######## block 1 ########
Block 1, clock wires, drivers and flops:
Scale bar: 50 um.
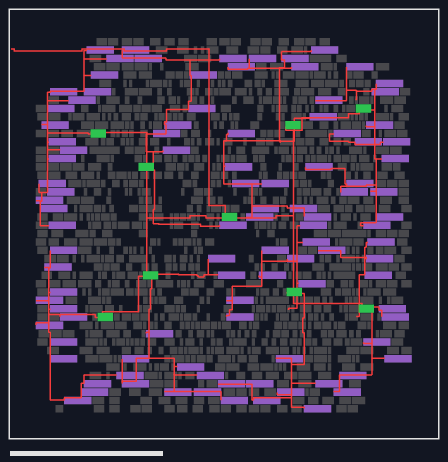

--- src/rtl/alu_exec_unit.sv ---
// alu_exec_unit: two-stage valid/ready ALU pipeline.
// S1 registers the operands and opcode. S2 registers the result and flags.
// Optional feature: define ALU_OVF_EN to add the Overflow output
// (signed overflow of ADD/SUB).
module alu_exec_unit (
  input  logic        clk,
  input  logic        rst_n,
  input  logic        in_valid,
  output logic        in_ready,
  input  logic [2:0]  AluSig,
  input  logic [31:0] A,
  input  logic [31:0] B,
  output logic        out_valid,
  input  logic        out_ready,
  output logic [31:0] Result,
  output logic        Zero,
`ifdef ALU_OVF_EN
  output logic        Illegal,
  output logic        Overflow
`else
  output logic        Illegal
`endif
);

  localparam logic [2:0] OP_AND = 3'b000;
  localparam logic [2:0] OP_OR  = 3'b001;
  localparam logic [2:0] OP_ADD = 3'b010;
  localparam logic [2:0] OP_NOR = 3'b100;
  localparam logic [2:0] OP_SUB = 3'b110;
  localparam logic [2:0] OP_SLT = 3'b111;

  // Stage S1: captured operands and opcode
  logic        s1_valid_r;
  logic [31:0] s1_a_r;
  logic [31:0] s1_b_r;
  logic [2:0]  s1_op_r;

  // Stage S2: registered result and flags
  logic        s2_valid_r;
  logic [31:0] result_r;
  logic        illegal_r;
  logic        ovf_r;

  // Combinational execute datapath between S1 and S2
  logic [31:0] sum_s;
  logic [31:0] diff_s;
  logic [31:0] res_s;
  logic        ill_s;
  logic        ovf_s;
  logic        s2_adv_s;

  // S2 can take a new beat when it is empty or its beat leaves this cycle.
  // S1 can advance (and accept input) when it is empty or S2 advances.
  assign s2_adv_s = !s2_valid_r || out_ready;
  assign in_ready = !s1_valid_r || s2_adv_s;

  // Decode the opcode and compute the wrapped 32-bit result for the beat in S1
  always_comb begin
    sum_s  = s1_a_r + s1_b_r;
    diff_s = s1_a_r - s1_b_r;
    res_s  = 32'd0;
    ill_s  = 1'b0;
    case (s1_op_r)
      OP_AND:  res_s = s1_a_r & s1_b_r;
      OP_OR:   res_s = s1_a_r | s1_b_r;
      OP_ADD:  res_s = sum_s;
      OP_NOR:  res_s = ~(s1_a_r | s1_b_r);
      OP_SUB:  res_s = diff_s;
      OP_SLT:  res_s = ($signed(s1_a_r) < $signed(s1_b_r)) ? 32'd1 : 32'd0;
      default: begin
        res_s = 32'd0;
        ill_s = 1'b1;
      end
    endcase
  end

`ifdef ALU_OVF_EN
  // Signed overflow: result sign disagrees with what the operand signs imply
  always_comb begin
    ovf_s = 1'b0;
    if (s1_op_r == OP_ADD) begin
      ovf_s = (s1_a_r[31] == s1_b_r[31]) && (sum_s[31] != s1_a_r[31]);
    end else if (s1_op_r == OP_SUB) begin
      ovf_s = (s1_a_r[31] != s1_b_r[31]) && (diff_s[31] != s1_a_r[31]);
    end else begin
      ovf_s = 1'b0;
    end
  end
`else
  assign ovf_s = 1'b0;
`endif

  // S1 register: load a new beat whenever the stage may advance
  always_ff @(posedge clk or negedge rst_n) begin
    if (!rst_n) begin
      s1_valid_r <= 1'b0;
      s1_a_r     <= 32'd0;
      s1_b_r     <= 32'd0;
      s1_op_r    <= 3'b000;
    end else if (in_ready) begin
      s1_valid_r <= in_valid;
      if (in_valid) begin
        s1_a_r  <= A;
        s1_b_r  <= B;
        s1_op_r <= AluSig;
      end
    end
  end

  // S2 register: take the computed result; hold it while the consumer stalls
  always_ff @(posedge clk or negedge rst_n) begin
    if (!rst_n) begin
      s2_valid_r <= 1'b0;
      result_r   <= 32'd0;
      illegal_r  <= 1'b0;
      ovf_r      <= 1'b0;
    end else if (s2_adv_s) begin
      s2_valid_r <= s1_valid_r;
      if (s1_valid_r) begin
        result_r  <= res_s;
        illegal_r <= ill_s;
        ovf_r     <= ovf_s;
      end
    end
  end

  assign out_valid = s2_valid_r;
  assign Result    = result_r;
  // Zero is taken from the registered result so it always matches Result
  assign Zero      = (result_r == 32'd0);
  assign Illegal   = illegal_r;
`ifdef ALU_OVF_EN
  assign Overflow  = ovf_r;
`else
  // ovf_r stays constant 0 in this build and is intentionally left unread
  logic unused_ovf_s;
  assign unused_ovf_s = ovf_r;
`endif

endmodule

--- config.mk ---
export PLATFORM = sky130hd
export DESIGN_NAME = alu_exec_unit
export DESIGN_NICKNAME = d
export VERILOG_FILES = /design/src/rtl/alu_exec_unit.sv
export SDC_FILE = /design/constraint.sdc
export NUM_CORES = 1
export LEC_CHECK = 0
export CORE_MARGIN = 8
export CORE_UTILIZATION = 59
export CTS_BUF_LIST = sky130_fd_sc_hd__clkbuf_8
export CTS_CLUSTER_DIAMETER = 120
export CTS_CLUSTER_SIZE = 24
export DETAILED_ROUTE_END_ITERATION = 10
export PLACE_DENSITY = 0.88
export SLEW_MARGIN = 20
export SYNTH_ARGS = -nofsm -noshare
export SYNTH_HDL_FRONTEND = slang
export SYNTH_SLANG_ARGS = --single-unit
--- constraint.sdc ---
create_clock -name clk -period 4.56 [get_ports clk]
set_input_delay 1.14 -clock clk [delete_from_list [all_inputs] [get_ports clk]]
set_output_delay 1.14 -clock clk [all_outputs]
set_load 0.02 [all_outputs]
######## block 2 ########
`src/rtl/vga_pkg.sv`:
```
// Shared definitions for the VGA pixel path.
// Contents:
//   rgb_t           4-bit-per-channel colour
//   SPR_TRANSP_BIT  sprite ROM word bit that marks a transparent pixel
//   unpack_map()    map ROM word -> rgb_t   (R=[15:12], G=[11:8], B=[7:4])
//   unpack_spr()    sprite ROM word -> rgb_t (R=[3:0], G=[7:4], B=[11:8])
package vga_pkg;

  localparam int SPR_TRANSP_BIT = 15;

  typedef struct packed {
    logic [3:0] r;
    logic [3:0] g;
    logic [3:0] b;
  } rgb_t;

  function automatic rgb_t unpack_map(input logic [15:0] d);
    rgb_t p;
    p.r = d[15:12];
    p.g = d[11:8];
    p.b = d[7:4];
    return p;
  endfunction

  // Sprite art uses the opposite channel order to the map art.
  function automatic rgb_t unpack_spr(input logic [15:0] d);
    rgb_t p;
    p.r = d[3:0];
    p.g = d[7:4];
    p.b = d[11:8];
    return p;
  endfunction

endpackage

```
`src/rtl/vga_tile_renderer_blink_timer.sv`:
```
// Free-running blink timer, also used by the HUD logic.
// Ports:
//   clk      in   clock
//   rst      in   asynchronous active-high reset
//   o_phase  out  blink phase, toggles once every PERIOD cycles
//   o_tick   out  high on the last cycle of each half-period
// The counter runs 0..PERIOD-1; the cycle it sits at PERIOD-1 it wraps
// and the phase flips on the same edge.
module blink_timer #(
  parameter int PERIOD = 25_000_000
) (
  input  logic clk,
  input  logic rst,
  output logic o_phase,
  output logic o_tick
);

  localparam int CW = (PERIOD > 1) ? $clog2(PERIOD) : 1;

  logic [CW-1:0] cnt;

  assign o_tick = (cnt == CW'(PERIOD - 1));

  always_ff @(posedge clk or posedge rst) begin
    if (rst) begin
      cnt     <= '0;
      o_phase <= 1'b0;
    end else if (o_tick) begin
      cnt     <= '0;
      o_phase <= ~o_phase;
    end else begin
      cnt <= cnt + 1'b1;
    end
  end

endmodule

```
`src/rtl/vga_tile_renderer.sv`:
```
// Tile-map frame renderer: map tile lookup with up to NUM_SPRITES overlaid
// sprites (slot 0 wins), sprite transparency and blinking. Two-cycle
// pipeline, one pixel per clock; external ROMs have one cycle of latency.
// Ports:
//   clk, rst                       clock, asynchronous active-high reset
//   i_pix_valid, i_col, i_row      pixel from the timing generator
//   i_spr_en/blink/bcol/brow       sprite slot config, sampled at frame start
//   o_map_en, o_map_addr           map ROM request {tile col, tile row}
//   i_map_data                     map ROM word, one cycle after request
//   o_spr_en, o_spr_addr           sprite ROM request {slot, y in tile, x in tile}
//   i_spr_data                     sprite ROM word, one cycle after request
//   o_valid, o_red/green/blue      registered output pixel, 2 clk after input
//   o_blink_ph                     1 = blinking sprites hidden
module vga_tile_renderer
  import vga_pkg::*;
#(
  parameter int TILE_LOG2    = 4,
  parameter int MAP_COLS     = 40,
  parameter int MAP_ROWS     = 30,
  parameter int NUM_SPRITES  = 3,
  parameter int BLINK_PERIOD = 25_000_000,
  localparam int SIW         = (NUM_SPRITES > 1) ? $clog2(NUM_SPRITES) : 1
) (
  input  logic                         clk,
  input  logic                         rst,
  input  logic                         i_pix_valid,
  input  logic [9:0]                   i_col,
  input  logic [9:0]                   i_row,
  input  logic [NUM_SPRITES-1:0]       i_spr_en,
  input  logic [NUM_SPRITES-1:0]       i_spr_blink,
  input  logic [NUM_SPRITES*6-1:0]     i_spr_bcol,
  input  logic [NUM_SPRITES*6-1:0]     i_spr_brow,
  output logic                         o_map_en,
  output logic [18-2*TILE_LOG2:0]      o_map_addr,
  input  logic [15:0]                  i_map_data,
  output logic                         o_spr_en,
  output logic [SIW+2*TILE_LOG2-1:0]   o_spr_addr,
  input  logic [15:0]                  i_spr_data,
  output logic                         o_valid,
  output logic [3:0]                   o_red,
  output logic [3:0]                   o_green,
  output logic [3:0]                   o_blue,
  output logic                         o_blink_ph
);

  // Blink phase
  logic blink_ph;

  blink_timer #(.PERIOD(BLINK_PERIOD)) u_blink (
    .clk     (clk),
    .rst     (rst),
    .o_phase (blink_ph),
    .o_tick  ()
  );

  assign o_blink_ph = blink_ph;

  // Frame-synchronised sprite shadows. The frame-start pixel renders with the
  // freshly presented config, so the effective config bypasses the shadow then.
  logic                     frame_start;
  logic [NUM_SPRITES-1:0]   sh_en, sh_blink;
  logic [NUM_SPRITES*6-1:0] sh_bcol, sh_brow;
  logic [NUM_SPRITES-1:0]   eff_en, eff_blink;
  logic [NUM_SPRITES*6-1:0] eff_bcol, eff_brow;

  assign frame_start = i_pix_valid && (i_col == 10'd0) && (i_row == 10'd0);
  assign eff_en      = frame_start ? i_spr_en    : sh_en;
  assign eff_blink   = frame_start ? i_spr_blink : sh_blink;
  assign eff_bcol    = frame_start ? i_spr_bcol  : sh_bcol;
  assign eff_brow    = frame_start ? i_spr_brow  : sh_brow;

  always_ff @(posedge clk or posedge rst) begin
    if (rst) begin
      sh_en    <= '0;
      sh_blink <= '0;
      sh_bcol  <= '0;
      sh_brow  <= '0;
    end else if (frame_start) begin
      sh_en    <= i_spr_en;
      sh_blink <= i_spr_blink;
      sh_bcol  <= i_spr_bcol;
      sh_brow  <= i_spr_brow;
    end
  end

  // S0: tile coordinates, sprite hit search, ROM requests.
  // Tile coordinates are kept at full width so that tiles beyond the 6-bit
  // sprite range never alias onto a sprite position.
  logic [9:0]     bcol, brow;
  logic           hit0, oob0;
  logic [SIW-1:0] win0;

  assign bcol = i_col >> TILE_LOG2;
  assign brow = i_row >> TILE_LOG2;
  assign oob0 = (bcol >= 10'(MAP_COLS)) || (brow >= 10'(MAP_ROWS));

  // Scan from the lowest priority upwards so the last assignment is the winner.
  always_comb begin
    hit0 = 1'b0;
    win0 = '0;
    for (int k = NUM_SPRITES - 1; k >= 0; k--) begin
      if (eff_en[k] && !(eff_blink[k] && blink_ph) &&
          (bcol == 10'(eff_bcol[6*k +: 6])) &&
          (brow == 10'(eff_brow[6*k +: 6]))) begin
        hit0 = 1'b1;
        win0 = SIW'(k);
      end
    end
  end

  assign o_map_en   = i_pix_valid;
  assign o_map_addr = {i_col[9:TILE_LOG2], i_row[8:TILE_LOG2]};
  assign o_spr_en   = i_pix_valid;
  assign o_spr_addr = {win0, i_row[TILE_LOG2-1:0], i_col[TILE_LOG2-1:0]};

  // S1: pixel attributes line up with the ROM data arriving this cycle.
  logic valid1, hit1, oob1;

  always_ff @(posedge clk or posedge rst) begin
    if (rst) begin
      valid1 <= 1'b0;
      hit1   <= 1'b0;
      oob1   <= 1'b0;
    end else begin
      valid1 <= i_pix_valid;
      hit1   <= hit0;
      oob1   <= oob0;
    end
  end

  // S2: colour select. A transparent sprite pixel shows the map, never a
  // lower-priority sprite, since only the winning slot was fetched.
  rgb_t px;

  always_comb begin
    px = '0;
    if (valid1 && !oob1) begin
      if (hit1 && !i_spr_data[SPR_TRANSP_BIT])
        px = unpack_spr(i_spr_data);
      else
        px = unpack_map(i_map_data);
    end
  end

  always_ff @(posedge clk or posedge rst) begin
    if (rst) begin
      o_valid <= 1'b0;
      o_red   <= '0;
      o_green <= '0;
      o_blue  <= '0;
    end else begin
      o_valid <= valid1;
      o_red   <= px.r;
      o_green <= px.g;
      o_blue  <= px.b;
    end
  end

endmodule

```
`config.mk`:
```
export PLATFORM = sky130hd
export DESIGN_NAME = vga_tile_renderer
export DESIGN_NICKNAME = d
export VERILOG_FILES = /design/src/rtl/vga_pkg.sv /design/src/rtl/vga_tile_renderer_blink_timer.sv /design/src/rtl/vga_tile_renderer.sv
export SDC_FILE = /design/constraint.sdc
export NUM_CORES = 1
export LEC_CHECK = 0
export CAP_MARGIN = 25
export CORE_AREA = 3 3 104 106
export CTS_CLUSTER_SIZE = 8
export DETAILED_ROUTE_END_ITERATION = 10
export DIE_AREA = 0 0 107 109
export PLACE_DENSITY_LB_ADDON = 0.2
export SLEW_MARGIN = 25
export SYNTH_ARGS = -nofsm -noshare
export SYNTH_HDL_FRONTEND = slang
export SYNTH_SLANG_ARGS = --single-unit
```
`constraint.sdc`:
```
create_clock -name clk -period 9.4 [get_ports clk]
set_clock_uncertainty 0.2 [all_clocks]
set_input_delay 1.88 -clock clk [delete_from_list [all_inputs] [get_ports clk]]
set_output_delay 1.88 -clock clk [all_outputs]
set_load 0.03 [all_outputs]
```
######## block 3 ########
**src/rtl/pulse_mon_pkg.sv**
```systemverilog
// Shared types and helpers for the multi-channel pulse-width monitor.
// Optional minimum-gap checking is enabled with PULSE_MON_GAP_EN.
package pulse_mon_pkg;

    typedef enum logic [1:0] {
        IDLE     = 2'd0,
        HIGH     = 2'd1,
        WAIT_LOW = 2'd2,
        GAP      = 2'd3
    } pm_state_e;

    // Bits needed to index n items, never less than one.
    function automatic int ch_bit(input int n);
        return (n <= 2) ? 1 : $clog2(n);
    endfunction

    function automatic logic [63:0] sat_inc(input logic [63:0] v, input int bits);
        logic [63:0] top;
        top = (bits >= 64) ? '1 : ((64'd1 << bits) - 64'd1);
        return (v >= top) ? v : v + 64'd1;
    endfunction

endpackage

```
**src/rtl/pulse_mon_if.sv**
```systemverilog
// Control and status bundle of pulse_mon; master drives config/lines, slave is the monitor.
interface pulse_mon_if
    import pulse_mon_pkg::*;
#(
    parameter int P_CH        = 4,
    parameter int P_WIDTH_BIT = 4,
    parameter int P_CNT_BIT   = 16
);
    localparam int CH_BIT = ch_bit(P_CH);

    logic                                enable;
    logic                                clr;
    logic [P_WIDTH_BIT-1:0]              width_cfg;
    logic [P_CH-1:0]                     pulse;
    logic [P_CH-1:0][P_CNT_BIT-1:0]      pass_cnt;
    logic [P_CH-1:0][P_CNT_BIT-1:0]      fail_cnt;
    logic [P_CH-1:0]                     err_sticky;
    logic                                first_fail_vld;
    logic [CH_BIT-1:0]                   first_fail_ch;

    modport master (
        output enable, clr, width_cfg, pulse,
        input  pass_cnt, fail_cnt, err_sticky, first_fail_vld, first_fail_ch
    );

    modport slave (
        input  enable, clr, width_cfg, pulse,
        output pass_cnt, fail_cnt, err_sticky, first_fail_vld, first_fail_ch
    );

endinterface

```
**src/rtl/pulse_mon_ch.sv**
```systemverilog
// One monitored line: edge detect, width FSM, saturating pass/fail counters, sticky error.
// With PULSE_MON_GAP_EN a minimum low time between pulses is also enforced.
module pulse_mon_ch
    import pulse_mon_pkg::*;
#(
    parameter int P_WIDTH_BIT = 4,
    parameter int P_CNT_BIT   = 16
`ifdef PULSE_MON_GAP_EN
    ,
    parameter int P_MIN_GAP   = 1
`endif
) (
    input  logic                   clk,
    input  logic                   resetn,
    input  logic                   enable,
    input  logic                   clr,
    input  logic [P_WIDTH_BIT-1:0] width_cfg,
    input  logic                   pulse,
    output logic [P_CNT_BIT-1:0]   pass_cnt,
    output logic [P_CNT_BIT-1:0]   fail_cnt,
    output logic                   err_sticky,
    output logic                   fail_stb
);
`ifdef PULSE_MON_GAP_EN
    localparam int GAP_BIT = ch_bit(P_MIN_GAP + 1);
    logic [GAP_BIT-1:0] gcnt, gcnt_nxt;
`endif

    pm_state_e              state, state_nxt;
    logic [P_WIDTH_BIT-1:0] wcnt, wcnt_nxt;
    logic [P_WIDTH_BIT-1:0] w_eff;
    logic                   pulse_q;
    logic                   rise;
    logic                   fell;
    logic                   pass_ev;
    logic                   fail_ev;

    assign w_eff = (width_cfg == '0) ? P_WIDTH_BIT'(1) : width_cfg;
    assign rise  = pulse & ~pulse_q;

    always_comb begin
        state_nxt = state;
        wcnt_nxt  = wcnt;
        fell      = 1'b0;
        pass_ev   = 1'b0;
        fail_ev   = 1'b0;
`ifdef PULSE_MON_GAP_EN
        gcnt_nxt  = gcnt;
`endif
        if (!enable) begin
            state_nxt = IDLE;
            wcnt_nxt  = '0;
        end else begin
            case (state)
                IDLE: if (rise) begin
                    state_nxt = HIGH;
                    wcnt_nxt  = P_WIDTH_BIT'(1);
                end
                HIGH: if (pulse) begin
                    if (wcnt == w_eff) begin
                        fail_ev   = 1'b1;
                        state_nxt = WAIT_LOW;
                    end else begin
                        wcnt_nxt = wcnt + P_WIDTH_BIT'(1);
                    end
                end else begin
                    pass_ev = (wcnt == w_eff);
                    fail_ev = (wcnt != w_eff);
                    fell    = 1'b1;
                end
                WAIT_LOW: fell = ~pulse;
`ifdef PULSE_MON_GAP_EN
                // Any high sample inside the gap window is an early pulse.
                GAP: if (pulse) begin
                    fail_ev   = 1'b1;
                    state_nxt = WAIT_LOW;
                end else if (int'(gcnt) + 1 >= P_MIN_GAP) begin
                    state_nxt = IDLE;
                end else begin
                    gcnt_nxt = gcnt + GAP_BIT'(1);
                end
`endif
                default: state_nxt = IDLE;
            endcase
            if (fell) begin
                wcnt_nxt  = '0;
`ifdef PULSE_MON_GAP_EN
                if (P_MIN_GAP > 1) begin
                    state_nxt = GAP;
                    gcnt_nxt  = GAP_BIT'(1);
                end else begin
                    state_nxt = IDLE;
                end
`else
                state_nxt = IDLE;
`endif
            end
        end
    end

    // pulse_q resets high so a line already high out of reset is not a rise.
    always_ff @(posedge clk or negedge resetn) begin
        if (!resetn) begin
            pulse_q <= 1'b1;
            state   <= IDLE;
            wcnt    <= '0;
`ifdef PULSE_MON_GAP_EN
            gcnt    <= '0;
`endif
        end else begin
            pulse_q <= pulse;
            state   <= state_nxt;
            wcnt    <= wcnt_nxt;
`ifdef PULSE_MON_GAP_EN
            gcnt    <= gcnt_nxt;
`endif
        end
    end

    always_ff @(posedge clk or negedge resetn) begin
        if (!resetn) begin
            pass_cnt   <= '0;
            fail_cnt   <= '0;
            err_sticky <= 1'b0;
        end else if (clr) begin
            pass_cnt   <= '0;
            fail_cnt   <= '0;
            err_sticky <= 1'b0;
        end else begin
            if (pass_ev)
                pass_cnt <= P_CNT_BIT'(sat_inc(64'(pass_cnt), P_CNT_BIT));
            if (fail_ev) begin
                fail_cnt   <= P_CNT_BIT'(sat_inc(64'(fail_cnt), P_CNT_BIT));
                err_sticky <= 1'b1;
            end
        end
    end

    assign fail_stb = fail_ev & ~clr;

endmodule

```
**src/rtl/pulse_mon.sv**
```systemverilog
// Multi-channel pulse-width monitor: per-channel checkers plus first-fail capture.
// Define PULSE_MON_GAP_EN to add the minimum-gap check (P_MIN_GAP low cycles).
module pulse_mon
    import pulse_mon_pkg::*;
#(
    parameter int P_CH        = 4,
    parameter int P_WIDTH_BIT = 4,
    parameter int P_CNT_BIT   = 16,
    parameter int P_MIN_GAP   = 1
) (
    input  logic       clk,
    input  logic       resetn,
    pulse_mon_if.slave mon
);
    localparam int CH_BIT = ch_bit(P_CH);

    logic [P_CH-1:0]   fail_stb;
    logic [CH_BIT-1:0] ff_idx;

    if (P_CH < 1 || P_MIN_GAP < 1 || P_CNT_BIT > 64) begin : g_param_chk
        $error("pulse_mon: unsupported parameter set");
    end

    for (genvar g = 0; g < P_CH; g++) begin : g_ch
        pulse_mon_ch #(
            .P_WIDTH_BIT (P_WIDTH_BIT),
            .P_CNT_BIT   (P_CNT_BIT)
`ifdef PULSE_MON_GAP_EN
            ,
            .P_MIN_GAP   (P_MIN_GAP)
`endif
        ) u_ch (
            .clk        (clk),
            .resetn     (resetn),
            .enable     (mon.enable),
            .clr        (mon.clr),
            .width_cfg  (mon.width_cfg),
            .pulse      (mon.pulse[g]),
            .pass_cnt   (mon.pass_cnt[g]),
            .fail_cnt   (mon.fail_cnt[g]),
            .err_sticky (mon.err_sticky[g]),
            .fail_stb   (fail_stb[g])
        );
    end

    // Scan from the top down so the lowest failing index wins.
    always_comb begin
        ff_idx = '0;
        for (int i = P_CH - 1; i >= 0; i--)
            if (fail_stb[i]) ff_idx = CH_BIT'(i);
    end

    always_ff @(posedge clk or negedge resetn) begin
        if (!resetn) begin
            mon.first_fail_vld <= 1'b0;
            mon.first_fail_ch  <= '0;
        end else if (mon.clr) begin
            mon.first_fail_vld <= 1'b0;
            mon.first_fail_ch  <= '0;
        end else if (!mon.first_fail_vld && (|fail_stb)) begin
            mon.first_fail_vld <= 1'b1;
            mon.first_fail_ch  <= ff_idx;
        end
    end

endmodule

```
**src/flat_wrapper.sv**
```systemverilog
// flat-port wrapper written by rule: the top's interface ports become plain ports
module pulse_mon_flat import pulse_mon_pkg::*;
#(
    parameter int P_CH        = 4,
    parameter int P_WIDTH_BIT = 4,
    parameter int P_CNT_BIT   = 16,
    parameter int P_MIN_GAP   = 1
)
  (clk, resetn, mon_enable, mon_clr, mon_width_cfg, mon_pulse, mon_pass_cnt, mon_fail_cnt, mon_err_sticky, mon_first_fail_vld, mon_first_fail_ch);
  pulse_mon_if #(.P_CH(P_CH), .P_WIDTH_BIT(P_WIDTH_BIT), .P_CNT_BIT(P_CNT_BIT)) mon_i ();
  input  logic clk;
  input  logic resetn;
  input wire logic [$bits(mon_i.enable)-1:0] mon_enable;
  input wire logic [$bits(mon_i.clr)-1:0] mon_clr;
  input wire logic [$bits(mon_i.width_cfg)-1:0] mon_width_cfg;
  input wire logic [$bits(mon_i.pulse)-1:0] mon_pulse;
  output wire logic [$bits(mon_i.pass_cnt)-1:0] mon_pass_cnt;
  output wire logic [$bits(mon_i.fail_cnt)-1:0] mon_fail_cnt;
  output wire logic [$bits(mon_i.err_sticky)-1:0] mon_err_sticky;
  output wire logic [$bits(mon_i.first_fail_vld)-1:0] mon_first_fail_vld;
  output wire logic [$bits(mon_i.first_fail_ch)-1:0] mon_first_fail_ch;
  assign mon_i.enable = mon_enable;
  assign mon_i.clr = mon_clr;
  assign mon_i.width_cfg = mon_width_cfg;
  assign mon_i.pulse = mon_pulse;
  assign mon_pass_cnt = mon_i.pass_cnt;
  assign mon_fail_cnt = mon_i.fail_cnt;
  assign mon_err_sticky = mon_i.err_sticky;
  assign mon_first_fail_vld = mon_i.first_fail_vld;
  assign mon_first_fail_ch = mon_i.first_fail_ch;
  pulse_mon #(.P_CH(P_CH), .P_WIDTH_BIT(P_WIDTH_BIT), .P_CNT_BIT(P_CNT_BIT), .P_MIN_GAP(P_MIN_GAP)) u_core (.clk(clk), .resetn(resetn), .mon(mon_i));
endmodule
```
**config.mk**
```make
export PLATFORM = sky130hd
export DESIGN_NAME = pulse_mon_flat
export DESIGN_NICKNAME = d
export VERILOG_FILES = /design/src/rtl/pulse_mon_pkg.sv /design/src/rtl/pulse_mon_if.sv /design/src/rtl/pulse_mon_ch.sv /design/src/rtl/pulse_mon.sv /design/src/flat_wrapper.sv
export SDC_FILE = /design/constraint.sdc
export NUM_CORES = 1
export LEC_CHECK = 0
export ABC_AREA = 1
export CAP_MARGIN = 20
export CORE_ASPECT_RATIO = 0.75
export CORE_MARGIN = 1
export CORE_UTILIZATION = 50
export CTS_BUF_LIST = sky130_fd_sc_hd__clkbuf_2 sky130_fd_sc_hd__clkbuf_4 sky130_fd_sc_hd__clkbuf_8
export DETAILED_ROUTE_END_ITERATION = 10
export PLACE_DENSITY = 0.76
export RECOVER_POWER = 50
export SLEW_MARGIN = 20
export SYNTH_ARGS = -nofsm -noshare
export SYNTH_HDL_FRONTEND = slang
export SYNTH_SLANG_ARGS = --single-unit
```
**constraint.sdc**
```tcl
create_clock -name clk -period 1.88 [get_ports clk]
set_input_delay 0.282 -clock clk [delete_from_list [all_inputs] [get_ports clk]]
set_output_delay 0.282 -clock clk [all_outputs]
set_load 0.03 [all_outputs]
```

==> screenshots <==
Clock routing.
image #1
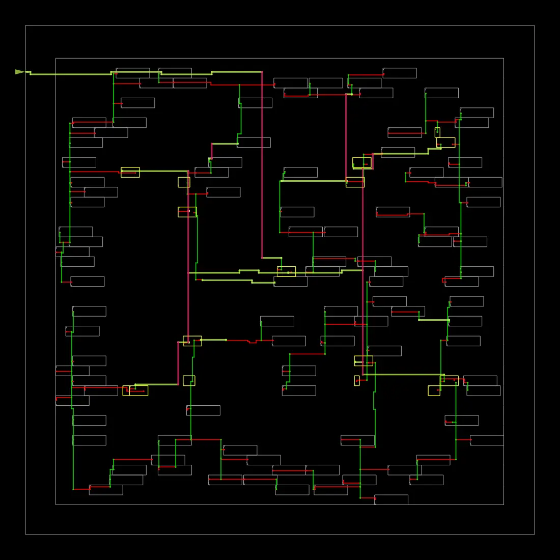
image #2
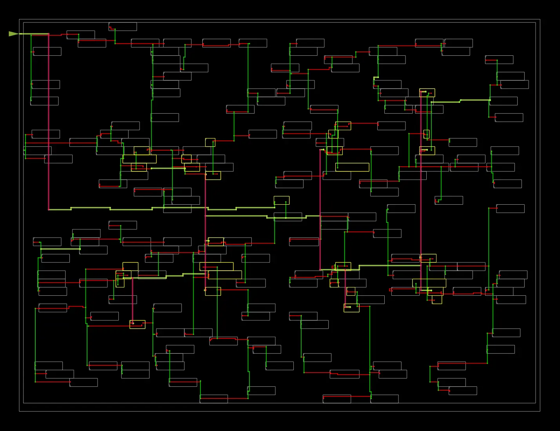
image #3
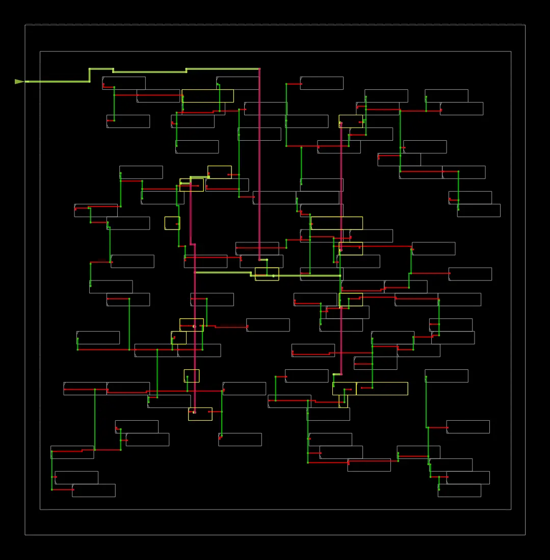
- image #2 = block 3
- image #1 = block 1
- image #3 = block 2
The one with the fewest sequential cells is image #3.

Block 2, PDN straps and rails:
Scale bar: 20 um. Pins as bars on the die edge.
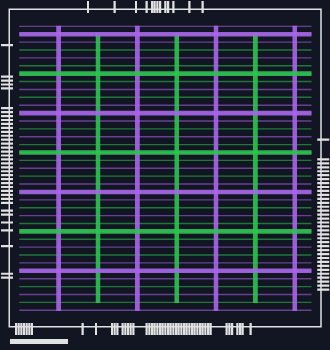
| colour | net |
|---|---|
| purple | VSS |
| green | VDD |
met5 straps: 7
rows: 36
met4 straps: 7
met1 rails: 37
Die H: 109 um
VDD IR max: 0.0656 mV
Core Footprint: 9860 um^2
Die W: 107 um

==> results.sh, block 2 <==
# source this file to load flow results
export IMPL_p_total_mw=0.787
export IMPL_slew_headroom_pct=47.6
export IMPL_ant_nets=0
export IMPL_wl_met2_um=5710
export IMPL_drcViolationCount=0
export IMPL_cts_made_buffers=9
export IMPL_top_area_cell="dfrtp_1"
export IMPL_path_clk_slew_ns=0.09
export IMPL_outcome="complete, no violations"
export IMPL_reg2reg_to="hit1"
export IMPL_layout_nets=671
export IMPL_yosys_top_cells_count="nand2_1, dfrtp_1, nor2_1"
export IMPL_path_class="in2out"
export IMPL_tap_cells=133
export IMPL_grt_busiest_layer="met2"
export IMPL_syn_area_um2=4460
export IMPL_synth_cellmix_adderShare_pct=0.280
export IMPL_grtUsageTotal_pct=21.2
export IMPL_post_route_period_util_pct=85.8
export IMPL_layout_min_cycle_time_ns=8.07
export IMPL_yosysSeqAreaShare_pct=47.1
export IMPL_top_cell_area_share_pct=47.1
export IMPL_fp_util_pct=45.3
## block 2: power by group
part	internal (mW)	total, mW	switching [mW]
Combinational	0.0544	0.107	0.0528
Clock	0.178	0.316	0.137
Sequential	0.363	0.364	0.000554
## block 2: placed cells by master (no fill, tap or decap), types with 5 or more instances in the layout
cell             netlist  routed
nor3_1                 5       5
mux2_2                 8       8
dfrtp_1               84      84
nand2_1              106     106
inv_1                 21      20
nand4_1                6       6
xnor2_1               25      25
xor2_1                24      24
nor2_1                32      32
and3_1                 6       6
o2111ai_1              5       5
a21oi_1               18      18
clkdlybuf4s50_1        0     126
o21ai_0               11      11
clkbuf_8               0       9
nand3_1               14      14
## block 2: critical path: cells and delay by family
family	cells	cell delay, ns
compound gates	1	0.14
buf+inv	3	1.61
mux	1	0.26
simple gates	5	2.08
## block 2: flip-flops by register name, indices dropped and copies added, names as in the netlist
signal	flops
u_blink.cnt	25
sh_bcol	18
sh_brow	18
o_blue	4
o_green	4
o_red	4
sh_blink	3
sh_en	3
hit1	1
o_valid	1
oob1	1
u_blink.o_phase	1
valid1	1
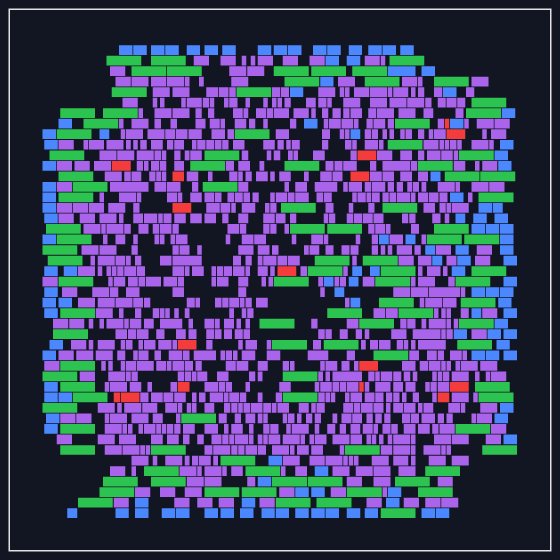
Block 1: cell classes on the final placement
| colour | class | cells | share of their area |
|---|---|---|---|
| green | registers | 102 | 25% |
| red | clock drivers and dummy loads | 16 | 1.7% |
| purple | remaining logic cells | 869 | 61% |
| blue | remaining buffers and delay cells | 123 | 12% |
Core Footprint: 15000 um^2
Seq/total area: 24.6%
Non-Filler Cell Area, Final: 10400 um^2
row count: 45
fin util: 69.0%

Notes on 'clock wires, drivers and flops' of block 1 above:
[red] clock wires | length: 1500 um
[green] clock-net drivers | count: 9
[purple] flip-flops | count: 102
routed clock nets: 10
flops lie: widely spread
Clock Latency Late Sink: 0.41 ns
Worst Skew: 0.0207 ns
Clock Power Share: 12.4%

==> results.sh, block 1 <==
# source this file to load flow results
export IMPL_yosysSeqAreaShare_pct=28.3
export IMPL_use_met1_pct=36.7
export IMPL_postCtsSetupBuffers=0
export IMPL_reg2reg_from="s1_b_r[0]"
export IMPL_combGateArea_um2=5850
export IMPL_cp_cell_sequence="ha_1 -> inv_1 -> fa_1 -> nor2b_1 -> o31a_1 -> o21ai_0 -> o21ai_0 -> a31oi_1 -> o31ai_1 -> xnor2_1 -> a221oi_1 -> a21oi_1"
export IMPL_synthTopCellsByArea="dfrtp_1, ha_1, mux2_2, a21oi_1, inv_1"
export IMPL_rsz0062_at_grt="false"
export IMPL_route_vias_total=8565
export IMPL_topCombFamilyByArea="AND-OR/OR-AND gates"
export IMPL_comb_cells=773
export IMPL_fp_util_pct=59.9
export IMPL_leakage_nw=4.58
export IMPL_top_area_cell="dfrtp_1"
export IMPL_drcViolationCount=0
export IMPL_syn_avg_cell_area_um2=8.73
export IMPL_die_area_um2=19500
export IMPL_min_to="Illegal"
export IMPL_outcome="complete, no violations"
export IMPL_tap_cells=188
export IMPL_wl_met1_um=11200
export IMPL_cts_tree="yes"
export IMPL_hold_ws_ns=0.523
export IMPL_cp_data_arrival_time_ns=3.95
export IMPL_via_per_inst=6.60
export IMPL_warnings=93
export IMPL_setup_viol=0
export IMPL_ys_sh_mux_pct=9.53
-- block 1: cell usage in the layout, fill, tap and decap left out, types with 4 or more instances in the layout --
cell,n
clkbuf_8,10
dfrtp_1,102
a22oi_1,4
inv_1,95
o21bai_1,10
nor2_1,84
a22o_1,10
nor3_1,11
o31ai_1,5
a21o_1,14
mux2i_1,7
a211oi_1,12
o311a_1,5
nor2b_1,5
nor4_1,14
a211o_1,4
xnor2_1,16
o22ai_1,7
o221ai_1,24
nand4_1,10
ha_1,99
buf_4,17
o21ai_0,54
o211ai_1,10
a21oi_1,82
mux2_2,68
a2111oi_0,4
nand2_1,77
nand2b_1,13
a221oi_1,10
o31a_1,4
o221a_2,4
clkdlybuf4s50_1,105
a221o_1,7
nand3_1,9
a31oi_1,8
o21a_1,5
-- block 1: power breakdown --
| group | internal [mW] | switching, mW | leakage, nW | total, mW |
|---|---|---|---|---|
| clock | 0.213 | 0.350 | 0.0992 | 0.564 |
| combinational | 1.10 | 1.53 | 3.26 | 2.63 |
| sequential | 1.10 | 0.261 | 1.23 | 1.36 |
Block 3, routed metal, one colour a layer:
Scale bar: 50 um.
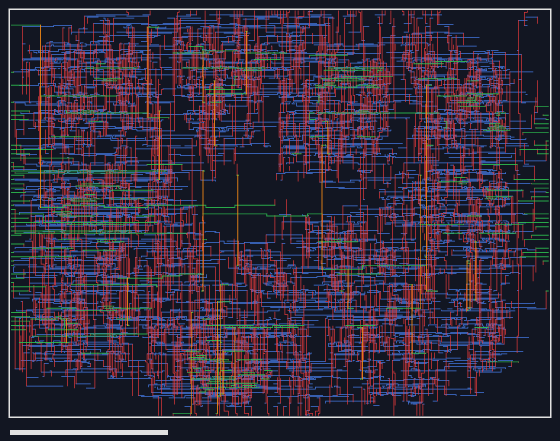
| colour | layer | wire length |
|---|---|---|
| orange | M4 | 644 um |
| green | M3 | 1980 um |
| red | M2 | 14600 um |
| blue | M1 | 13800 um |
via count: 11200
final wirelength: 31000 um
Overall Global Routing Usage: 27.3%
routed wire length per instance: 14.9 um

==> results.sh, block 3 <==
# source this file to load flow results
export IMPL_clock_skew_ns=0.0148
export IMPL_wl_met1_um=13800
export IMPL_top_cell_area_share_pct=37.1
export IMPL_grt_busiest_layer="met2"
export IMPL_yosys_area_um2=10700
export IMPL_bufAreaShareNonClock_pct=17.4
export IMPL_topCombFamilyByArea="simple AND/OR/NAND/NOR gates"
export IMPL_edf_count=0
export IMPL_regArea_um2=4080
export IMPL_buffers_excl_clock=289
export IMPL_setup_ws_ns=-0.0667
export IMPL_via_per_inst=5.38
export IMPL_comb_cells=1176
export IMPL_crit_path_end_kind="flip-flop"
export IMPL_yosysWarningCount=0
export IMPL_yosysSeqAreaShare_pct=38.0
export IMPL_routabilityCongestion=0.884
export IMPL_outcome="finished with violations"
export IMPL_hold_viol_final=0
export IMPL_crit_path_max_incr_delay_ns=0.42
export IMPL_pre_cts_ws_ns=-0.818
export IMPL_ant_nets=0
export IMPL_path_class="reg2reg"
export IMPL_violations="negative setup slack"
export IMPL_ys_sh_xor_pct=5.14
export IMPL_placed_cells=2014
export IMPL_hold_ws_ns=0.382
export IMPL_synthArstFlopShare_pct=100
export IMPL_clockBufferDepth=2
export IMPL_setup_viol=21
export IMPL_drtIter0Drc=941
export IMPL_synthTopCellsByArea="dfrtp_1, nand2_1, nand3_1, nor2_1, inv_1"
export IMPL_fp_util_pct=51.0
export IMPL_grt_max_degree=75
export IMPL_area_delta_synth_final_pct=32.6
export IMPL_ys_sh_mux_pct=0
export IMPL_cp_start_kind="flip-flop"
export IMPL_route_met3_wl_um=1980
export IMPL_seq_cells=163
export IMPL_powerDensity_nw_per_um2=650
## block 3: path summary, 6_finish.rpt
check / endpoint / depth (start not counted) / slack [ns]
worst max-delay path: u_core.mon.first_fail_ch[0] / 16 / -0.07
worst min-delay path: u_core.g_ch[2].u_ch.pulse_q / 1 / 0.38
min in group asynchronous: u_core.g_ch[0].u_ch.pass_cnt[10] / 2 / 0.47
worst max register to register: u_core.mon.first_fail_ch[0] / 16 / -0.07
worst min register to register: u_core.g_ch[1].u_ch.err_sticky / 1 / 0.51
max in group asynchronous: u_core.g_ch[0].u_ch.fail_cnt[6] / 3 / 0.23
## block 3: flip-flops by register name, indices dropped and copies added (netlist names)
signal	flops
u_core.g_ch.u_ch.fail_cnt	64
u_core.g_ch.u_ch.pass_cnt	64
u_core.g_ch.u_ch.wcnt	16
u_core.g_ch.u_ch.state	8
u_core.g_ch.u_ch.err_sticky	4
u_core.g_ch.u_ch.pulse_q	4
u_core.mon.first_fail_ch	2
u_core.mon.first_fail_vld	1
## block 3: report_power, final
| group | internal [mW] | switching (mW) | total, mW |
|---|---|---|---|
| clock network | 1.63 | 1.41 | 3.04 |
| logic | 0.895 | 1.45 | 2.35 |
| registers | 3.70 | 0.169 | 3.87 |

######## block 4 ########
--- src/rtl/vc_pop_scheduler_pkg.sv ---
`default_nettype none
// ============================================================================
//  Module   : vc_pop_scheduler_pkg
//  Brief    : Shared state encoding and default widths for vc_pop_scheduler.
//  Revision : 1.0 - initial release
// ============================================================================
package vc_pop_scheduler_pkg;

    localparam int DEF_CNT_W    = 5;
    localparam int DEF_WEIGHT_W = 4;
    localparam int DEF_STAT_W   = 16;

    typedef enum logic [1:0] {
        ST_IDLE   = 2'd0,
        ST_SERVE0 = 2'd1,
        ST_SERVE1 = 2'd2,
        ST_STALL  = 2'd3
    } state_t;

endpackage
`default_nettype wire

--- src/rtl/vc_pop_scheduler_pop_stat_counter.sv ---
`default_nettype none
// ============================================================================
//  Module   : vc_pop_scheduler_pop_stat_counter
//  Brief    : Wrapping pop statistics counter (pop_stat_counter), reset-only clear.
//  Revision : 1.0 - initial release
// ============================================================================
module vc_pop_scheduler_pop_stat_counter
    import vc_pop_scheduler_pkg::*;
#(
    parameter int STAT_W = DEF_STAT_W
) (
    input  logic              clk,
    input  logic              reset,
    input  logic              inc,
    output logic [STAT_W-1:0] count
);

    logic [STAT_W-1:0] r_count;

    always_ff @(posedge clk or posedge reset) begin
        if (reset) begin
            r_count <= '0;
        end else if (inc) begin
            r_count <= r_count + STAT_W'(1);
        end
    end

    assign count = r_count;

endmodule
`default_nettype wire

--- src/rtl/vc_pop_scheduler.sv ---
`default_nettype none
// ============================================================================
//  Module   : vc_pop_scheduler
//  Brief    : Main-FIFO pop plus weighted round-robin VC0/VC1 pop scheduler.
//  Revision : 1.0 - initial release
// ============================================================================
module vc_pop_scheduler
    import vc_pop_scheduler_pkg::*;
#(
    parameter int CNT_W    = DEF_CNT_W,
    parameter int WEIGHT_W = DEF_WEIGHT_W,
    parameter int STAT_W   = DEF_STAT_W
) (
    input  logic                clk,
    input  logic                reset,
    input  logic                enable,
    input  logic [CNT_W-1:0]    mf_count,
    input  logic [CNT_W-1:0]    vc0_count,
    input  logic [CNT_W-1:0]    vc1_count,
    input  logic                pause_vc0,
    input  logic                pause_vc1,
    input  logic                pause_d0,
    input  logic                pause_d1,
    input  logic [WEIGHT_W-1:0] weight_vc0,
    input  logic [WEIGHT_W-1:0] weight_vc1,
    output logic                pop_mf,
    output logic                pop_vc0,
    output logic                pop_vc1,
    output logic                grant_vc,
    output logic                stalled,
    output logic [STAT_W-1:0]   pops_vc0,
    output logic [STAT_W-1:0]   pops_vc1
);

    localparam logic [WEIGHT_W-1:0] c_CREDIT_ONE = WEIGHT_W'(1);

    state_t              r_state;
    state_t              w_state_nxt;
    logic [WEIGHT_W-1:0] r_credit;
    logic [WEIGHT_W-1:0] w_credit_nxt;
    logic                r_pop_mf;
    logic                r_pop_vc0;
    logic                r_pop_vc1;
    logic                r_grant_vc;
    logic                r_stalled;
    logic                w_pop_mf_nxt;
    logic                w_pop0_nxt;
    logic                w_pop1_nxt;
    logic                w_grant_nxt;
    logic                w_stalled_nxt;

    logic                w_pause_d;
    logic                w_elig0;
    logic                w_elig1;
    logic [WEIGHT_W-1:0] w_w0;
    logic [WEIGHT_W-1:0] w_w1;
    logic                w_cur_vc;
    logic                w_elig_cur;
    logic                w_elig_oth;
    logic [WEIGHT_W-1:0] w_weight_cur;
    logic                w_turn_open;
    logic                w_do_pop;
    logic                w_pop_vc;

    // Compare against the in-flight pop so the last word is never popped twice.
    assign w_pause_d = pause_d0 | pause_d1;
    assign w_elig0   = enable & ~w_pause_d & (vc0_count > {{(CNT_W-1){1'b0}}, r_pop_vc0});
    assign w_elig1   = enable & ~w_pause_d & (vc1_count > {{(CNT_W-1){1'b0}}, r_pop_vc1});
    assign w_w0      = (weight_vc0 == '0) ? c_CREDIT_ONE : weight_vc0;
    assign w_w1      = (weight_vc1 == '0) ? c_CREDIT_ONE : weight_vc1;

    assign w_pop_mf_nxt = enable & ~pause_vc0 & ~pause_vc1 &
                          (mf_count > {{(CNT_W-1){1'b0}}, r_pop_mf});

    // Credit is zero in IDLE, so the "turn open" test doubles as IDLE's first pick.
    assign w_cur_vc     = (r_state == ST_IDLE) ? 1'b0 : r_grant_vc;
    assign w_elig_cur   = w_cur_vc ? w_elig1 : w_elig0;
    assign w_elig_oth   = w_cur_vc ? w_elig0 : w_elig1;
    assign w_weight_cur = w_cur_vc ? w_w1 : w_w0;
    assign w_turn_open  = (r_credit < w_weight_cur);

    always_comb begin
        w_state_nxt   = r_state;
        w_credit_nxt  = r_credit;
        w_grant_nxt   = r_grant_vc;
        w_pop0_nxt    = 1'b0;
        w_pop1_nxt    = 1'b0;
        w_stalled_nxt = 1'b0;
        w_do_pop      = 1'b0;
        w_pop_vc      = w_cur_vc;

        if (!enable) begin
            w_state_nxt  = ST_IDLE;
            w_credit_nxt = '0;
        end else if (w_pause_d && (r_state != ST_IDLE)) begin
            w_state_nxt   = ST_STALL;
            w_stalled_nxt = 1'b1;
        end else if (w_elig_cur && w_turn_open) begin
            w_do_pop     = 1'b1;
            w_credit_nxt = r_credit + c_CREDIT_ONE;
        end else if (w_elig_oth) begin
            w_do_pop     = 1'b1;
            w_pop_vc     = ~w_cur_vc;
            w_credit_nxt = c_CREDIT_ONE;
        end else if (w_elig_cur) begin
            w_do_pop     = 1'b1;
            w_credit_nxt = c_CREDIT_ONE;
        end else begin
            w_state_nxt  = ST_IDLE;
            w_credit_nxt = '0;
        end

        if (w_do_pop) begin
            w_state_nxt = w_pop_vc ? ST_SERVE1 : ST_SERVE0;
            w_grant_nxt = w_pop_vc;
            w_pop0_nxt  = ~w_pop_vc;
            w_pop1_nxt  = w_pop_vc;
        end
    end

    always_ff @(posedge clk or posedge reset) begin
        if (reset) begin
            r_state    <= ST_IDLE;
            r_credit   <= '0;
            r_pop_mf   <= 1'b0;
            r_pop_vc0  <= 1'b0;
            r_pop_vc1  <= 1'b0;
            r_grant_vc <= 1'b0;
            r_stalled  <= 1'b0;
        end else begin
            r_state    <= w_state_nxt;
            r_credit   <= w_credit_nxt;
            r_pop_mf   <= w_pop_mf_nxt;
            r_pop_vc0  <= w_pop0_nxt;
            r_pop_vc1  <= w_pop1_nxt;
            r_grant_vc <= w_grant_nxt;
            r_stalled  <= w_stalled_nxt;
        end
    end

    vc_pop_scheduler_pop_stat_counter #(.STAT_W(STAT_W)) u_stat_vc0 (
        .clk   (clk),
        .reset (reset),
        .inc   (r_pop_vc0),
        .count (pops_vc0)
    );

    vc_pop_scheduler_pop_stat_counter #(.STAT_W(STAT_W)) u_stat_vc1 (
        .clk   (clk),
        .reset (reset),
        .inc   (r_pop_vc1),
        .count (pops_vc1)
    );

    assign pop_mf   = r_pop_mf;
    assign pop_vc0  = r_pop_vc0;
    assign pop_vc1  = r_pop_vc1;
    assign grant_vc = r_grant_vc;
    assign stalled  = r_stalled;

endmodule
`default_nettype wire

--- config.mk ---
export PLATFORM = sky130hd
export DESIGN_NAME = vc_pop_scheduler
export DESIGN_NICKNAME = d
export VERILOG_FILES = /design/src/rtl/vc_pop_scheduler_pkg.sv /design/src/rtl/vc_pop_scheduler_pop_stat_counter.sv /design/src/rtl/vc_pop_scheduler.sv
export SDC_FILE = /design/constraint.sdc
export NUM_CORES = 1
export LEC_CHECK = 0
export CORE_ASPECT_RATIO = 0.9
export CORE_UTILIZATION = 41
export CTS_CLUSTER_SIZE = 12
export DETAILED_ROUTE_END_ITERATION = 10
export PLACE_DENSITY = 0.75
export SETUP_SLACK_MARGIN = 0.05
export SYNTH_ARGS = -nofsm -noshare
export SYNTH_HDL_FRONTEND = slang
export SYNTH_SLANG_ARGS = --single-unit
--- constraint.sdc ---
create_clock -name clk -period 2.2 [get_ports clk]
set_clock_uncertainty 0.1 [all_clocks]
set_input_delay 0.33 -clock clk [delete_from_list [all_inputs] [get_ports clk]]
set_output_delay 0.33 -clock clk [all_outputs]
set_load 0.01 [all_outputs]
######## block 5 ########
===== src/rtl/conv2d_window_ctrl.sv =====
// conv2d_window_ctrl
// Sequences a raster-order pixel stream into a KxK sliding-window convolution:
// drives line-buffer writes, issues one window per window-producing pixel, and
// limits windows in flight with a credit counter sized to the output buffer.
// Optional statistics outputs (stall_cycles, frame_count) are compiled in when
// CONV2D_WINDOW_CTRL_STATS_EN is defined.
module conv2d_window_ctrl #(
    parameter int IMG_W   = 32,
    parameter int IMG_H   = 32,
    parameter int K       = 3,
    parameter int CREDITS = 4
) (
    input  logic                     clk,
    input  logic                     rst_n,
    input  logic                     start,
    input  logic                     in_valid,
    output logic                     in_ready,
    output logic                     lb_push,
    output logic [$clog2(IMG_W)-1:0] lb_col,
    output logic [$clog2(IMG_H)-1:0] lb_row,
    output logic                     win_valid,
    output logic [$clog2(IMG_H)-1:0] win_row,
    output logic [$clog2(IMG_W)-1:0] win_col,
    input  logic                     out_fire,
    output logic                     busy,
    output logic                     frame_done,
    output logic                     err
`ifdef CONV2D_WINDOW_CTRL_STATS_EN
    ,
    output logic [31:0]              stall_cycles,
    output logic [31:0]              frame_count
`endif
);

    localparam int CW  = $clog2(IMG_W);
    localparam int RW  = $clog2(IMG_H);
    localparam int CRW = $clog2(CREDITS + 1);

    typedef enum logic [1:0] {
        S_IDLE,
        S_FILL,
        S_RUN,
        S_DRAIN
    } state_t;

    state_t          r_state;
    state_t          w_state_nxt;
    logic [CW-1:0]   r_col;
    logic [RW-1:0]   r_row;
    logic [CRW-1:0]  r_credits;
    logic            r_err;
    logic            r_win_valid;
    logic [RW-1:0]   r_win_row;
    logic [CW-1:0]   r_win_col;

    logic            w_last_col;
    logic            w_last_row;
    logic            w_win_prod;
    logic            w_accept;
    logic            w_dec;
    logic            w_credits_empty;
    logic            w_credits_full;
    logic            w_stall_cond;

    assign w_last_col      = (r_col == CW'(IMG_W - 1));
    assign w_last_row      = (r_row == RW'(IMG_H - 1));
    assign w_win_prod      = (r_row >= RW'(K - 1)) && (r_col >= CW'(K - 1));
    assign w_credits_empty = (r_credits == '0);
    assign w_credits_full  = (r_credits == CRW'(CREDITS));
    // A window-producing pixel stalls until the output buffer has a free slot.
    assign w_stall_cond    = w_win_prod && w_credits_empty;
    assign w_accept        = in_valid && in_ready;
    assign w_dec           = w_accept && w_win_prod;

    assign lb_push   = w_accept;
    assign lb_col    = r_col;
    assign lb_row    = r_row;
    assign win_valid = r_win_valid;
    assign win_row   = r_win_row;
    assign win_col   = r_win_col;
    assign busy      = (r_state != S_IDLE);
    assign err       = r_err;

    // State register.
    always_ff @(posedge clk) begin
        // NOTE: sequential state uses non-blocking assignments so every register
        // samples pre-edge values regardless of block evaluation order.
        if (!rst_n) begin
            r_state <= S_IDLE;
        end else begin
            r_state <= w_state_nxt;
        end
    end

    // Next-state decode plus the combinational handshake and end-of-frame pulse.
    always_comb begin
        // NOTE: every output of this block gets a default first, so no path can
        // leave one unassigned and infer a latch.
        w_state_nxt = r_state;
        in_ready    = 1'b0;
        frame_done  = 1'b0;
        case (r_state)
            S_IDLE: begin
                if (start) w_state_nxt = S_FILL;
            end
            S_FILL: begin
                in_ready = !w_stall_cond;
                if (w_accept && w_last_col && (r_row == RW'(K - 2))) w_state_nxt = S_RUN;
            end
            S_RUN: begin
                in_ready = !w_stall_cond;
                if (w_accept && w_last_col && w_last_row) w_state_nxt = S_DRAIN;
            end
            S_DRAIN: begin
                if (w_credits_full) begin
                    frame_done  = 1'b1;
                    w_state_nxt = S_IDLE;
                end
            end
            default: w_state_nxt = S_IDLE;
        endcase
    end

    // Raster position of the next pixel to accept.
    always_ff @(posedge clk) begin
        if (!rst_n) begin
            r_col <= '0;
            r_row <= '0;
        end else if ((r_state == S_IDLE) && start) begin
            r_col <= '0;
            r_row <= '0;
        end else if (w_accept) begin
            if (w_last_col) begin
                r_col <= '0;
                r_row <= w_last_row ? '0 : r_row + RW'(1);
            end else begin
                r_col <= r_col + CW'(1);
            end
        end
    end

    // Output-buffer credits; a return with the counter already full saturates and flags err.
    always_ff @(posedge clk) begin
        if (!rst_n) begin
            r_credits <= CRW'(CREDITS);
            r_err     <= 1'b0;
        end else if (out_fire && !w_dec) begin
            if (w_credits_full) r_err     <= 1'b1;
            else                r_credits <= r_credits + CRW'(1);
        end else if (!out_fire && w_dec) begin
            r_credits <= r_credits - CRW'(1);
        end
    end

    // Window issue, one cycle after its bottom-right pixel is accepted.
    always_ff @(posedge clk) begin
        if (!rst_n) begin
            r_win_valid <= 1'b0;
            r_win_row   <= '0;
            r_win_col   <= '0;
        end else begin
            r_win_valid <= w_dec;
            if (w_dec) begin
                r_win_row <= r_row - RW'(K - 1);
                r_win_col <= r_col - CW'(K - 1);
            end
        end
    end

`ifdef CONV2D_WINDOW_CTRL_STATS_EN
    logic [31:0] r_stall_cycles;
    logic [31:0] r_frame_count;

    // Free-running wrap-around counters of upstream stall cycles and completed frames.
    always_ff @(posedge clk) begin
        if (!rst_n) begin
            r_stall_cycles <= '0;
            r_frame_count  <= '0;
        end else begin
            if (in_valid && !in_ready && ((r_state == S_FILL) || (r_state == S_RUN)))
                r_stall_cycles <= r_stall_cycles + 32'd1;
            if (frame_done)
                r_frame_count <= r_frame_count + 32'd1;
        end
    end

    assign stall_cycles = r_stall_cycles;
    assign frame_count  = r_frame_count;
`endif

endmodule


===== config.mk =====
export PLATFORM = sky130hd
export DESIGN_NAME = conv2d_window_ctrl
export DESIGN_NICKNAME = d
export VERILOG_FILES = /design/src/rtl/conv2d_window_ctrl.sv
export SDC_FILE = /design/constraint.sdc
export NUM_CORES = 1
export LEC_CHECK = 0
export ABC_AREA = 0
export CORE_MARGIN = 2
export CORE_UTILIZATION = 46
export CTS_CLUSTER_DIAMETER = 50
export DETAILED_ROUTE_END_ITERATION = 16
export MAX_ROUTING_LAYER = met4
export PLACE_DENSITY = 0.75
export SETUP_SLACK_MARGIN = 0.05
export SKIP_CTS_REPAIR_TIMING = 1
export SLEW_MARGIN = 10
export SYNTH_ARGS = -nofsm -noshare
export SYNTH_HDL_FRONTEND = slang
export SYNTH_SLANG_ARGS = --single-unit

===== constraint.sdc =====
create_clock -name clk -period 2.5 [get_ports clk]
set_clock_uncertainty 0.1 [all_clocks]
set_input_delay 0.5 -clock clk [delete_from_list [all_inputs] [get_ports clk]]
set_output_delay 0.5 -clock clk [all_outputs]
set_load 0.02 [all_outputs]

######## block 6 ########
===== src/rtl/gpio_wb_ctrl.sv =====
// Wishbone-slave GPIO controller for the user project pads: output/enable registers,
// synchronised inputs and a rising-edge interrupt on the low 32 bits.
module gpio_wb_ctrl #(
  parameter int unsigned NUM_IO   = 38,
  parameter logic [31:0] BASE_ADR = 32'h3000_0000
) (
  input  logic              wb_clk_i,
  input  logic              wb_rst_i,
  input  logic              wbs_cyc_i,
  input  logic              wbs_stb_i,
  input  logic              wbs_we_i,
  input  logic [3:0]        wbs_sel_i,
  input  logic [31:0]       wbs_adr_i,
  input  logic [31:0]       wbs_dat_i,
  output logic              wbs_ack_o,
  output logic [31:0]       wbs_dat_o,
  input  logic [NUM_IO-1:0] io_in,
  output logic [NUM_IO-1:0] io_out,
  output logic [NUM_IO-1:0] io_oeb,
  output logic              irq
);

  logic [NUM_IO-1:0] out_q, out_d;
  logic [NUM_IO-1:0] oeb_q, oeb_d;
  logic [NUM_IO-1:0] s1_q, s2_q;
  logic [31:0]       s3_q;
  logic [31:0]       irq_en_q, irq_en_d;
  logic [31:0]       irq_stat_q, irq_stat_d;
  logic [31:0]       dat_q, dat_d;
  logic              ack_q, ack_d;
  logic              irq_q, irq_d;

  logic        req, hit, wr, rd;
  logic [2:0]  reg_sel;
  logic [31:0] lane_mask;
  logic [31:0] rise;
  logic [31:0] w1c;
  logic [63:0] out_ext, oeb_ext, in_ext;
  logic        unused_adr;

  assign unused_adr = ^wbs_adr_i[1:0];

  always_comb begin
    req     = wbs_cyc_i & wbs_stb_i & ~ack_q;
    hit     = req && (wbs_adr_i[31:5] == BASE_ADR[31:5]);
    wr      = hit & wbs_we_i;
    rd      = hit & ~wbs_we_i;
    reg_sel = wbs_adr_i[4:2];
    for (int b = 0; b < 4; b++) begin
      lane_mask[8*b +: 8] = {8{wbs_sel_i[b]}};
    end

    // Zero-padded 64-bit views so the HI registers read 0 above NUM_IO.
    out_ext = '0;
    oeb_ext = '0;
    in_ext  = '0;
    out_ext[NUM_IO-1:0] = out_q;
    oeb_ext[NUM_IO-1:0] = oeb_q;
    in_ext[NUM_IO-1:0]  = s2_q;

    out_d = out_q;
    oeb_d = oeb_q;
    for (int unsigned i = 0; i < NUM_IO; i++) begin
      if (wr && wbs_sel_i[(i % 32) / 8]) begin
        if (reg_sel == ((i < 32) ? 3'd0 : 3'd1)) out_d[i] = wbs_dat_i[i % 32];
        if (reg_sel == ((i < 32) ? 3'd2 : 3'd3)) oeb_d[i] = wbs_dat_i[i % 32];
      end
    end

    irq_en_d = irq_en_q;
    if (wr && reg_sel == 3'd6) begin
      irq_en_d = (irq_en_q & ~lane_mask) | (wbs_dat_i & lane_mask);
    end

    // A rise in the same cycle as a W1C keeps the bit set.
    rise       = s2_q[31:0] & ~s3_q;
    w1c        = (wr && reg_sel == 3'd7) ? (wbs_dat_i & lane_mask) : 32'd0;
    irq_stat_d = (irq_stat_q & ~w1c) | rise;

    dat_d = 32'd0;
    if (rd) begin
      case (reg_sel)
        3'd0:    dat_d = out_ext[31:0];
        3'd1:    dat_d = out_ext[63:32];
        3'd2:    dat_d = oeb_ext[31:0];
        3'd3:    dat_d = oeb_ext[63:32];
        3'd4:    dat_d = in_ext[31:0];
        3'd5:    dat_d = in_ext[63:32];
        3'd6:    dat_d = irq_en_q;
        default: dat_d = irq_stat_q;
      endcase
    end

    ack_d = req;
    irq_d = |(irq_stat_q & irq_en_q);
  end

  always_ff @(posedge wb_clk_i or posedge wb_rst_i) begin
    if (wb_rst_i) begin
      out_q      <= '0;
      oeb_q      <= '1;
      s1_q       <= '0;
      s2_q       <= '0;
      s3_q       <= '0;
      irq_en_q   <= '0;
      irq_stat_q <= '0;
      dat_q      <= '0;
      ack_q      <= 1'b0;
      irq_q      <= 1'b0;
    end else begin
      out_q      <= out_d;
      oeb_q      <= oeb_d;
      s1_q       <= io_in;
      s2_q       <= s1_q;
      s3_q       <= s2_q[31:0];
      irq_en_q   <= irq_en_d;
      irq_stat_q <= irq_stat_d;
      dat_q      <= dat_d;
      ack_q      <= ack_d;
      irq_q      <= irq_d;
    end
  end

  assign wbs_ack_o = ack_q;
  assign wbs_dat_o = dat_q;
  assign io_out    = out_q;
  assign io_oeb    = oeb_q;
  assign irq       = irq_q;

endmodule

===== config.mk =====
export PLATFORM = sky130hd
export DESIGN_NAME = gpio_wb_ctrl
export DESIGN_NICKNAME = d
export VERILOG_FILES = /design/src/rtl/gpio_wb_ctrl.sv
export SDC_FILE = /design/constraint.sdc
export NUM_CORES = 1
export LEC_CHECK = 0
export CAP_MARGIN = 20
export CELL_PAD_IN_SITES_DETAIL_PLACEMENT = 1
export CELL_PAD_IN_SITES_GLOBAL_PLACEMENT = 1
export CORE_UTILIZATION = 47
export CTS_BUF_LIST = sky130_fd_sc_hd__clkbuf_4
export CTS_CLUSTER_SIZE = 30
export DETAILED_ROUTE_END_ITERATION = 10
export GPL_ROUTABILITY_DRIVEN = 0
export PLACE_DENSITY_LB_ADDON = 0.25
export SLEW_MARGIN = 5
export SYNTH_ARGS = -nofsm -noshare
export SYNTH_HDL_FRONTEND = slang
export SYNTH_SLANG_ARGS = --single-unit

===== constraint.sdc =====
create_clock -name wb_clk_i -period 13.47 [get_ports wb_clk_i]
set_input_delay 2.0205 -clock wb_clk_i [delete_from_list [all_inputs] [get_ports wb_clk_i]]
set_output_delay 2.0205 -clock wb_clk_i [all_outputs]
set_load 0.03 [all_outputs]


==> layout pictures side by side <==
Cell classes on the final placement.
Plate I
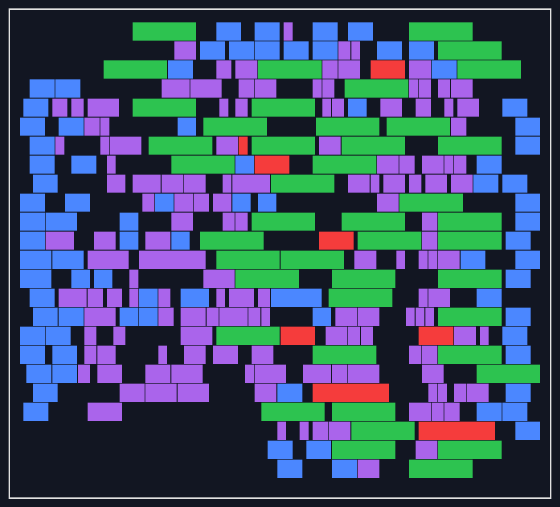
Plate II
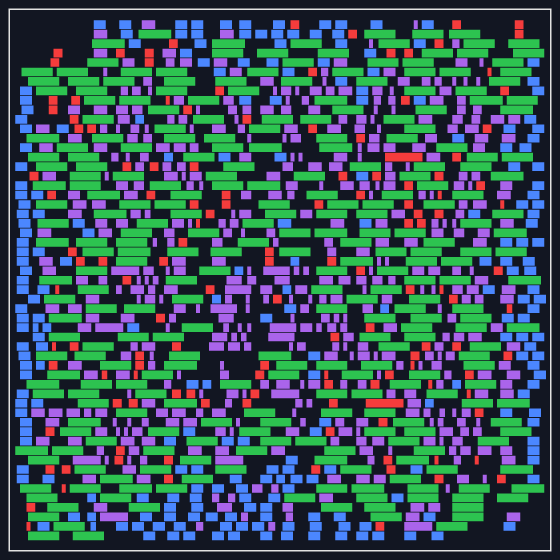
Plate III
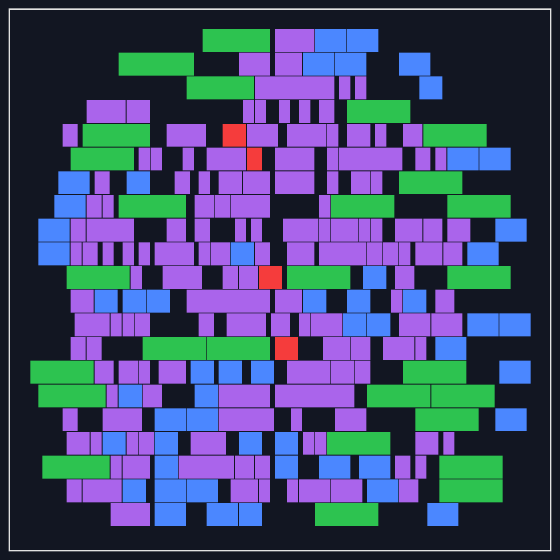
- Plate II = block 6
- Plate III = block 5
- Plate I = block 4

Block 4, routed metal, one colour a layer:
Scale bar: 20 um.
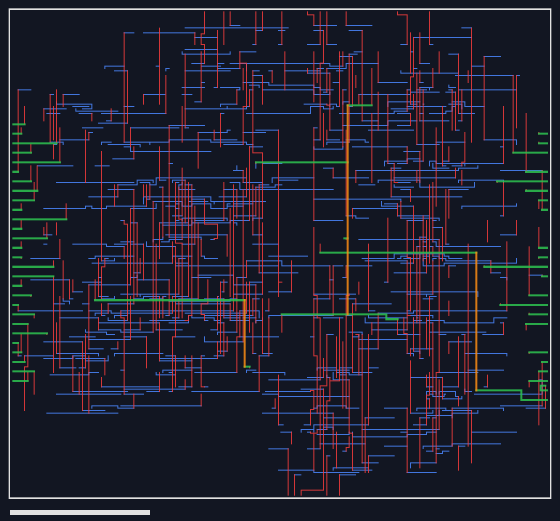
| colour | layer | wire length |
|---|---|---|
| green | M3 | 227 um |
| blue | M1 | 1980 um |
| red | M2 | 2030 um |
| orange | M4 | 59.2 um |
routed wire length per instance: 12.5 um
Overall Global Routing Usage: 17.1%
final wirelength: 4300 um
via count: 1690

==> results.sh, block 4 <==
# source this file to load flow results
export IMPL_clockBufferDepth=2
export IMPL_outcome="complete, no violations"
export IMPL_p_int_mw=1.76
export IMPL_crit_path_max_incr_delay_ns=0.40
export IMPL_top_layer_used="met4"
export IMPL_reg2reg_depth=7
export IMPL_ir_worst_vdd_mv=0.398
export IMPL_dominant_cells="registers"
export IMPL_detailed_place_hpwl_um=3340
export IMPL_ys_sh_simple_pct=16.7
export IMPL_post_route_period_util_pct=97.1
export IMPL_synthCells=188
export IMPL_grtUsageMet3_pct=4.34
export IMPL_syn_area_um2=2090
export IMPL_synthTopCellsByArea="dfrtp_1, xnor2_1, ha_1, nand3_1, mux2i_1"
export IMPL_root_buffer="clkbuf_8"
export IMPL_area_delta_synth_final_pct=51.4
export IMPL_combPwrFrac_pct=28.3
export IMPL_syn_nets=227
export IMPL_postCtsSetupBuffers=0
export IMPL_crit_family="AND-OR/OR-AND gates"
export IMPL_comb_share_pct=32.5
export IMPL_synth_cellmix_adderShare_pct=5.39
block 4: flip-flops by register name, indices dropped and copies added (netlist names):
name	flops
pop_mf	1
u_stat_vc1.count	16
pop_vc0	1
u_stat_vc0.count	16
grant_vc	1
pop_vc1	1
r_credit	4
stalled	1
r_state	2
block 4: cells in the final DEF (no fill, tap or decap), types with 2 or more instances in the layout:
cell type | netlist | routed
and3_1 | 5 | 5
ha_1 | 9 | 9
nor2_1 | 10 | 10
buf_4 | 0 | 15
or4_4 | 2 | 2
mux2i_1 | 6 | 5
clkbuf_8 | 0 | 5
dlymetal6s2s_1 | 0 | 4
xor2_1 | 6 | 6
nand4_1 | 6 | 6
nand3_1 | 13 | 13
nor3_1 | 6 | 6
inv_1 | 8 | 7
dfrtp_1 | 43 | 43
nand2_1 | 15 | 14
o31ai_1 | 2 | 2
xnor2_1 | 25 | 25
mux2_2 | 2 | 2
o21ai_0 | 4 | 3
bufinv_16 | 0 | 2
clkdlybuf4s50_1 | 0 | 62
or2_2 | 3 | 3
o21ai_1 | 1 | 2
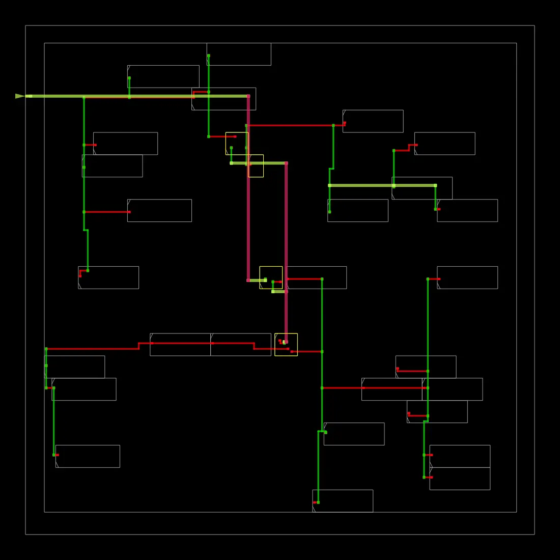
Block 5: clock routing
Clk power: 0.192 mW
Flop Count: 27
clkbuf count: 3
Clock Latency Late Sink: 0.33 ns

Block 5, routed metal, one colour a layer:
Scale bar: 20 um.
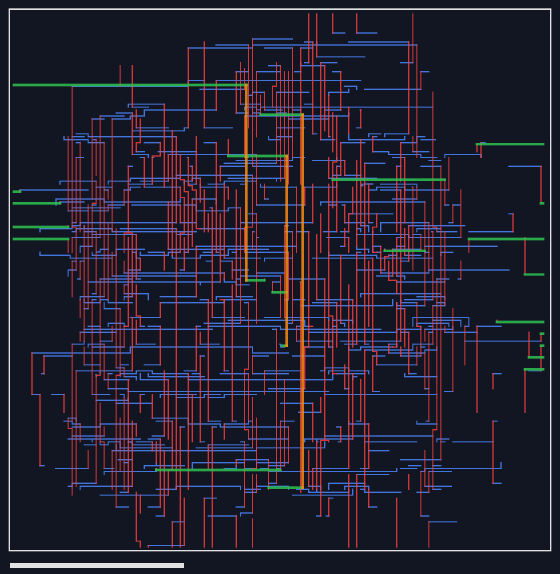
| colour | layer | wire length |
|---|---|---|
| blue | M1 | 1670 um |
| orange | M4 | 87.0 um |
| green | M3 | 124 um |
| red | M2 | 1940 um |
routed wire length per instance: 14.0 um
via count: 1430
final wirelength: 3820 um

==> results.sh, block 5 <==
# source this file to load flow results
export IMPL_max_freq_mhz=416
export IMPL_clkPwrFrac_pct=14.6
export IMPL_top_level_ports=31
export IMPL_outcome="complete, no violations"
export IMPL_synthTopCellsByArea="dfxtp_1, ha_1, nand2_1, o211a_1, inv_1"
export IMPL_pg_comb_mw=0.639
export IMPL_grt_max_degree=19
export IMPL_combGateArea_um2=996
export IMPL_drtIter0Drc=48
export IMPL_postLayoutCoreUtil_pct=65.6
export IMPL_mostFrequentLayoutCell="nand2_1"
export IMPL_p_total_mw=1.32
export IMPL_antenna_found_initial=0
export IMPL_top_layer_used="met4"
export IMPL_yosys_cells=174
export IMPL_crit_family="simple AND/OR/NAND/NOR gates"
export IMPL_edf_count=0
export IMPL_pre_cts_ws_ns=-0.131
export IMPL_hold_viol_final=0
export IMPL_powerDensity_nw_per_um2=612
export IMPL_pwr_share_seq_pct=36.9
export IMPL_ys_types=45
export IMPL_area_delta_synth_final_pct=39.3
export IMPL_hold_class="reg2reg"
[block 5: through the flow]
step                      std cells  hold WS [ns]
final                           273         0.372
after CTS                       273         0.377
after global placement          269         0.344
after floorplan                 174         0.368
after detailed placement        269         0.355
after global routing            273         0.405
[block 5: cell type report]
class	count	area share (%)
sequential	27	25.6
clock buffer	3	1.05
tap	46	2.67
timing repair buffer	53	21.7
clock inverter	1	0.232
multi-input combinational	130	46.2
inverter	13	2.50
[block 5: cell families after synthesis]
group                    synth area share (%)
buffers and inverters                    4.53
AND/OR/NAND/NOR                          25.2
adder cells (fa/ha/maj)                  14.2
XOR/XNOR                                 3.40
AND-OR/OR-AND                            17.1
flip-flops                               35.0
multiplexers                            0.647
[block 5: worst min-delay path, stage by stage, from the launching register on]
cell and delay (ns):
dfxtp_1 0.34, nand2_1 0.05, a21boi_1 0.05
[block 5: routing by layer]
| metal | vias to the layer above | global-route usage [%] |
|---|---|---|
| met5 | - | - |
| met4 | 0 | 6.99 |
| met3 | 7 | 3.11 |
| met2 | 26 | 37.9 |
| met1 | 688 | 27.7 |
| li1 | 709 | - |
Block 6, routed metal, one colour a layer:
Scale bar: 50 um.
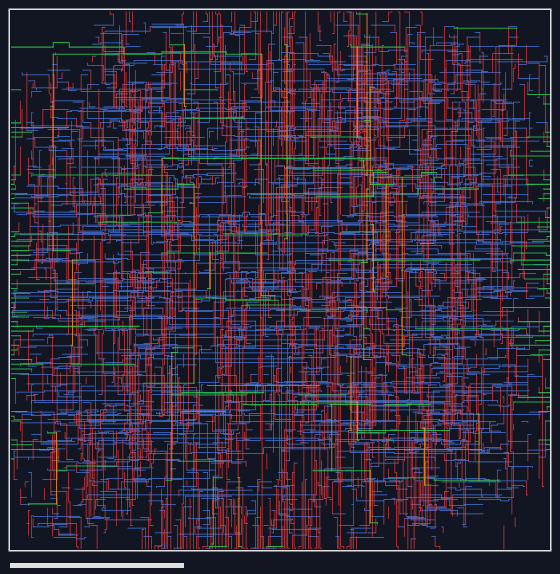
| colour | layer | wire length |
|---|---|---|
| blue | M1 | 13400 um |
| orange | M4 | 759 um |
| green | M3 | 1630 um |
| red | M2 | 16400 um |
final wirelength: 32200 um
via count: 7865
Overall Global Routing Usage: 27.9%

==> results.sh, block 6 <==
# source this file to load flow results
export IMPL_outcome="complete, no violations"
export IMPL_synthTopCellsByArea="dfrtp_1, mux2_2, dfstp_2, a221o_1, mux2i_1"
export IMPL_cts_resized_gates=0
export IMPL_worstMarginPinSlew_ns=1.07
export IMPL_mostFrequentLayoutCell="dfrtp_1"
export IMPL_grt_max_degree=129
export IMPL_worst_r2r_setup_slack_ns=10.93
export IMPL_ir_worst_vdd_mv=0.0723
export IMPL_warnings=30
export IMPL_switching_power_mw=0.410
export IMPL_layout_min_cycle_time_ns=4.69
export IMPL_maxCapViolations=0
export IMPL_core_um2=22800
export IMPL_slew_headroom_pct=28.3
export IMPL_cp_depth=6
export IMPL_crit_buf_inv=2
export IMPL_drv_slew=0
export IMPL_htreeDepth=3
export IMPL_via_per_inst=5.55
export IMPL_comb_share_pct=25.1
export IMPL_fp_util_pct=48.3
export IMPL_clkCellAreaFrac_pct=6.60
export IMPL_fin_cells=1418
export IMPL_setup_viol=0
## block 6: through the flow
| stage | total power [mW] | hold slack (ns) | utilization, % |
|---|---|---|---|
| after CTS | 1.75 | 0.338 | 63.6 |
| after global routing | 1.80 | 0.331 | 63.7 |
| after global placement | 0.976 | 0.332 | 59.4 |
| after detailed placement | 0.979 | 0.336 | 59.4 |
| after floorplan | 0.923 | 0.331 | - |
| final | 1.72 | 0.342 | 63.7 |
## block 6: power groups by stage
stage / combinational [mW] / clock [mW] / sequential, mW
finish: 0.0916 / 0.759 / 0.872
global route: 0.100 / 0.823 / 0.873
CTS: 0.0928 / 0.782 / 0.872
detailed placement: 0.0922 / 0 / 0.887
global placement: 0.0898 / 0 / 0.886
floorplan: 0.0381 / 0 / 0.885
## block 6: layer usage
| layer | share of wire, % | vias to the layer above | global-route usage [%] |
|---|---|---|---|
| met5 | 0 | - | 0 |
| met4 | 2.4 | 0 | 10.5 |
| met3 | 5.1 | 69 | 6.10 |
| met2 | 51 | 250 | 47.6 |
| met1 | 42 | 4109 | 35.0 |
| li1 | - | 3437 | - |

######## block 7 ########
Block 7, clock routing:
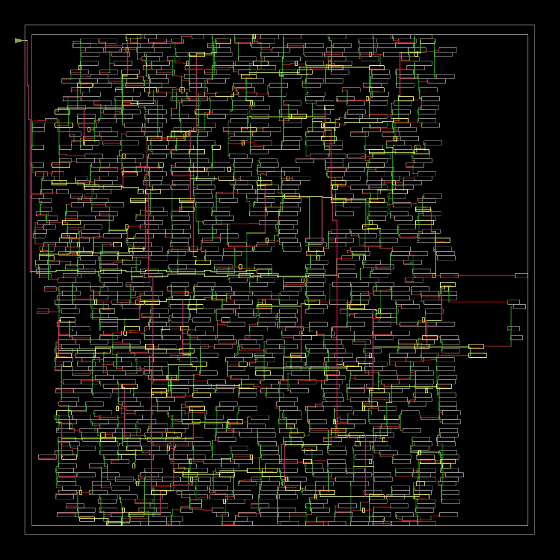

## src/rtl/wb_regfile_pkg.sv

```systemverilog
// ---------------------------------------------------------------------------
// wb_regfile_pkg
//   Shared pipeline definitions for the MEM -> WB write-back path.
//   Provides the default data/address widths, the zero register/word
//   constants and the write-back bundle used by the MEM and WB stages.
// ---------------------------------------------------------------------------
package wb_regfile_pkg;

    localparam int DATA_W = 32;
    localparam int ADDR_W = 5;

    localparam logic [ADDR_W-1:0] ZERO_REG  = '0;
    localparam logic [DATA_W-1:0] ZERO_WORD = 32'h0;

    // One write-back transaction as it travels from MEM into WB.
    typedef struct packed {
        logic              en;
        logic [ADDR_W-1:0] addr;
        logic [DATA_W-1:0] data;
    } wb_bundle_t;

endpackage

```

## src/rtl/wb_regfile_core.sv

```systemverilog
// ---------------------------------------------------------------------------
// regfile_core
//   Architectural register storage: one synchronous write port and two
//   asynchronous read ports. r0 is hardwired to zero (writes ignored, reads
//   return zero). Contains no pipeline control.
//
// Ports
//   clk            rising-edge clock
//   rst            synchronous active-high reset, clears every register
//   we/waddr/wdata write port
//   raddr1/rdata1  read port 1 (combinational)
//   raddr2/rdata2  read port 2 (combinational)
// ---------------------------------------------------------------------------
module regfile_core
    import wb_regfile_pkg::*;
#(
    parameter int DATA_W = wb_regfile_pkg::DATA_W,
    parameter int ADDR_W = wb_regfile_pkg::ADDR_W,
    parameter int NREGS  = 2**ADDR_W
) (
    input  logic              clk,
    input  logic              rst,
    input  logic              we,
    input  logic [ADDR_W-1:0] waddr,
    input  logic [DATA_W-1:0] wdata,
    input  logic [ADDR_W-1:0] raddr1,
    output logic [DATA_W-1:0] rdata1,
    input  logic [ADDR_W-1:0] raddr2,
    output logic [DATA_W-1:0] rdata2
);

    logic [DATA_W-1:0] regs [NREGS];

    always_ff @(posedge clk) begin
        if (rst) begin
            for (int i = 0; i < NREGS; i++) begin
                regs[i] <= '0;
            end
        end else if (we && (waddr != ZERO_REG)) begin
            regs[waddr] <= wdata;
        end
    end

    // r0 is forced to zero on read as well, so it never depends on storage.
    assign rdata1 = (raddr1 == ZERO_REG) ? ZERO_WORD : regs[raddr1];
    assign rdata2 = (raddr2 == ZERO_REG) ? ZERO_WORD : regs[raddr2];

endmodule

```

## src/rtl/wb_regfile.sv

```systemverilog
// ---------------------------------------------------------------------------
// wb_regfile
//   Write-back stage: MEM/WB pipeline latch (stall/flush), the 32x32 register
//   file it commits into, two ID-stage read ports and a retired-write counter.
//
//   Optional feature macro: WB_BYPASS_EN
//     defined   -> a read that matches the pending WB write returns wb_data_o
//                  in the same cycle.
//     undefined -> reads return register array contents only.
//
// Ports
//   clk, rst                     clock, synchronous active-high reset
//   write_reg_en_i/addr_i/data_i MEM-stage write request
//   stall, flush                 hold / squash the MEM/WB latch
//   re1, raddr1, rdata1          read port 1
//   re2, raddr2, rdata2          read port 2
//   wb_en_o, wb_addr_o, wb_data_o latched write (for forwarding logic)
//   retired_cnt_o                count of committed non-r0 writes
// ---------------------------------------------------------------------------
module wb_regfile
    import wb_regfile_pkg::*;
#(
    parameter int DATA_W = wb_regfile_pkg::DATA_W,
    parameter int ADDR_W = wb_regfile_pkg::ADDR_W,
    parameter int NREGS  = 2**ADDR_W,
    parameter int CNT_W  = 32
) (
    input  logic              clk,
    input  logic              rst,
    input  logic              write_reg_en_i,
    input  logic [ADDR_W-1:0] write_reg_addr_i,
    input  logic [DATA_W-1:0] write_reg_data_i,
    input  logic              stall,
    input  logic              flush,
    input  logic              re1,
    input  logic [ADDR_W-1:0] raddr1,
    output logic [DATA_W-1:0] rdata1,
    input  logic              re2,
    input  logic [ADDR_W-1:0] raddr2,
    output logic [DATA_W-1:0] rdata2,
    output logic              wb_en_o,
    output logic [ADDR_W-1:0] wb_addr_o,
    output logic [DATA_W-1:0] wb_data_o,
    output logic [CNT_W-1:0]  retired_cnt_o
);

    localparam logic [CNT_W-1:0] CNT_ONE = {{(CNT_W-1){1'b0}}, 1'b1};

    wb_bundle_t        wb_q;
    logic              committed;
    logic              commit;
    logic [CNT_W-1:0]  retired_cnt;
    logic [DATA_W-1:0] core_rdata1;
    logic [DATA_W-1:0] core_rdata2;

    assign commit = wb_q.en && (wb_q.addr != ZERO_REG);

    // The latch commits from its current contents on every edge, even while
    // stalled. 'committed' remembers that the held entry has already been
    // counted so a stalled write is retired exactly once; it clears whenever
    // the latch takes new contents (capture or flush bubble).
    always_ff @(posedge clk) begin
        if (rst) begin
            wb_q        <= '0;
            committed   <= 1'b0;
            retired_cnt <= '0;
        end else begin
            if (commit && !committed) begin
                retired_cnt <= retired_cnt + CNT_ONE;
            end
            if (flush) begin
                wb_q      <= '0;
                committed <= 1'b0;
            end else if (stall) begin
                committed <= committed | commit;
            end else begin
                wb_q.en   <= write_reg_en_i;
                wb_q.addr <= write_reg_addr_i;
                wb_q.data <= write_reg_data_i;
                committed <= 1'b0;
            end
        end
    end

    regfile_core #(
        .DATA_W (DATA_W),
        .ADDR_W (ADDR_W),
        .NREGS  (NREGS)
    ) u_core (
        .clk    (clk),
        .rst    (rst),
        .we     (commit),
        .waddr  (wb_q.addr),
        .wdata  (wb_q.data),
        .raddr1 (raddr1),
        .rdata1 (core_rdata1),
        .raddr2 (raddr2),
        .rdata2 (core_rdata2)
    );

    always_comb begin
        rdata1 = ZERO_WORD;
        rdata2 = ZERO_WORD;
        if (re1 && (raddr1 != ZERO_REG)) begin
            rdata1 = core_rdata1;
`ifdef WB_BYPASS_EN
            if (wb_q.en && (raddr1 == wb_q.addr)) begin
                rdata1 = wb_q.data;
            end
`endif
        end
        if (re2 && (raddr2 != ZERO_REG)) begin
            rdata2 = core_rdata2;
`ifdef WB_BYPASS_EN
            if (wb_q.en && (raddr2 == wb_q.addr)) begin
                rdata2 = wb_q.data;
            end
`endif
        end
    end

    assign wb_en_o       = wb_q.en;
    assign wb_addr_o     = wb_q.addr;
    assign wb_data_o     = wb_q.data;
    assign retired_cnt_o = retired_cnt;

endmodule

```

## config.mk

```make
export PLATFORM = sky130hd
export DESIGN_NAME = wb_regfile
export DESIGN_NICKNAME = d
export VERILOG_FILES = /design/src/rtl/wb_regfile_pkg.sv /design/src/rtl/wb_regfile_core.sv /design/src/rtl/wb_regfile.sv
export SDC_FILE = /design/constraint.sdc
export NUM_CORES = 2
export LEC_CHECK = 0
export CORE_MARGIN = 4
export CORE_UTILIZATION = 60
export DETAILED_ROUTE_END_ITERATION = 16
export DONT_BUFFER_PORTS = 1
export PLACE_DENSITY = 0.83
export SLEW_MARGIN = 10
export SYNTH_ARGS = -nofsm -noshare
export SYNTH_HDL_FRONTEND = slang
export SYNTH_SLANG_ARGS = --single-unit
```

## constraint.sdc

```tcl
create_clock -name clk -period 3.23 [get_ports clk]
set_clock_uncertainty 0.2 [all_clocks]
set_input_delay 0.323 -clock clk [delete_from_list [all_inputs] [get_ports clk]]
set_output_delay 0.323 -clock clk [all_outputs]
set_load 0.01 [all_outputs]
```

######## block 8 ########
[config.mk]
export PLATFORM = sky130hd
export DESIGN_NAME = id_ex_stage
export DESIGN_NICKNAME = d
export VERILOG_FILES = /design/src/rtl/id_ex_stage.sv
export SDC_FILE = /design/constraint.sdc
export NUM_CORES = 1
export LEC_CHECK = 0
export CAP_MARGIN = 20
export CORE_ASPECT_RATIO = 0.75
export CORE_MARGIN = 5
export CORE_UTILIZATION = 42
export CTS_CLUSTER_SIZE = 12
export DETAILED_ROUTE_END_ITERATION = 10
export PLACE_DENSITY = 0.83
export REMOVE_ABC_BUFFERS = 1
export SLEW_MARGIN = 20
export SYNTH_ARGS = -nofsm -noshare
export SYNTH_HDL_FRONTEND = slang
export SYNTH_SLANG_ARGS = --single-unit
[constraint.sdc]
create_clock -name clk_i -period 2.18 [get_ports clk_i]
set_input_delay 0.218 -clock clk_i [delete_from_list [all_inputs] [get_ports clk_i]]
set_output_delay 0.218 -clock clk_i [all_outputs]
set_load 0.05 [all_outputs]
[src/rtl/id_ex_stage.sv]
// id_ex_stage: ID/EX pipeline register with MEM/WB forwarding, ALU operand select and load-use bubble insertion.
module id_ex_stage #(
  parameter int DATA_WIDTH     = 32,
  parameter int REG_ADDR_WIDTH = 5
) (
  input  logic                      clk_i,
  input  logic                      rst_i,
  input  logic                      stall_i,
  input  logic                      flush_i,
  input  logic                      valid_i,
  input  logic [DATA_WIDTH-1:0]     RD1_i,
  input  logic [DATA_WIDTH-1:0]     RD2_i,
  input  logic [DATA_WIDTH-1:0]     ImmExt_i,
  input  logic [DATA_WIDTH-1:0]     PC_i,
  input  logic [REG_ADDR_WIDTH-1:0] Rs1_i,
  input  logic [REG_ADDR_WIDTH-1:0] Rs2_i,
  input  logic [REG_ADDR_WIDTH-1:0] Rd_i,
  input  logic [2:0]                ALUControl_i,
  input  logic                      ALUSrcA_i,
  input  logic                      ALUSrcB_i,
  input  logic                      RegWrite_i,
  input  logic                      MemWrite_i,
  input  logic [1:0]                ResultSrc_i,
  input  logic [DATA_WIDTH-1:0]     ALUResultM_i,
  input  logic [REG_ADDR_WIDTH-1:0] RdM_i,
  input  logic                      RegWriteM_i,
  input  logic [DATA_WIDTH-1:0]     ResultW_i,
  input  logic [REG_ADDR_WIDTH-1:0] RdW_i,
  input  logic                      RegWriteW_i,
  output logic [DATA_WIDTH-1:0]     SrcA_o,
  output logic [DATA_WIDTH-1:0]     SrcB_o,
  output logic [2:0]                ALUControl_o,
  output logic [DATA_WIDTH-1:0]     WriteData_o,
  output logic [DATA_WIDTH-1:0]     PCE_o,
  output logic [REG_ADDR_WIDTH-1:0] RdE_o,
  output logic                      RegWriteE_o,
  output logic                      MemWriteE_o,
  output logic [1:0]                ResultSrcE_o,
  output logic                      ValidE_o,
  output logic                      LoadUse_o
);
  typedef struct packed {
    logic                      valid;
    logic [DATA_WIDTH-1:0]     rd1;
    logic [DATA_WIDTH-1:0]     rd2;
    logic [DATA_WIDTH-1:0]     imm;
    logic [DATA_WIDTH-1:0]     pc;
    logic [REG_ADDR_WIDTH-1:0] rs1;
    logic [REG_ADDR_WIDTH-1:0] rs2;
    logic [REG_ADDR_WIDTH-1:0] rd;
    logic [2:0]                alu_ctrl;
    logic                      src_a_sel;
    logic                      src_b_sel;
    logic                      reg_write;
    logic                      mem_write;
    logic [1:0]                result_src;
  } ex_t;
  ex_t ex_q, ex_d, cap;
  logic [DATA_WIDTH-1:0] fwd_a, fwd_b;
  always_comb begin
    cap = '{valid: 1'b1, rd1: RD1_i, rd2: RD2_i, imm: ImmExt_i, pc: PC_i,
            rs1: Rs1_i, rs2: Rs2_i, rd: Rd_i, alu_ctrl: ALUControl_i,
            src_a_sel: ALUSrcA_i, src_b_sel: ALUSrcB_i, reg_write: RegWrite_i,
            mem_write: MemWrite_i, result_src: ResultSrc_i};
    ex_d = (rst_i || flush_i) ? '0 : stall_i ? ex_q : (LoadUse_o || !valid_i) ? '0 : cap;
  end
  always_ff @(posedge clk_i) ex_q <= ex_d;
  // x0 is hardwired zero, so a write to it must never be forwarded
  always_comb begin
    fwd_a = (RegWriteM_i && RdM_i == ex_q.rs1 && RdM_i != '0) ? ALUResultM_i :
            (RegWriteW_i && RdW_i == ex_q.rs1 && RdW_i != '0) ? ResultW_i : ex_q.rd1;
    fwd_b = (RegWriteM_i && RdM_i == ex_q.rs2 && RdM_i != '0) ? ALUResultM_i :
            (RegWriteW_i && RdW_i == ex_q.rs2 && RdW_i != '0) ? ResultW_i : ex_q.rd2;
  end
  assign LoadUse_o    = ex_q.valid && ex_q.result_src == 2'b01 && ex_q.rd != '0 && valid_i &&
                        (Rs1_i == ex_q.rd || Rs2_i == ex_q.rd);
  assign SrcA_o       = ex_q.src_a_sel ? ex_q.pc : fwd_a;
  assign SrcB_o       = ex_q.src_b_sel ? ex_q.imm : fwd_b;
  assign WriteData_o  = fwd_b;
  assign ALUControl_o = ex_q.alu_ctrl;
  assign PCE_o        = ex_q.pc;
  assign RdE_o        = ex_q.rd;
  assign RegWriteE_o  = ex_q.reg_write;
  assign MemWriteE_o  = ex_q.mem_write;
  assign ResultSrcE_o = ex_q.result_src;
  assign ValidE_o     = ex_q.valid;
endmodule

Block 8, PDN straps and rails:
Scale bar: 50 um. Pins as bars on the die edge.
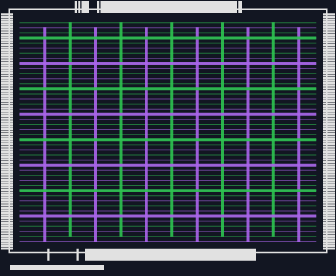
| colour | net |
|---|---|
| purple | VSS |
| green | VDD |
signal pins: 375
met5 straps: 8
rows: 43
met1 rails: 44
Die H: 129 um
Core Footprint: 18600 um^2

Block 8, routed metal, one colour a layer:
Scale bar: 50 um.
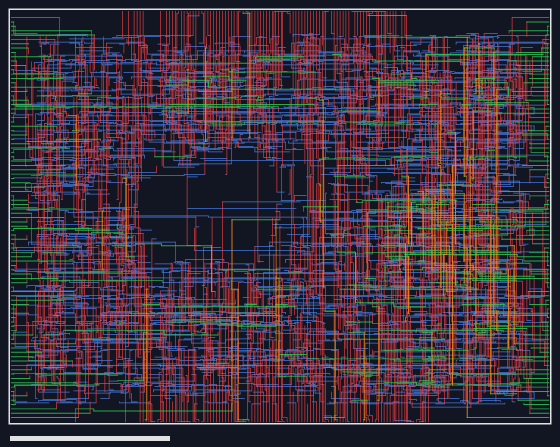
| colour | layer | wire length |
|---|---|---|
| blue | M1 | 14900 um |
| green | M3 | 4410 um |
| orange | M4 | 1640 um |
| red | M2 | 20.4 mm |
final wirelength: 41300 um
routed wire length per instance: 27.5 um
via count: 9444
Overall Global Routing Usage: 33.0%

==> results.sh, block 8 <==
# source this file to load flow results
export IMPL_top_area_cell="dfxtp_1"
export IMPL_root_buffer="clkbuf_16"
export IMPL_drtIter0Drc=1058
export IMPL_reg2reg_from="RdE_o[0]"
export IMPL_setup_viol=96
export IMPL_p_total_mw=8.22
export IMPL_drv_slew=0
export IMPL_ys_types=43
export IMPL_syn_area_um2=7960
export IMPL_detailed_place_hpwl_um=24100
export IMPL_comb_cells=512
export IMPL_warnings=27
export IMPL_placed_area_um2=12500
export IMPL_setup_ws_ns=-0.795
export IMPL_clkCellAreaFrac_pct=4.11
export IMPL_grt_max_degree=95
export IMPL_synth_cellmix_adderShare_pct=0
export IMPL_cp_start_kind="flip-flop"
export IMPL_maxCapViolations=0
export IMPL_yosys_cells=819
export IMPL_yosysWarningCount=0
export IMPL_cts_tree="yes"
export IMPL_nNonClkInverters=20
export IMPL_rsz0062_at_grt="true"
export IMPL_ys_flops=153
export IMPL_post_route_period_util_pct=136
export IMPL_grt_pass1_wl_um=56000
export IMPL_violations="negative setup slack"
export IMPL_comb_share_pct=34.7
export IMPL_yosys_area_um2=7960
export IMPL_top_cell_area_share_pct=38.5
export IMPL_cts_hold_buffers=0
export IMPL_synthTopCellsByArea="dfxtp_1, a22o_1, buf_4, mux2i_1, o41ai_1"
export IMPL_outcome="finished with violations"
## block 8: layout by cell type, fill, tap and decap left out, types with 18 or more instances in the layout
master | synthesis | routed
a221oi_2 | 0 | 18
a22o_1 | 152 | 152
a31oi_4 | 0 | 19
buf_12 | 0 | 46
buf_4 | 49 | 108
buf_6 | 10 | 59
buf_8 | 0 | 42
clkbuf_16 | 0 | 18
clkdlybuf4s50_1 | 0 | 271
dfxtp_1 | 153 | 144
inv_1 | 19 | 19
mux2_4 | 0 | 22
nand3_1 | 34 | 33
nor3_1 | 51 | 43
or4_4 | 0 | 18
## block 8: sequential cells by signal (all words and copies together) (netlist names)
name / count
ValidE_o: 1
ResultSrcE_o: 2
ALUControl_o: 3
PCE_o: 32
RdE_o: 5
MemWriteE_o: 1
ex_q: 108
RegWriteE_o: 1
## block 8: metal layers
layer	track usage, %	wire length, um
met2	57.8	20400
met3	9.06	4410
met4	12.0	1640
met1	38.9	14900
met5	0	0
## block 8: where the power goes
part	switching, mW	internal, mW	total, mW
Clock	1.34	1.97	3.31
Combinational	1.00	1.01	2.01
Sequential	0.0546	2.85	2.90
Total	2.40	5.83	8.22
Block 7, routed metal, one colour a layer:
Scale bar: 100 um.
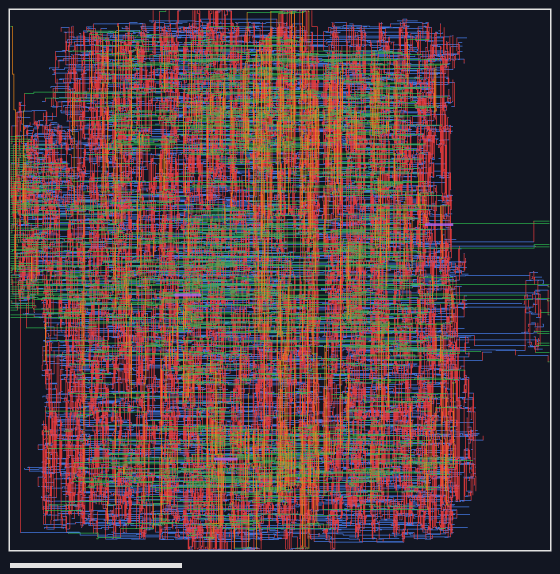
| colour | layer | wire length |
|---|---|---|
| blue | M1 | 58.7 mm |
| purple | M5 | 40.5 um |
| red | M2 | 80.7 mm |
| orange | M4 | 10200 um |
| green | M3 | 27.3 mm |
via count: 39700
routed wire length per instance: 31.7 um

Notes on 'clock routing' of block 7 above:
Clk power: 13.3 mW
Flop Count: 1063

==> results.sh, block 7 <==
# source this file to load flow results
export IMPL_synth_cellmix_adderShare_pct=0.0224
export IMPL_drt_pass1_iter_count=6
export IMPL_clkLatencyLatePin_ns=0.70
export IMPL_post_route_period_util_pct=106
export IMPL_setup_ws_ns=-0.180
export IMPL_drv_slew=74
export IMPL_dominant_cells="registers"
export IMPL_layout_nets=4300
export IMPL_routabilityCongestion=0.960
export IMPL_crit_path_end_kind="output port"
export IMPL_crit_buf_inv=2
export IMPL_violations="max-slew violations, negative setup slack"
export IMPL_rsz0062_at_grt="false"
export IMPL_drcViolationCount=0
export IMPL_htreeDepth=3
export IMPL_worstMarginPinSlew_ns=1.62
export IMPL_die_height_um=313
export IMPL_cts_sinks=1063
export IMPL_outcome="finished with violations"
export IMPL_setup_viol=17
export IMPL_n_fill_cell=6064
export IMPL_grt_use_met2_pct=54.8
export IMPL_via_per_inst=7.09
export IMPL_syn_avg_cell_area_um2=13.0
## block 7: repair_timing
| action | 4_1_cts | 5_1_grt |
|---|---|---|
| hold buffers | 76 | 0 |
| resized | 3 | 1 |
| setup endpoints to repair | 3 | 2 |
| endpoints found under the hold margin | 590 | 0 |
| pin swaps | 0 | 1 |
## block 7: registers in the layout, indices dropped and copies added (netlist names)
signal,cells
u_core.regs,992
wb_addr_o,5
committed,1
wb_data_o,32
wb_en_o,1
retired_cnt_o,32
## block 7: power by group
group | leakage [nW] | switching (mW) | internal, mW
Sequential | 10.9 | 0.293 | 15.4
Clock | 1.83 | 5.50 | 7.75
Combinational | 10.5 | 1.39 | 1.05
## block 7: how the worst max path moves through the flow
stage	cells past startpoint	end	start	slack, ns
5_1_grt	3	rdata1[31]	u_core.regs[31][31]	0.008
6_report	6	rdata2[16]	raddr2[1]	-0.18
3_5_place_dp	7	rdata1[18]	raddr1[2]	0.16
4_1_cts	6	rdata1[0]	u_core.regs[1][0]	0.07
2_1_floorplan	4	u_core.regs[10][0]	wb_addr_o[3]	0.90
3_3_place_gp	7	rdata1[18]	raddr1[2]	0.16

==> notes/layouts.md <==
Pictures saved along the way, in no particular order.

Clock wires, drivers and flops.
(a)
Scale bar: 100 um.
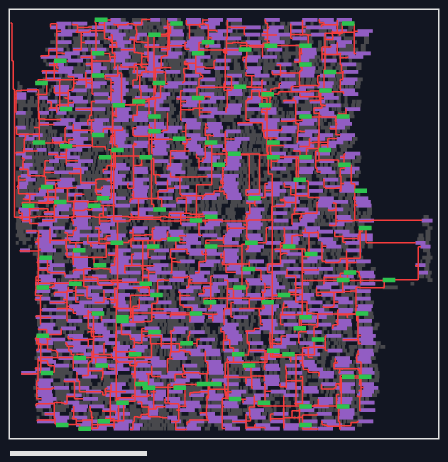
(b)
Scale bar: 50 um.
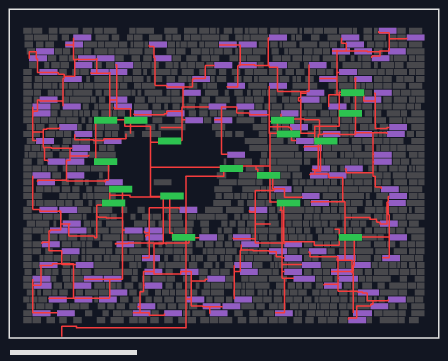
For block 8, see (b).
For block 7, see (a).
- largest die: (a)


######## block 9 ########
<file path="src/rtl/sort_cmp_pkg.sv">
// Shared types and constants for the bubble-sort controller.
package sort_cmp_pkg;

    typedef enum logic [1:0] {
        IDLE = 2'd0,
        SORT = 2'd1,
        DONE = 2'd2
    } state_t;

    localparam int SWAP_CNT_W = 8;
    localparam logic [SWAP_CNT_W-1:0] SWAP_CNT_MAX = 8'd255;

endpackage

</file>
<file path="src/rtl/gt_compare_w.sv">
// Unsigned strictly-greater-than comparator shared by every compare slot.
module gt_compare_w #(
    parameter int WIDTH = 4
) (
    input  logic [WIDTH-1:0] a,
    input  logic [WIDTH-1:0] b,
    output logic             gt
);

    // Strict compare keeps equal words in place, which makes the sort stable.
    assign gt = (a > b);

endmodule

</file>
<file path="src/rtl/sort_cmp_controller.sv">
// Sequential bubble-sort engine: one compare/swap per clock through a single
// shared comparator, host loads serially and reads results by address.
module sort_cmp_controller
    import sort_cmp_pkg::*;
#(
    parameter int WIDTH = 4,
    parameter int DEPTH = 4
) (
    input  logic                     clk,
    input  logic                     rst,
    input  logic                     load_valid,
    output logic                     load_ready,
    input  logic [WIDTH-1:0]         load_data,
    input  logic                     start,
    output logic                     busy,
    output logic                     done,
    input  logic [$clog2(DEPTH)-1:0] rd_addr,
    output logic [WIDTH-1:0]         rd_data,
    output logic [SWAP_CNT_W-1:0]    swap_count
);

    localparam int AW = $clog2(DEPTH);
    localparam logic [AW-1:0] LAST_I    = AW'(DEPTH - 2);
    localparam logic [AW-1:0] LAST_SLOT = AW'(DEPTH - 1);

    state_t                      state;
    logic [DEPTH-1:0][WIDTH-1:0] mem;
    logic [AW-1:0]               wr_ptr;
    logic [AW-1:0]               i;
    logic [AW-1:0]               i_nxt;
    logic                        swapped;
    logic [WIDTH-1:0]            cmp_a;
    logic [WIDTH-1:0]            cmp_b;
    logic                        gt;

    // Index muxes steer the adjacent pair under test into the comparator.
    assign i_nxt = i + 1'b1;
    assign cmp_a = mem[i];
    assign cmp_b = mem[i_nxt];

    gt_compare_w #(.WIDTH(WIDTH)) u_cmp (
        .a  (cmp_a),
        .b  (cmp_b),
        .gt (gt)
    );

    // Live read port; during a sort it shows the partially sorted array.
    assign rd_data = mem[rd_addr];

    // Controller FSM with registered handshake/status outputs.
    always_ff @(posedge clk) begin
        if (rst) begin
            state      <= IDLE;
            mem        <= '0;
            wr_ptr     <= '0;
            i          <= '0;
            swapped    <= 1'b0;
            swap_count <= '0;
            load_ready <= 1'b1;
            busy       <= 1'b0;
            done       <= 1'b0;
        end else begin
            case (state)
                IDLE: begin
                    // A load coinciding with start still lands and joins the sort.
                    if (load_valid) begin
                        mem[wr_ptr] <= load_data;
                        wr_ptr      <= (wr_ptr == LAST_SLOT) ? '0 : wr_ptr + 1'b1;
                    end
                    if (start) begin
                        state      <= SORT;
                        i          <= '0;
                        swapped    <= 1'b0;
                        swap_count <= '0;
                        load_ready <= 1'b0;
                        busy       <= 1'b1;
                    end
                end
                SORT: begin
                    if (gt) begin
                        mem[i]     <= cmp_b;
                        mem[i_nxt] <= cmp_a;
                        swapped    <= 1'b1;
                        if (swap_count != SWAP_CNT_MAX)
                            swap_count <= swap_count + 1'b1;
                    end
                    if (i != LAST_I) begin
                        i <= i_nxt;
                    end else if (swapped || gt) begin
                        // Pass made progress: run another full-length pass.
                        i       <= '0;
                        swapped <= 1'b0;
                    end else begin
                        state <= DONE;
                        busy  <= 1'b0;
                        done  <= 1'b1;
                    end
                end
                DONE: begin
                    state      <= IDLE;
                    done       <= 1'b0;
                    load_ready <= 1'b1;
                    wr_ptr     <= '0;
                end
                default: begin
                    state      <= IDLE;
                    done       <= 1'b0;
                    busy       <= 1'b0;
                    load_ready <= 1'b1;
                end
            endcase
        end
    end

endmodule
</file>
<file path="config.mk">
export PLATFORM = sky130hd
export DESIGN_NAME = sort_cmp_controller
export DESIGN_NICKNAME = d
export VERILOG_FILES = /design/src/rtl/sort_cmp_pkg.sv /design/src/rtl/gt_compare_w.sv /design/src/rtl/sort_cmp_controller.sv
export SDC_FILE = /design/constraint.sdc
export NUM_CORES = 1
export LEC_CHECK = 0
export ABC_AREA = 1
export CORE_MARGIN = 2
export CORE_UTILIZATION = 33
export DETAILED_ROUTE_END_ITERATION = 6
export RECOVER_POWER = 25
export SKIP_CTS_REPAIR_TIMING = 1
export SLEW_MARGIN = 10
export SYNTH_ARGS = -nofsm -noshare
export SYNTH_HDL_FRONTEND = slang
export SYNTH_SLANG_ARGS = --single-unit
export TNS_END_PERCENT = 10
</file>
<file path="constraint.sdc">
create_clock -name clk -period 3.2 [get_ports clk]
set_input_delay 0.8 -clock clk [delete_from_list [all_inputs] [get_ports clk]]
set_output_delay 0.8 -clock clk [all_outputs]
set_load 0.1 [all_outputs]
</file>
######## block 10 ########
===== src/rtl/mips_core_pkg.sv =====
// Shared types for the memory-port arbiter: FSM states, op kind, index-width helper.
`ifndef ADDR_WIDTH
`define ADDR_WIDTH 32
`endif
`ifndef DATA_WIDTH
`define DATA_WIDTH 32
`endif

package mips_core_pkg;

  typedef enum logic [2:0] {
    ARB_IDLE,
    ARB_WR_ADDR,
    ARB_WR_DATA,
    ARB_WR_RESP,
    ARB_RD_ADDR,
    ARB_RD_DATA
  } ArbState;

  typedef enum logic {
    ARB_OP_READ,
    ARB_OP_WRITE
  } ArbOp;

  function automatic int idx_width(input int n);
    return (n > 1) ? $clog2(n) : 1;
  endfunction

endpackage


===== src/rtl/rr_grant_picker.sv =====
// Combinational round-robin pick: first asserted request at or after ptr, wrapping.
module rr_grant_picker
  import mips_core_pkg::*;
#(
  parameter int NUM_REQ = 2,
  parameter int IDX_W   = idx_width(NUM_REQ)
) (
  input  logic [NUM_REQ-1:0] req,
  input  logic [IDX_W-1:0]   ptr,
  output logic               vld,
  output logic [IDX_W-1:0]   idx
);

  int               c;
  logic [IDX_W-1:0] ci;

  // Scan from the farthest slot back to ptr so the nearest hit is written last.
  always_comb begin
    vld = 1'b0;
    idx = '0;
    c   = 0;
    ci  = '0;
    for (int i = NUM_REQ - 1; i >= 0; i--) begin
      c = int'(ptr) + i;
      if (c >= NUM_REQ) c = c - NUM_REQ;
      ci = IDX_W'(c);
      if (req[ci]) begin
        vld = 1'b1;
        idx = ci;
      end
    end
  end

endmodule


===== src/rtl/mem_port_arbiter.sv =====
// Shares one AXI-style memory port among NUM_REQ requesters, one whole burst at a time, round-robin.
// Define MEM_ARB_PERF_CNT_EN to add per-requester grant and wait-cycle counters.
`ifndef ADDR_WIDTH
`define ADDR_WIDTH 32
`endif
`ifndef DATA_WIDTH
`define DATA_WIDTH 32
`endif

module mem_port_arbiter
  import mips_core_pkg::*;
#(
  parameter  int NUM_REQ   = 2,
  parameter  int LEN_WIDTH = 4,
  localparam int IDX_W     = idx_width(NUM_REQ)
) (
  input  logic                            clk,
  input  logic                            rst,
  input  logic [NUM_REQ-1:0]              req_awvalid,
  input  logic [NUM_REQ*`ADDR_WIDTH-1:0]  req_awaddr,
  input  logic [NUM_REQ*LEN_WIDTH-1:0]    req_awlen,
  output logic [NUM_REQ-1:0]              req_awready,
  input  logic [NUM_REQ-1:0]              req_wvalid,
  input  logic [NUM_REQ*`DATA_WIDTH-1:0]  req_wdata,
  output logic [NUM_REQ-1:0]              req_wready,
  output logic [NUM_REQ-1:0]              req_bvalid,
  input  logic [NUM_REQ-1:0]              req_arvalid,
  input  logic [NUM_REQ*`ADDR_WIDTH-1:0]  req_araddr,
  input  logic [NUM_REQ*LEN_WIDTH-1:0]    req_arlen,
  output logic [NUM_REQ-1:0]              req_arready,
  output logic [NUM_REQ-1:0]              req_rvalid,
  output logic [`DATA_WIDTH-1:0]          req_rdata,
  output logic                            mem_awvalid,
  input  logic                            mem_awready,
  output logic [`ADDR_WIDTH-1:0]          mem_awaddr,
  output logic [LEN_WIDTH-1:0]            mem_awlen,
  output logic [IDX_W-1:0]                mem_awid,
  output logic                            mem_wvalid,
  input  logic                            mem_wready,
  output logic [`DATA_WIDTH-1:0]          mem_wdata,
  output logic                            mem_wlast,
  input  logic                            mem_bvalid,
  output logic                            mem_bready,
  output logic                            mem_arvalid,
  input  logic                            mem_arready,
  output logic [`ADDR_WIDTH-1:0]          mem_araddr,
  output logic [LEN_WIDTH-1:0]            mem_arlen,
  output logic [IDX_W-1:0]                mem_arid,
  input  logic                            mem_rvalid,
  output logic                            mem_rready,
  input  logic [`DATA_WIDTH-1:0]          mem_rdata
`ifdef MEM_ARB_PERF_CNT_EN
  ,
  output logic [31:0]                     perf_grants [NUM_REQ],
  output logic [31:0]                     perf_waits  [NUM_REQ]
`endif
);

  localparam int AW = `ADDR_WIDTH;
  localparam int DW = `DATA_WIDTH;

  logic [AW-1:0]        awaddr_a [NUM_REQ];
  logic [AW-1:0]        araddr_a [NUM_REQ];
  logic [LEN_WIDTH-1:0] awlen_a  [NUM_REQ];
  logic [LEN_WIDTH-1:0] arlen_a  [NUM_REQ];
  logic [DW-1:0]        wdata_a  [NUM_REQ];

  for (genvar g = 0; g < NUM_REQ; g++) begin : g_unpack
    assign awaddr_a[g] = req_awaddr[g*AW +: AW];
    assign araddr_a[g] = req_araddr[g*AW +: AW];
    assign awlen_a[g]  = req_awlen[g*LEN_WIDTH +: LEN_WIDTH];
    assign arlen_a[g]  = req_arlen[g*LEN_WIDTH +: LEN_WIDTH];
    assign wdata_a[g]  = req_wdata[g*DW +: DW];
  end

  ArbState              state;
  logic [IDX_W-1:0]     grant;
  logic [IDX_W-1:0]     rr_ptr;
  logic [AW-1:0]        addr_q;
  logic [LEN_WIDTH-1:0] len_q;
  logic [LEN_WIDTH-1:0] beat_cnt;

  logic [NUM_REQ-1:0]   cand;
  logic                 pick_vld;
  logic [IDX_W-1:0]     pick_idx;
  ArbOp                 pick_op;
  logic [LEN_WIDTH-1:0] pick_len;
  logic                 last_beat;

  assign cand = req_arvalid | req_awvalid;

  rr_grant_picker #(.NUM_REQ(NUM_REQ), .IDX_W(IDX_W)) u_picker (
    .req (cand),
    .ptr (rr_ptr),
    .vld (pick_vld),
    .idx (pick_idx)
  );

  // Write wins for a requester with both pending so a dirty flush lands before its refill.
  assign pick_op  = req_awvalid[pick_idx] ? ARB_OP_WRITE : ARB_OP_READ;
  assign pick_len = (pick_op == ARB_OP_WRITE) ? awlen_a[pick_idx] : arlen_a[pick_idx];
  assign last_beat = (beat_cnt == len_q - 1'b1);

  always_ff @(posedge clk) begin
    if (rst) begin
      state    <= ARB_IDLE;
      grant    <= '0;
      rr_ptr   <= '0;
      addr_q   <= '0;
      len_q    <= '0;
      beat_cnt <= '0;
    end else begin
      case (state)
        ARB_IDLE: if (pick_vld) begin
          grant    <= pick_idx;
          rr_ptr   <= (pick_idx == IDX_W'(NUM_REQ - 1)) ? '0 : pick_idx + 1'b1;
          addr_q   <= (pick_op == ARB_OP_WRITE) ? awaddr_a[pick_idx] : araddr_a[pick_idx];
          // A zero length is stored as one beat, and that is what the memory side sees.
          len_q    <= (pick_len == '0) ? LEN_WIDTH'(1) : pick_len;
          beat_cnt <= '0;
          state    <= (pick_op == ARB_OP_WRITE) ? ARB_WR_ADDR : ARB_RD_ADDR;
        end
        ARB_WR_ADDR: if (mem_awready) state <= ARB_WR_DATA;
        ARB_WR_DATA: if (mem_wvalid && mem_wready) begin
          if (last_beat) begin
            beat_cnt <= '0;
            state    <= ARB_WR_RESP;
          end else begin
            beat_cnt <= beat_cnt + 1'b1;
          end
        end
        ARB_WR_RESP: if (mem_bvalid) state <= ARB_IDLE;
        ARB_RD_ADDR: if (mem_arready) state <= ARB_RD_DATA;
        ARB_RD_DATA: if (mem_rvalid) begin
          if (last_beat) begin
            beat_cnt <= '0;
            state    <= ARB_IDLE;
          end else begin
            beat_cnt <= beat_cnt + 1'b1;
          end
        end
        default: state <= ARB_IDLE;
      endcase
    end
  end

  always_comb begin
    req_awready = '0;
    req_wready  = '0;
    req_bvalid  = '0;
    req_arready = '0;
    req_rvalid  = '0;
    mem_awvalid = 1'b0;
    mem_wvalid  = 1'b0;
    mem_wlast   = 1'b0;
    mem_arvalid = 1'b0;
    case (state)
      ARB_WR_ADDR: begin
        mem_awvalid        = 1'b1;
        req_awready[grant] = mem_awready;
      end
      ARB_WR_DATA: begin
        mem_wvalid        = req_wvalid[grant];
        req_wready[grant] = mem_wready;
        mem_wlast         = last_beat;
      end
      ARB_WR_RESP: req_bvalid[grant] = mem_bvalid;
      ARB_RD_ADDR: begin
        mem_arvalid        = 1'b1;
        req_arready[grant] = mem_arready;
      end
      ARB_RD_DATA: req_rvalid[grant] = mem_rvalid;
      default: ;
    endcase
  end

  assign mem_awaddr = addr_q;
  assign mem_araddr = addr_q;
  assign mem_awlen  = len_q;
  assign mem_arlen  = len_q;
  assign mem_awid   = grant;
  assign mem_arid   = grant;
  assign mem_wdata  = wdata_a[grant];
  assign mem_bready = 1'b1;
  assign mem_rready = 1'b1;
  assign req_rdata  = mem_rdata;

`ifdef MEM_ARB_PERF_CNT_EN
  // A requester waits while it has a request up and is neither being picked nor owning the port.
  for (genvar g = 0; g < NUM_REQ; g++) begin : g_perf
    logic owns;
    logic picked;
    assign owns   = (state != ARB_IDLE) && (grant == IDX_W'(g));
    assign picked = (state == ARB_IDLE) && pick_vld && (pick_idx == IDX_W'(g));
    always_ff @(posedge clk) begin
      if (rst) begin
        perf_grants[g] <= '0;
        perf_waits[g]  <= '0;
      end else begin
        if (picked && (perf_grants[g] != '1)) perf_grants[g] <= perf_grants[g] + 1'b1;
        if (cand[g] && !owns && !picked && (perf_waits[g] != '1)) perf_waits[g] <= perf_waits[g] + 1'b1;
      end
    end
  end
`else
  // Counters are not built in this configuration.
`endif

endmodule


===== config.mk =====
export PLATFORM = sky130hd
export DESIGN_NAME = mem_port_arbiter
export DESIGN_NICKNAME = d
export VERILOG_FILES = /design/src/rtl/mips_core_pkg.sv /design/src/rtl/rr_grant_picker.sv /design/src/rtl/mem_port_arbiter.sv
export SDC_FILE = /design/constraint.sdc
export NUM_CORES = 1
export LEC_CHECK = 0
export ABC_AREA = 1
export ABC_CLOCK_PERIOD_IN_PS = 5400
export CAP_MARGIN = 10
export CORE_AREA = 2 2 160 162
export DETAILED_ROUTE_END_ITERATION = 10
export DIE_AREA = 0 0 162 164
export SLEW_MARGIN = 20
export SYNTH_ARGS = -nofsm -noshare
export SYNTH_HDL_FRONTEND = slang
export SYNTH_HIERARCHICAL = 1
export SYNTH_SLANG_ARGS = --single-unit

===== constraint.sdc =====
create_clock -name clk -period 5.4 [get_ports clk]
set_input_delay 1.08 -clock clk [delete_from_list [all_inputs] [get_ports clk]]
set_output_delay 1.08 -clock clk [all_outputs]
set_load 0.02 [all_outputs]

Block 9, clock routing:
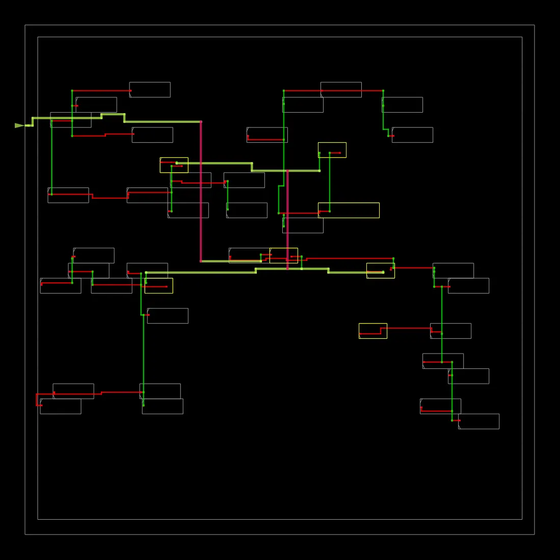
Flop Count: 34
Clock Latency Late Sink: 0.30 ns
Clk power: 0.412 mW
clkbuf count: 6

Block 9, cell classes on the final placement:
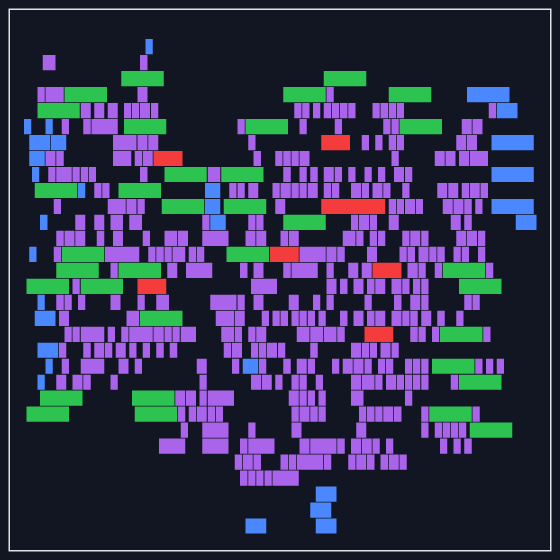
| colour | class | cells | share of their area |
|---|---|---|---|
| purple | remaining logic cells | 385 | 63% |
| blue | remaining buffers and delay cells | 29 | 8.8% |
| red | clock drivers and dummy loads | 7 | 3.9% |
| green | registers | 34 | 24% |
Core Footprint: 7610 um^2
row count: 32
Non-Filler Cell Area, Final: 2990 um^2
fin util: 39.3%

==> results.sh, block 9 <==
# source this file to load flow results
export IMPL_mostFrequentLayoutCell="nand2_1"
export IMPL_drcViolationCount=0
export IMPL_endpoint="rd_data[3]"
export IMPL_ys_types=30
export IMPL_path_class="in2out"
export IMPL_area_delta_synth_final_pct=17.2
export IMPL_htreeDepth=2
export IMPL_worst_path_max_fanout=12
export IMPL_top_area_cell="dfxtp_1"
export IMPL_via_per_inst=4.83
export IMPL_synthCells=429
export IMPL_grt_pass1_wl_um=11700
export IMPL_die_w_um=91.9
export IMPL_yosysSeqAreaShare_pct=26.7
export IMPL_post_drt_wl_per_cell_um=12.7
export IMPL_n_fill_cell=841
export IMPL_buffers_excl_clock=29
export IMPL_reg2reg_from="i[0]"
export IMPL_post_route_period_util_pct=93.9
export IMPL_root_buffer="clkbuf_8"
export IMPL_path_clk_slew_ns=0.07
export IMPL_ys_sh_simple_pct=42.4
export IMPL_combGateArea_um2=1630
export IMPL_grt_pass1_vias=2416
export IMPL_drv_slew=0
export IMPL_drtIter0Drc=179
export IMPL_layout_min_cycle_time_ns=3.00
export IMPL_setup_ws_ns=0.196
export IMPL_cts_made_buffers=5
export IMPL_synthTopCellsByArea="dfxtp_1, nand2_1, nor2_1, nand3_1, ha_1"
export IMPL_cts_tree="yes"
export IMPL_edf_count=0
export IMPL_slew_headroom_pct=22.4
export IMPL_ant_nets=0
export IMPL_die_height_um=91.9
export IMPL_ys_flops=34
export IMPL_hold_start="swapped"
export IMPL_maxCapViolations=0
export IMPL_warnings=35
export IMPL_outcome="complete, no violations"
export IMPL_cp_required_ns=2.40
export IMPL_top_cell_area_share_pct=26.7
export IMPL_ys_sh_xor_pct=0.687
export IMPL_leakage_nw=1.33
export IMPL_clock_skew_ns=0.00858
block 9: critical path, stage by stage:
cell and delay (ns):
clkdlybuf4s50_1 0.55, inv_1 0.17, a21oi_1 0.19, o21ai_0 0.12, o21ai_1 0.16, buf_12 0.21
block 9: flip-flops by register name (all words and copies together), names as in the netlist:
register and cells:
busy 1, swapped 1, i 2, swap_count 8
load_ready 1, mem 16, state 2, wr_ptr 2
done 1
block 9: per-layer routing:
layer  wire length [um]  vias to the layer above  GRT usage [%]
li1                   -                     1418              -
met1               3390                     1189           22.7
met2               3240                       72           28.6
met3                312                       10           3.78
met4                102                        0           3.23
met5                  0                        -              0
block 9: per-stage QoR:
stage	hold WS, ns	TNS, ns	std cells
floorplan	0.443	-0.434	429
CTS	0.466	0	557
detailed placement	0.455	0	550
global route	0.491	0	557
finish	0.463	0	557
global placement	0.451	0	550
block 9: report_power, final:
group	switching [mW]	leakage [nW]	total [mW]	internal, mW
clock	0.162	0.0573	0.412	0.249
combinational	0.407	0.999	0.585	0.178
sequential	0.0459	0.278	0.511	0.465
Block 10, clock routing:
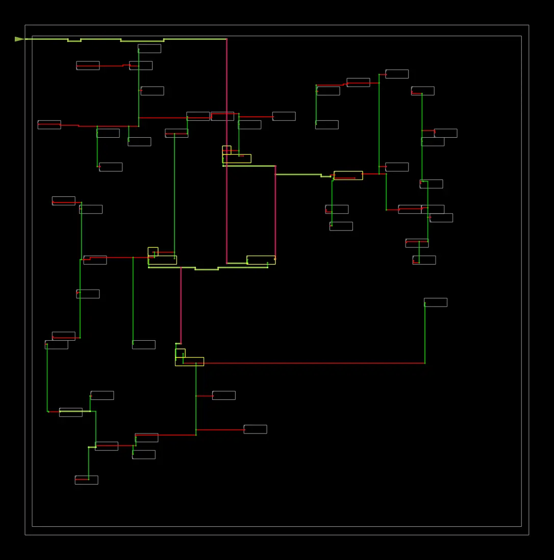
Flop Count: 45
Clk power: 0.341 mW

==> results.sh, block 10 <==
# source this file to load flow results
export IMPL_cts_made_buffers=5
export IMPL_pwr_share_seq_pct=18.2
export IMPL_holdPathStages=2
export IMPL_grt_pass1_vias=5213
export IMPL_layout_nets=1211
export IMPL_comb_cells=493
export IMPL_nNonClkInverters=62
export IMPL_outcome="complete, no violations"
export IMPL_maxCapViolations=0
export IMPL_routabilityCongestion=0.794
export IMPL_power_top_group="combinational logic"
export IMPL_yosys_area_um2=4210
export IMPL_drt_pass1_iter_count=4
export IMPL_combGateArea_um2=2360
export IMPL_placed_cells=1279
export IMPL_cp_cell_sequence="clkdlybuf4s50_1 -> or2_2 -> a21oi_4 -> inv_2 -> nand2_2 -> nand2_4 -> inv_2 -> buf_4 -> nand2_1 -> nand3_1 -> a21boi_0 -> o21bai_1 -> inv_1"
export IMPL_clkCellAreaFrac_pct=1.99
==> block 10: layer usage <==
layer	share of wire [%]	wire length, um	track usage (%)
met5	0	0	0
met3	8.9	1830	4.42
met1	38	7760	15.3
met4	2.5	505	4.67
met2	51	10500	27.7
==> block 10: flip-flops by register name (all words and copies together) (netlist names) <==
| signal | flops |
|---|---|
| state | 3 |
| beat_cnt | 4 |
| mem_arid | 1 |
| rr_ptr | 1 |
| mem_arlen | 4 |
| mem_araddr | 32 |
==> block 10: cell usage after synthesis, drive strengths merged, types with 3 or more instances <==
cell | n | area, um^2
nand2 | 250 | 948
clkbuf | 18 | 67.6
buf | 95 | 664
o21bai | 32 | 240
dfxtp | 45 | 901
nand3 | 48 | 240
o211ai | 3 | 22.5
nor2 | 16 | 60.1
a21boi | 32 | 240
a21oi | 45 | 225
nor3 | 11 | 55.1
inv | 62 | 233
or2 | 5 | 31.3
o21ai | 40 | 200
==> block 10: cell families after synthesis <==
kind of cell               Yosys count  share of synthesized area [%]
AOI/OAI and AO/OA                  154                           22.4
DFF                                 45                           21.4
other                                1                         0.0890
and+or+nand+nor                    332                           32.0
buffers and inverters              175                           22.9
xor gates and xnor gates             3                          0.624
adders and majority gates            2                          0.594

==> gallery <==
Routed metal, one colour a layer.
picture 1
Scale bar: 20 um.
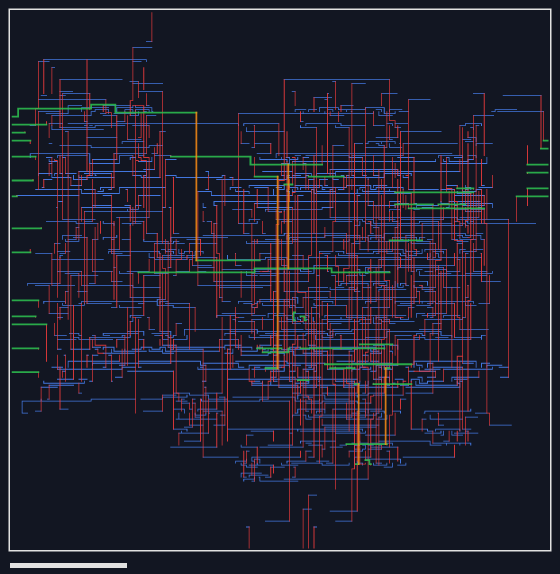
picture 2
Scale bar: 50 um.
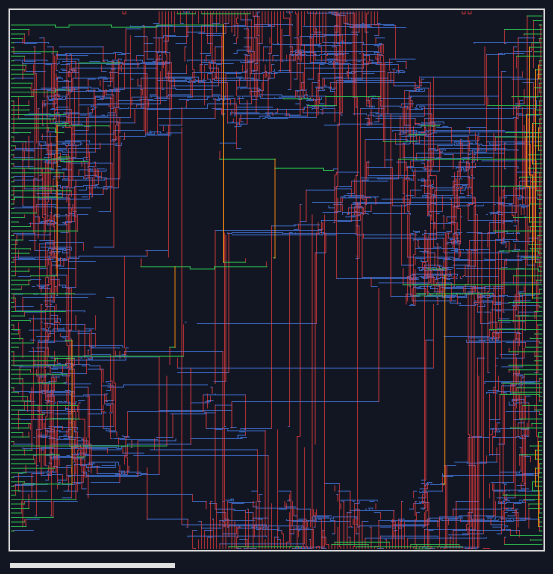
block 9 -> picture 1
block 10 -> picture 2
Of these, largest die: picture 2
Of these, most wire: picture 2



## Gallery

Clock wires, drivers and flops.
panel A
Scale bar: 20 um.
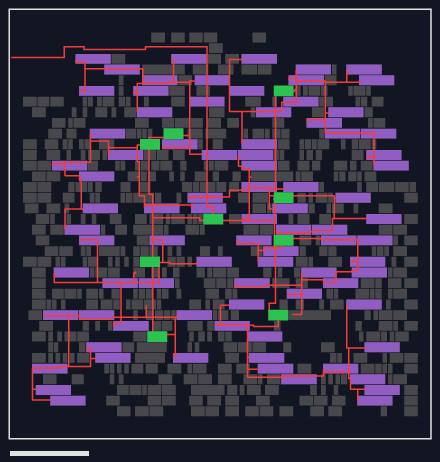
panel B
Scale bar: 20 um.
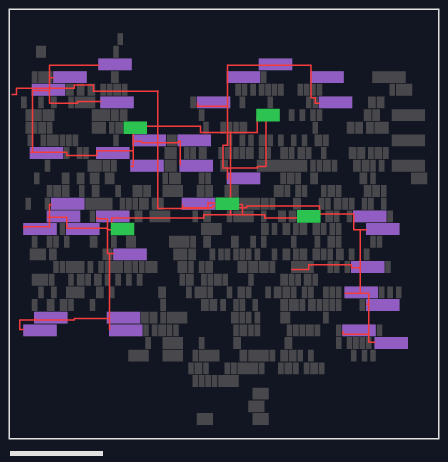
panel C
Scale bar: 20 um.
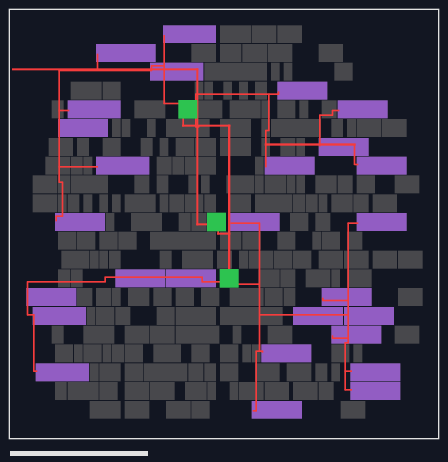
panel D
Scale bar: 50 um.
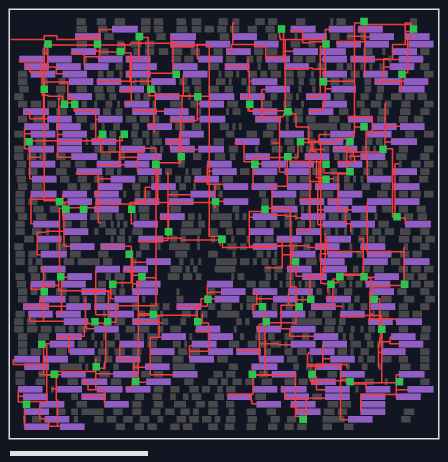
panel E
Scale bar: 20 um.
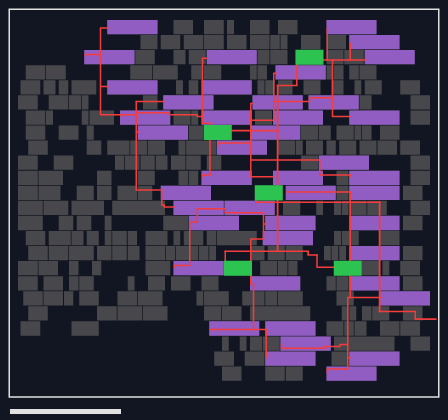
panel F
Scale bar: 50 um.
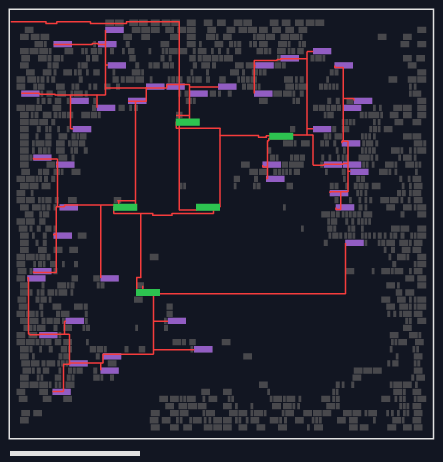
block 10 -> panel F
block 5 -> panel C
block 6 -> panel D
block 9 -> panel B
block 4 -> panel E
block 2 -> panel A


==> gallery <==
Cell classes on the final placement.
shot_01.png
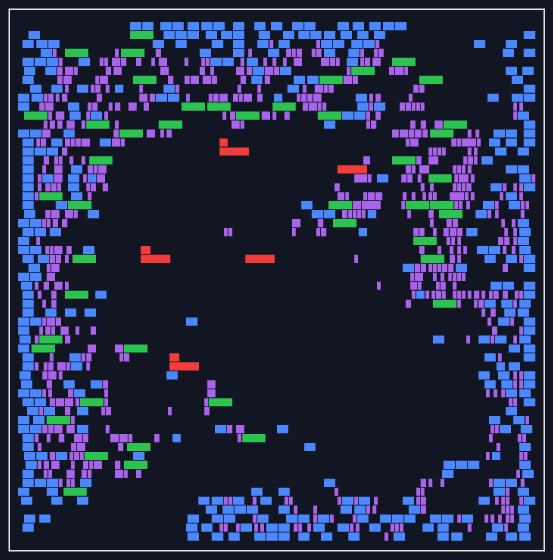
shot_02.png
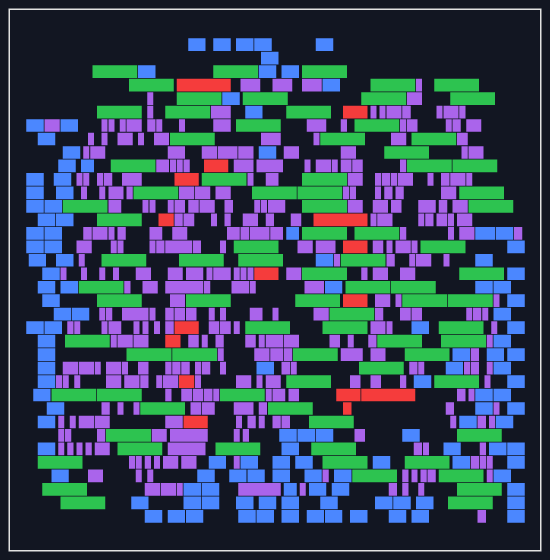
shot_03.png
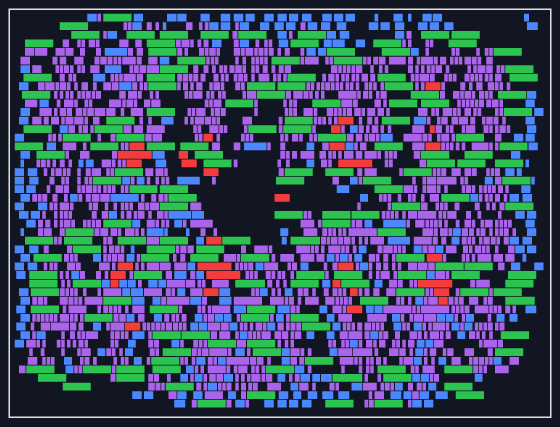
shot_04.png
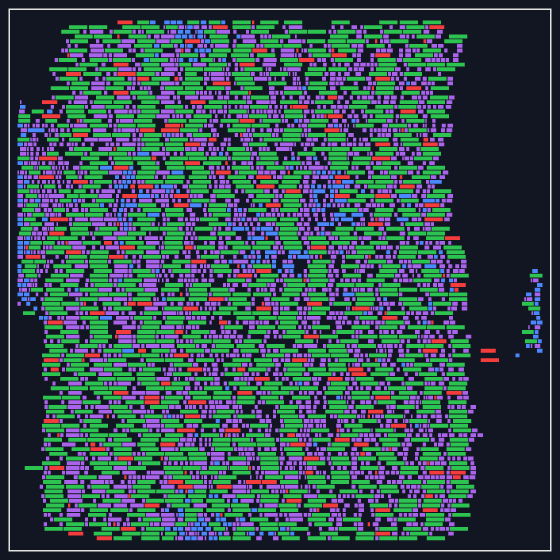
shot_05.png
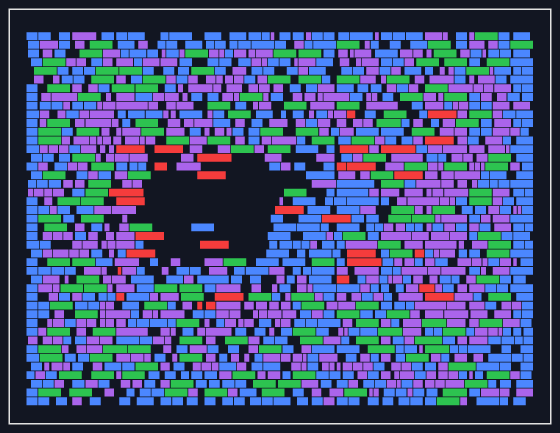
shot_05.png: block 8
shot_02.png: block 2
shot_03.png: block 3
shot_04.png: block 7
shot_01.png: block 10

Power is estimated from default activity; no workload was simulated.
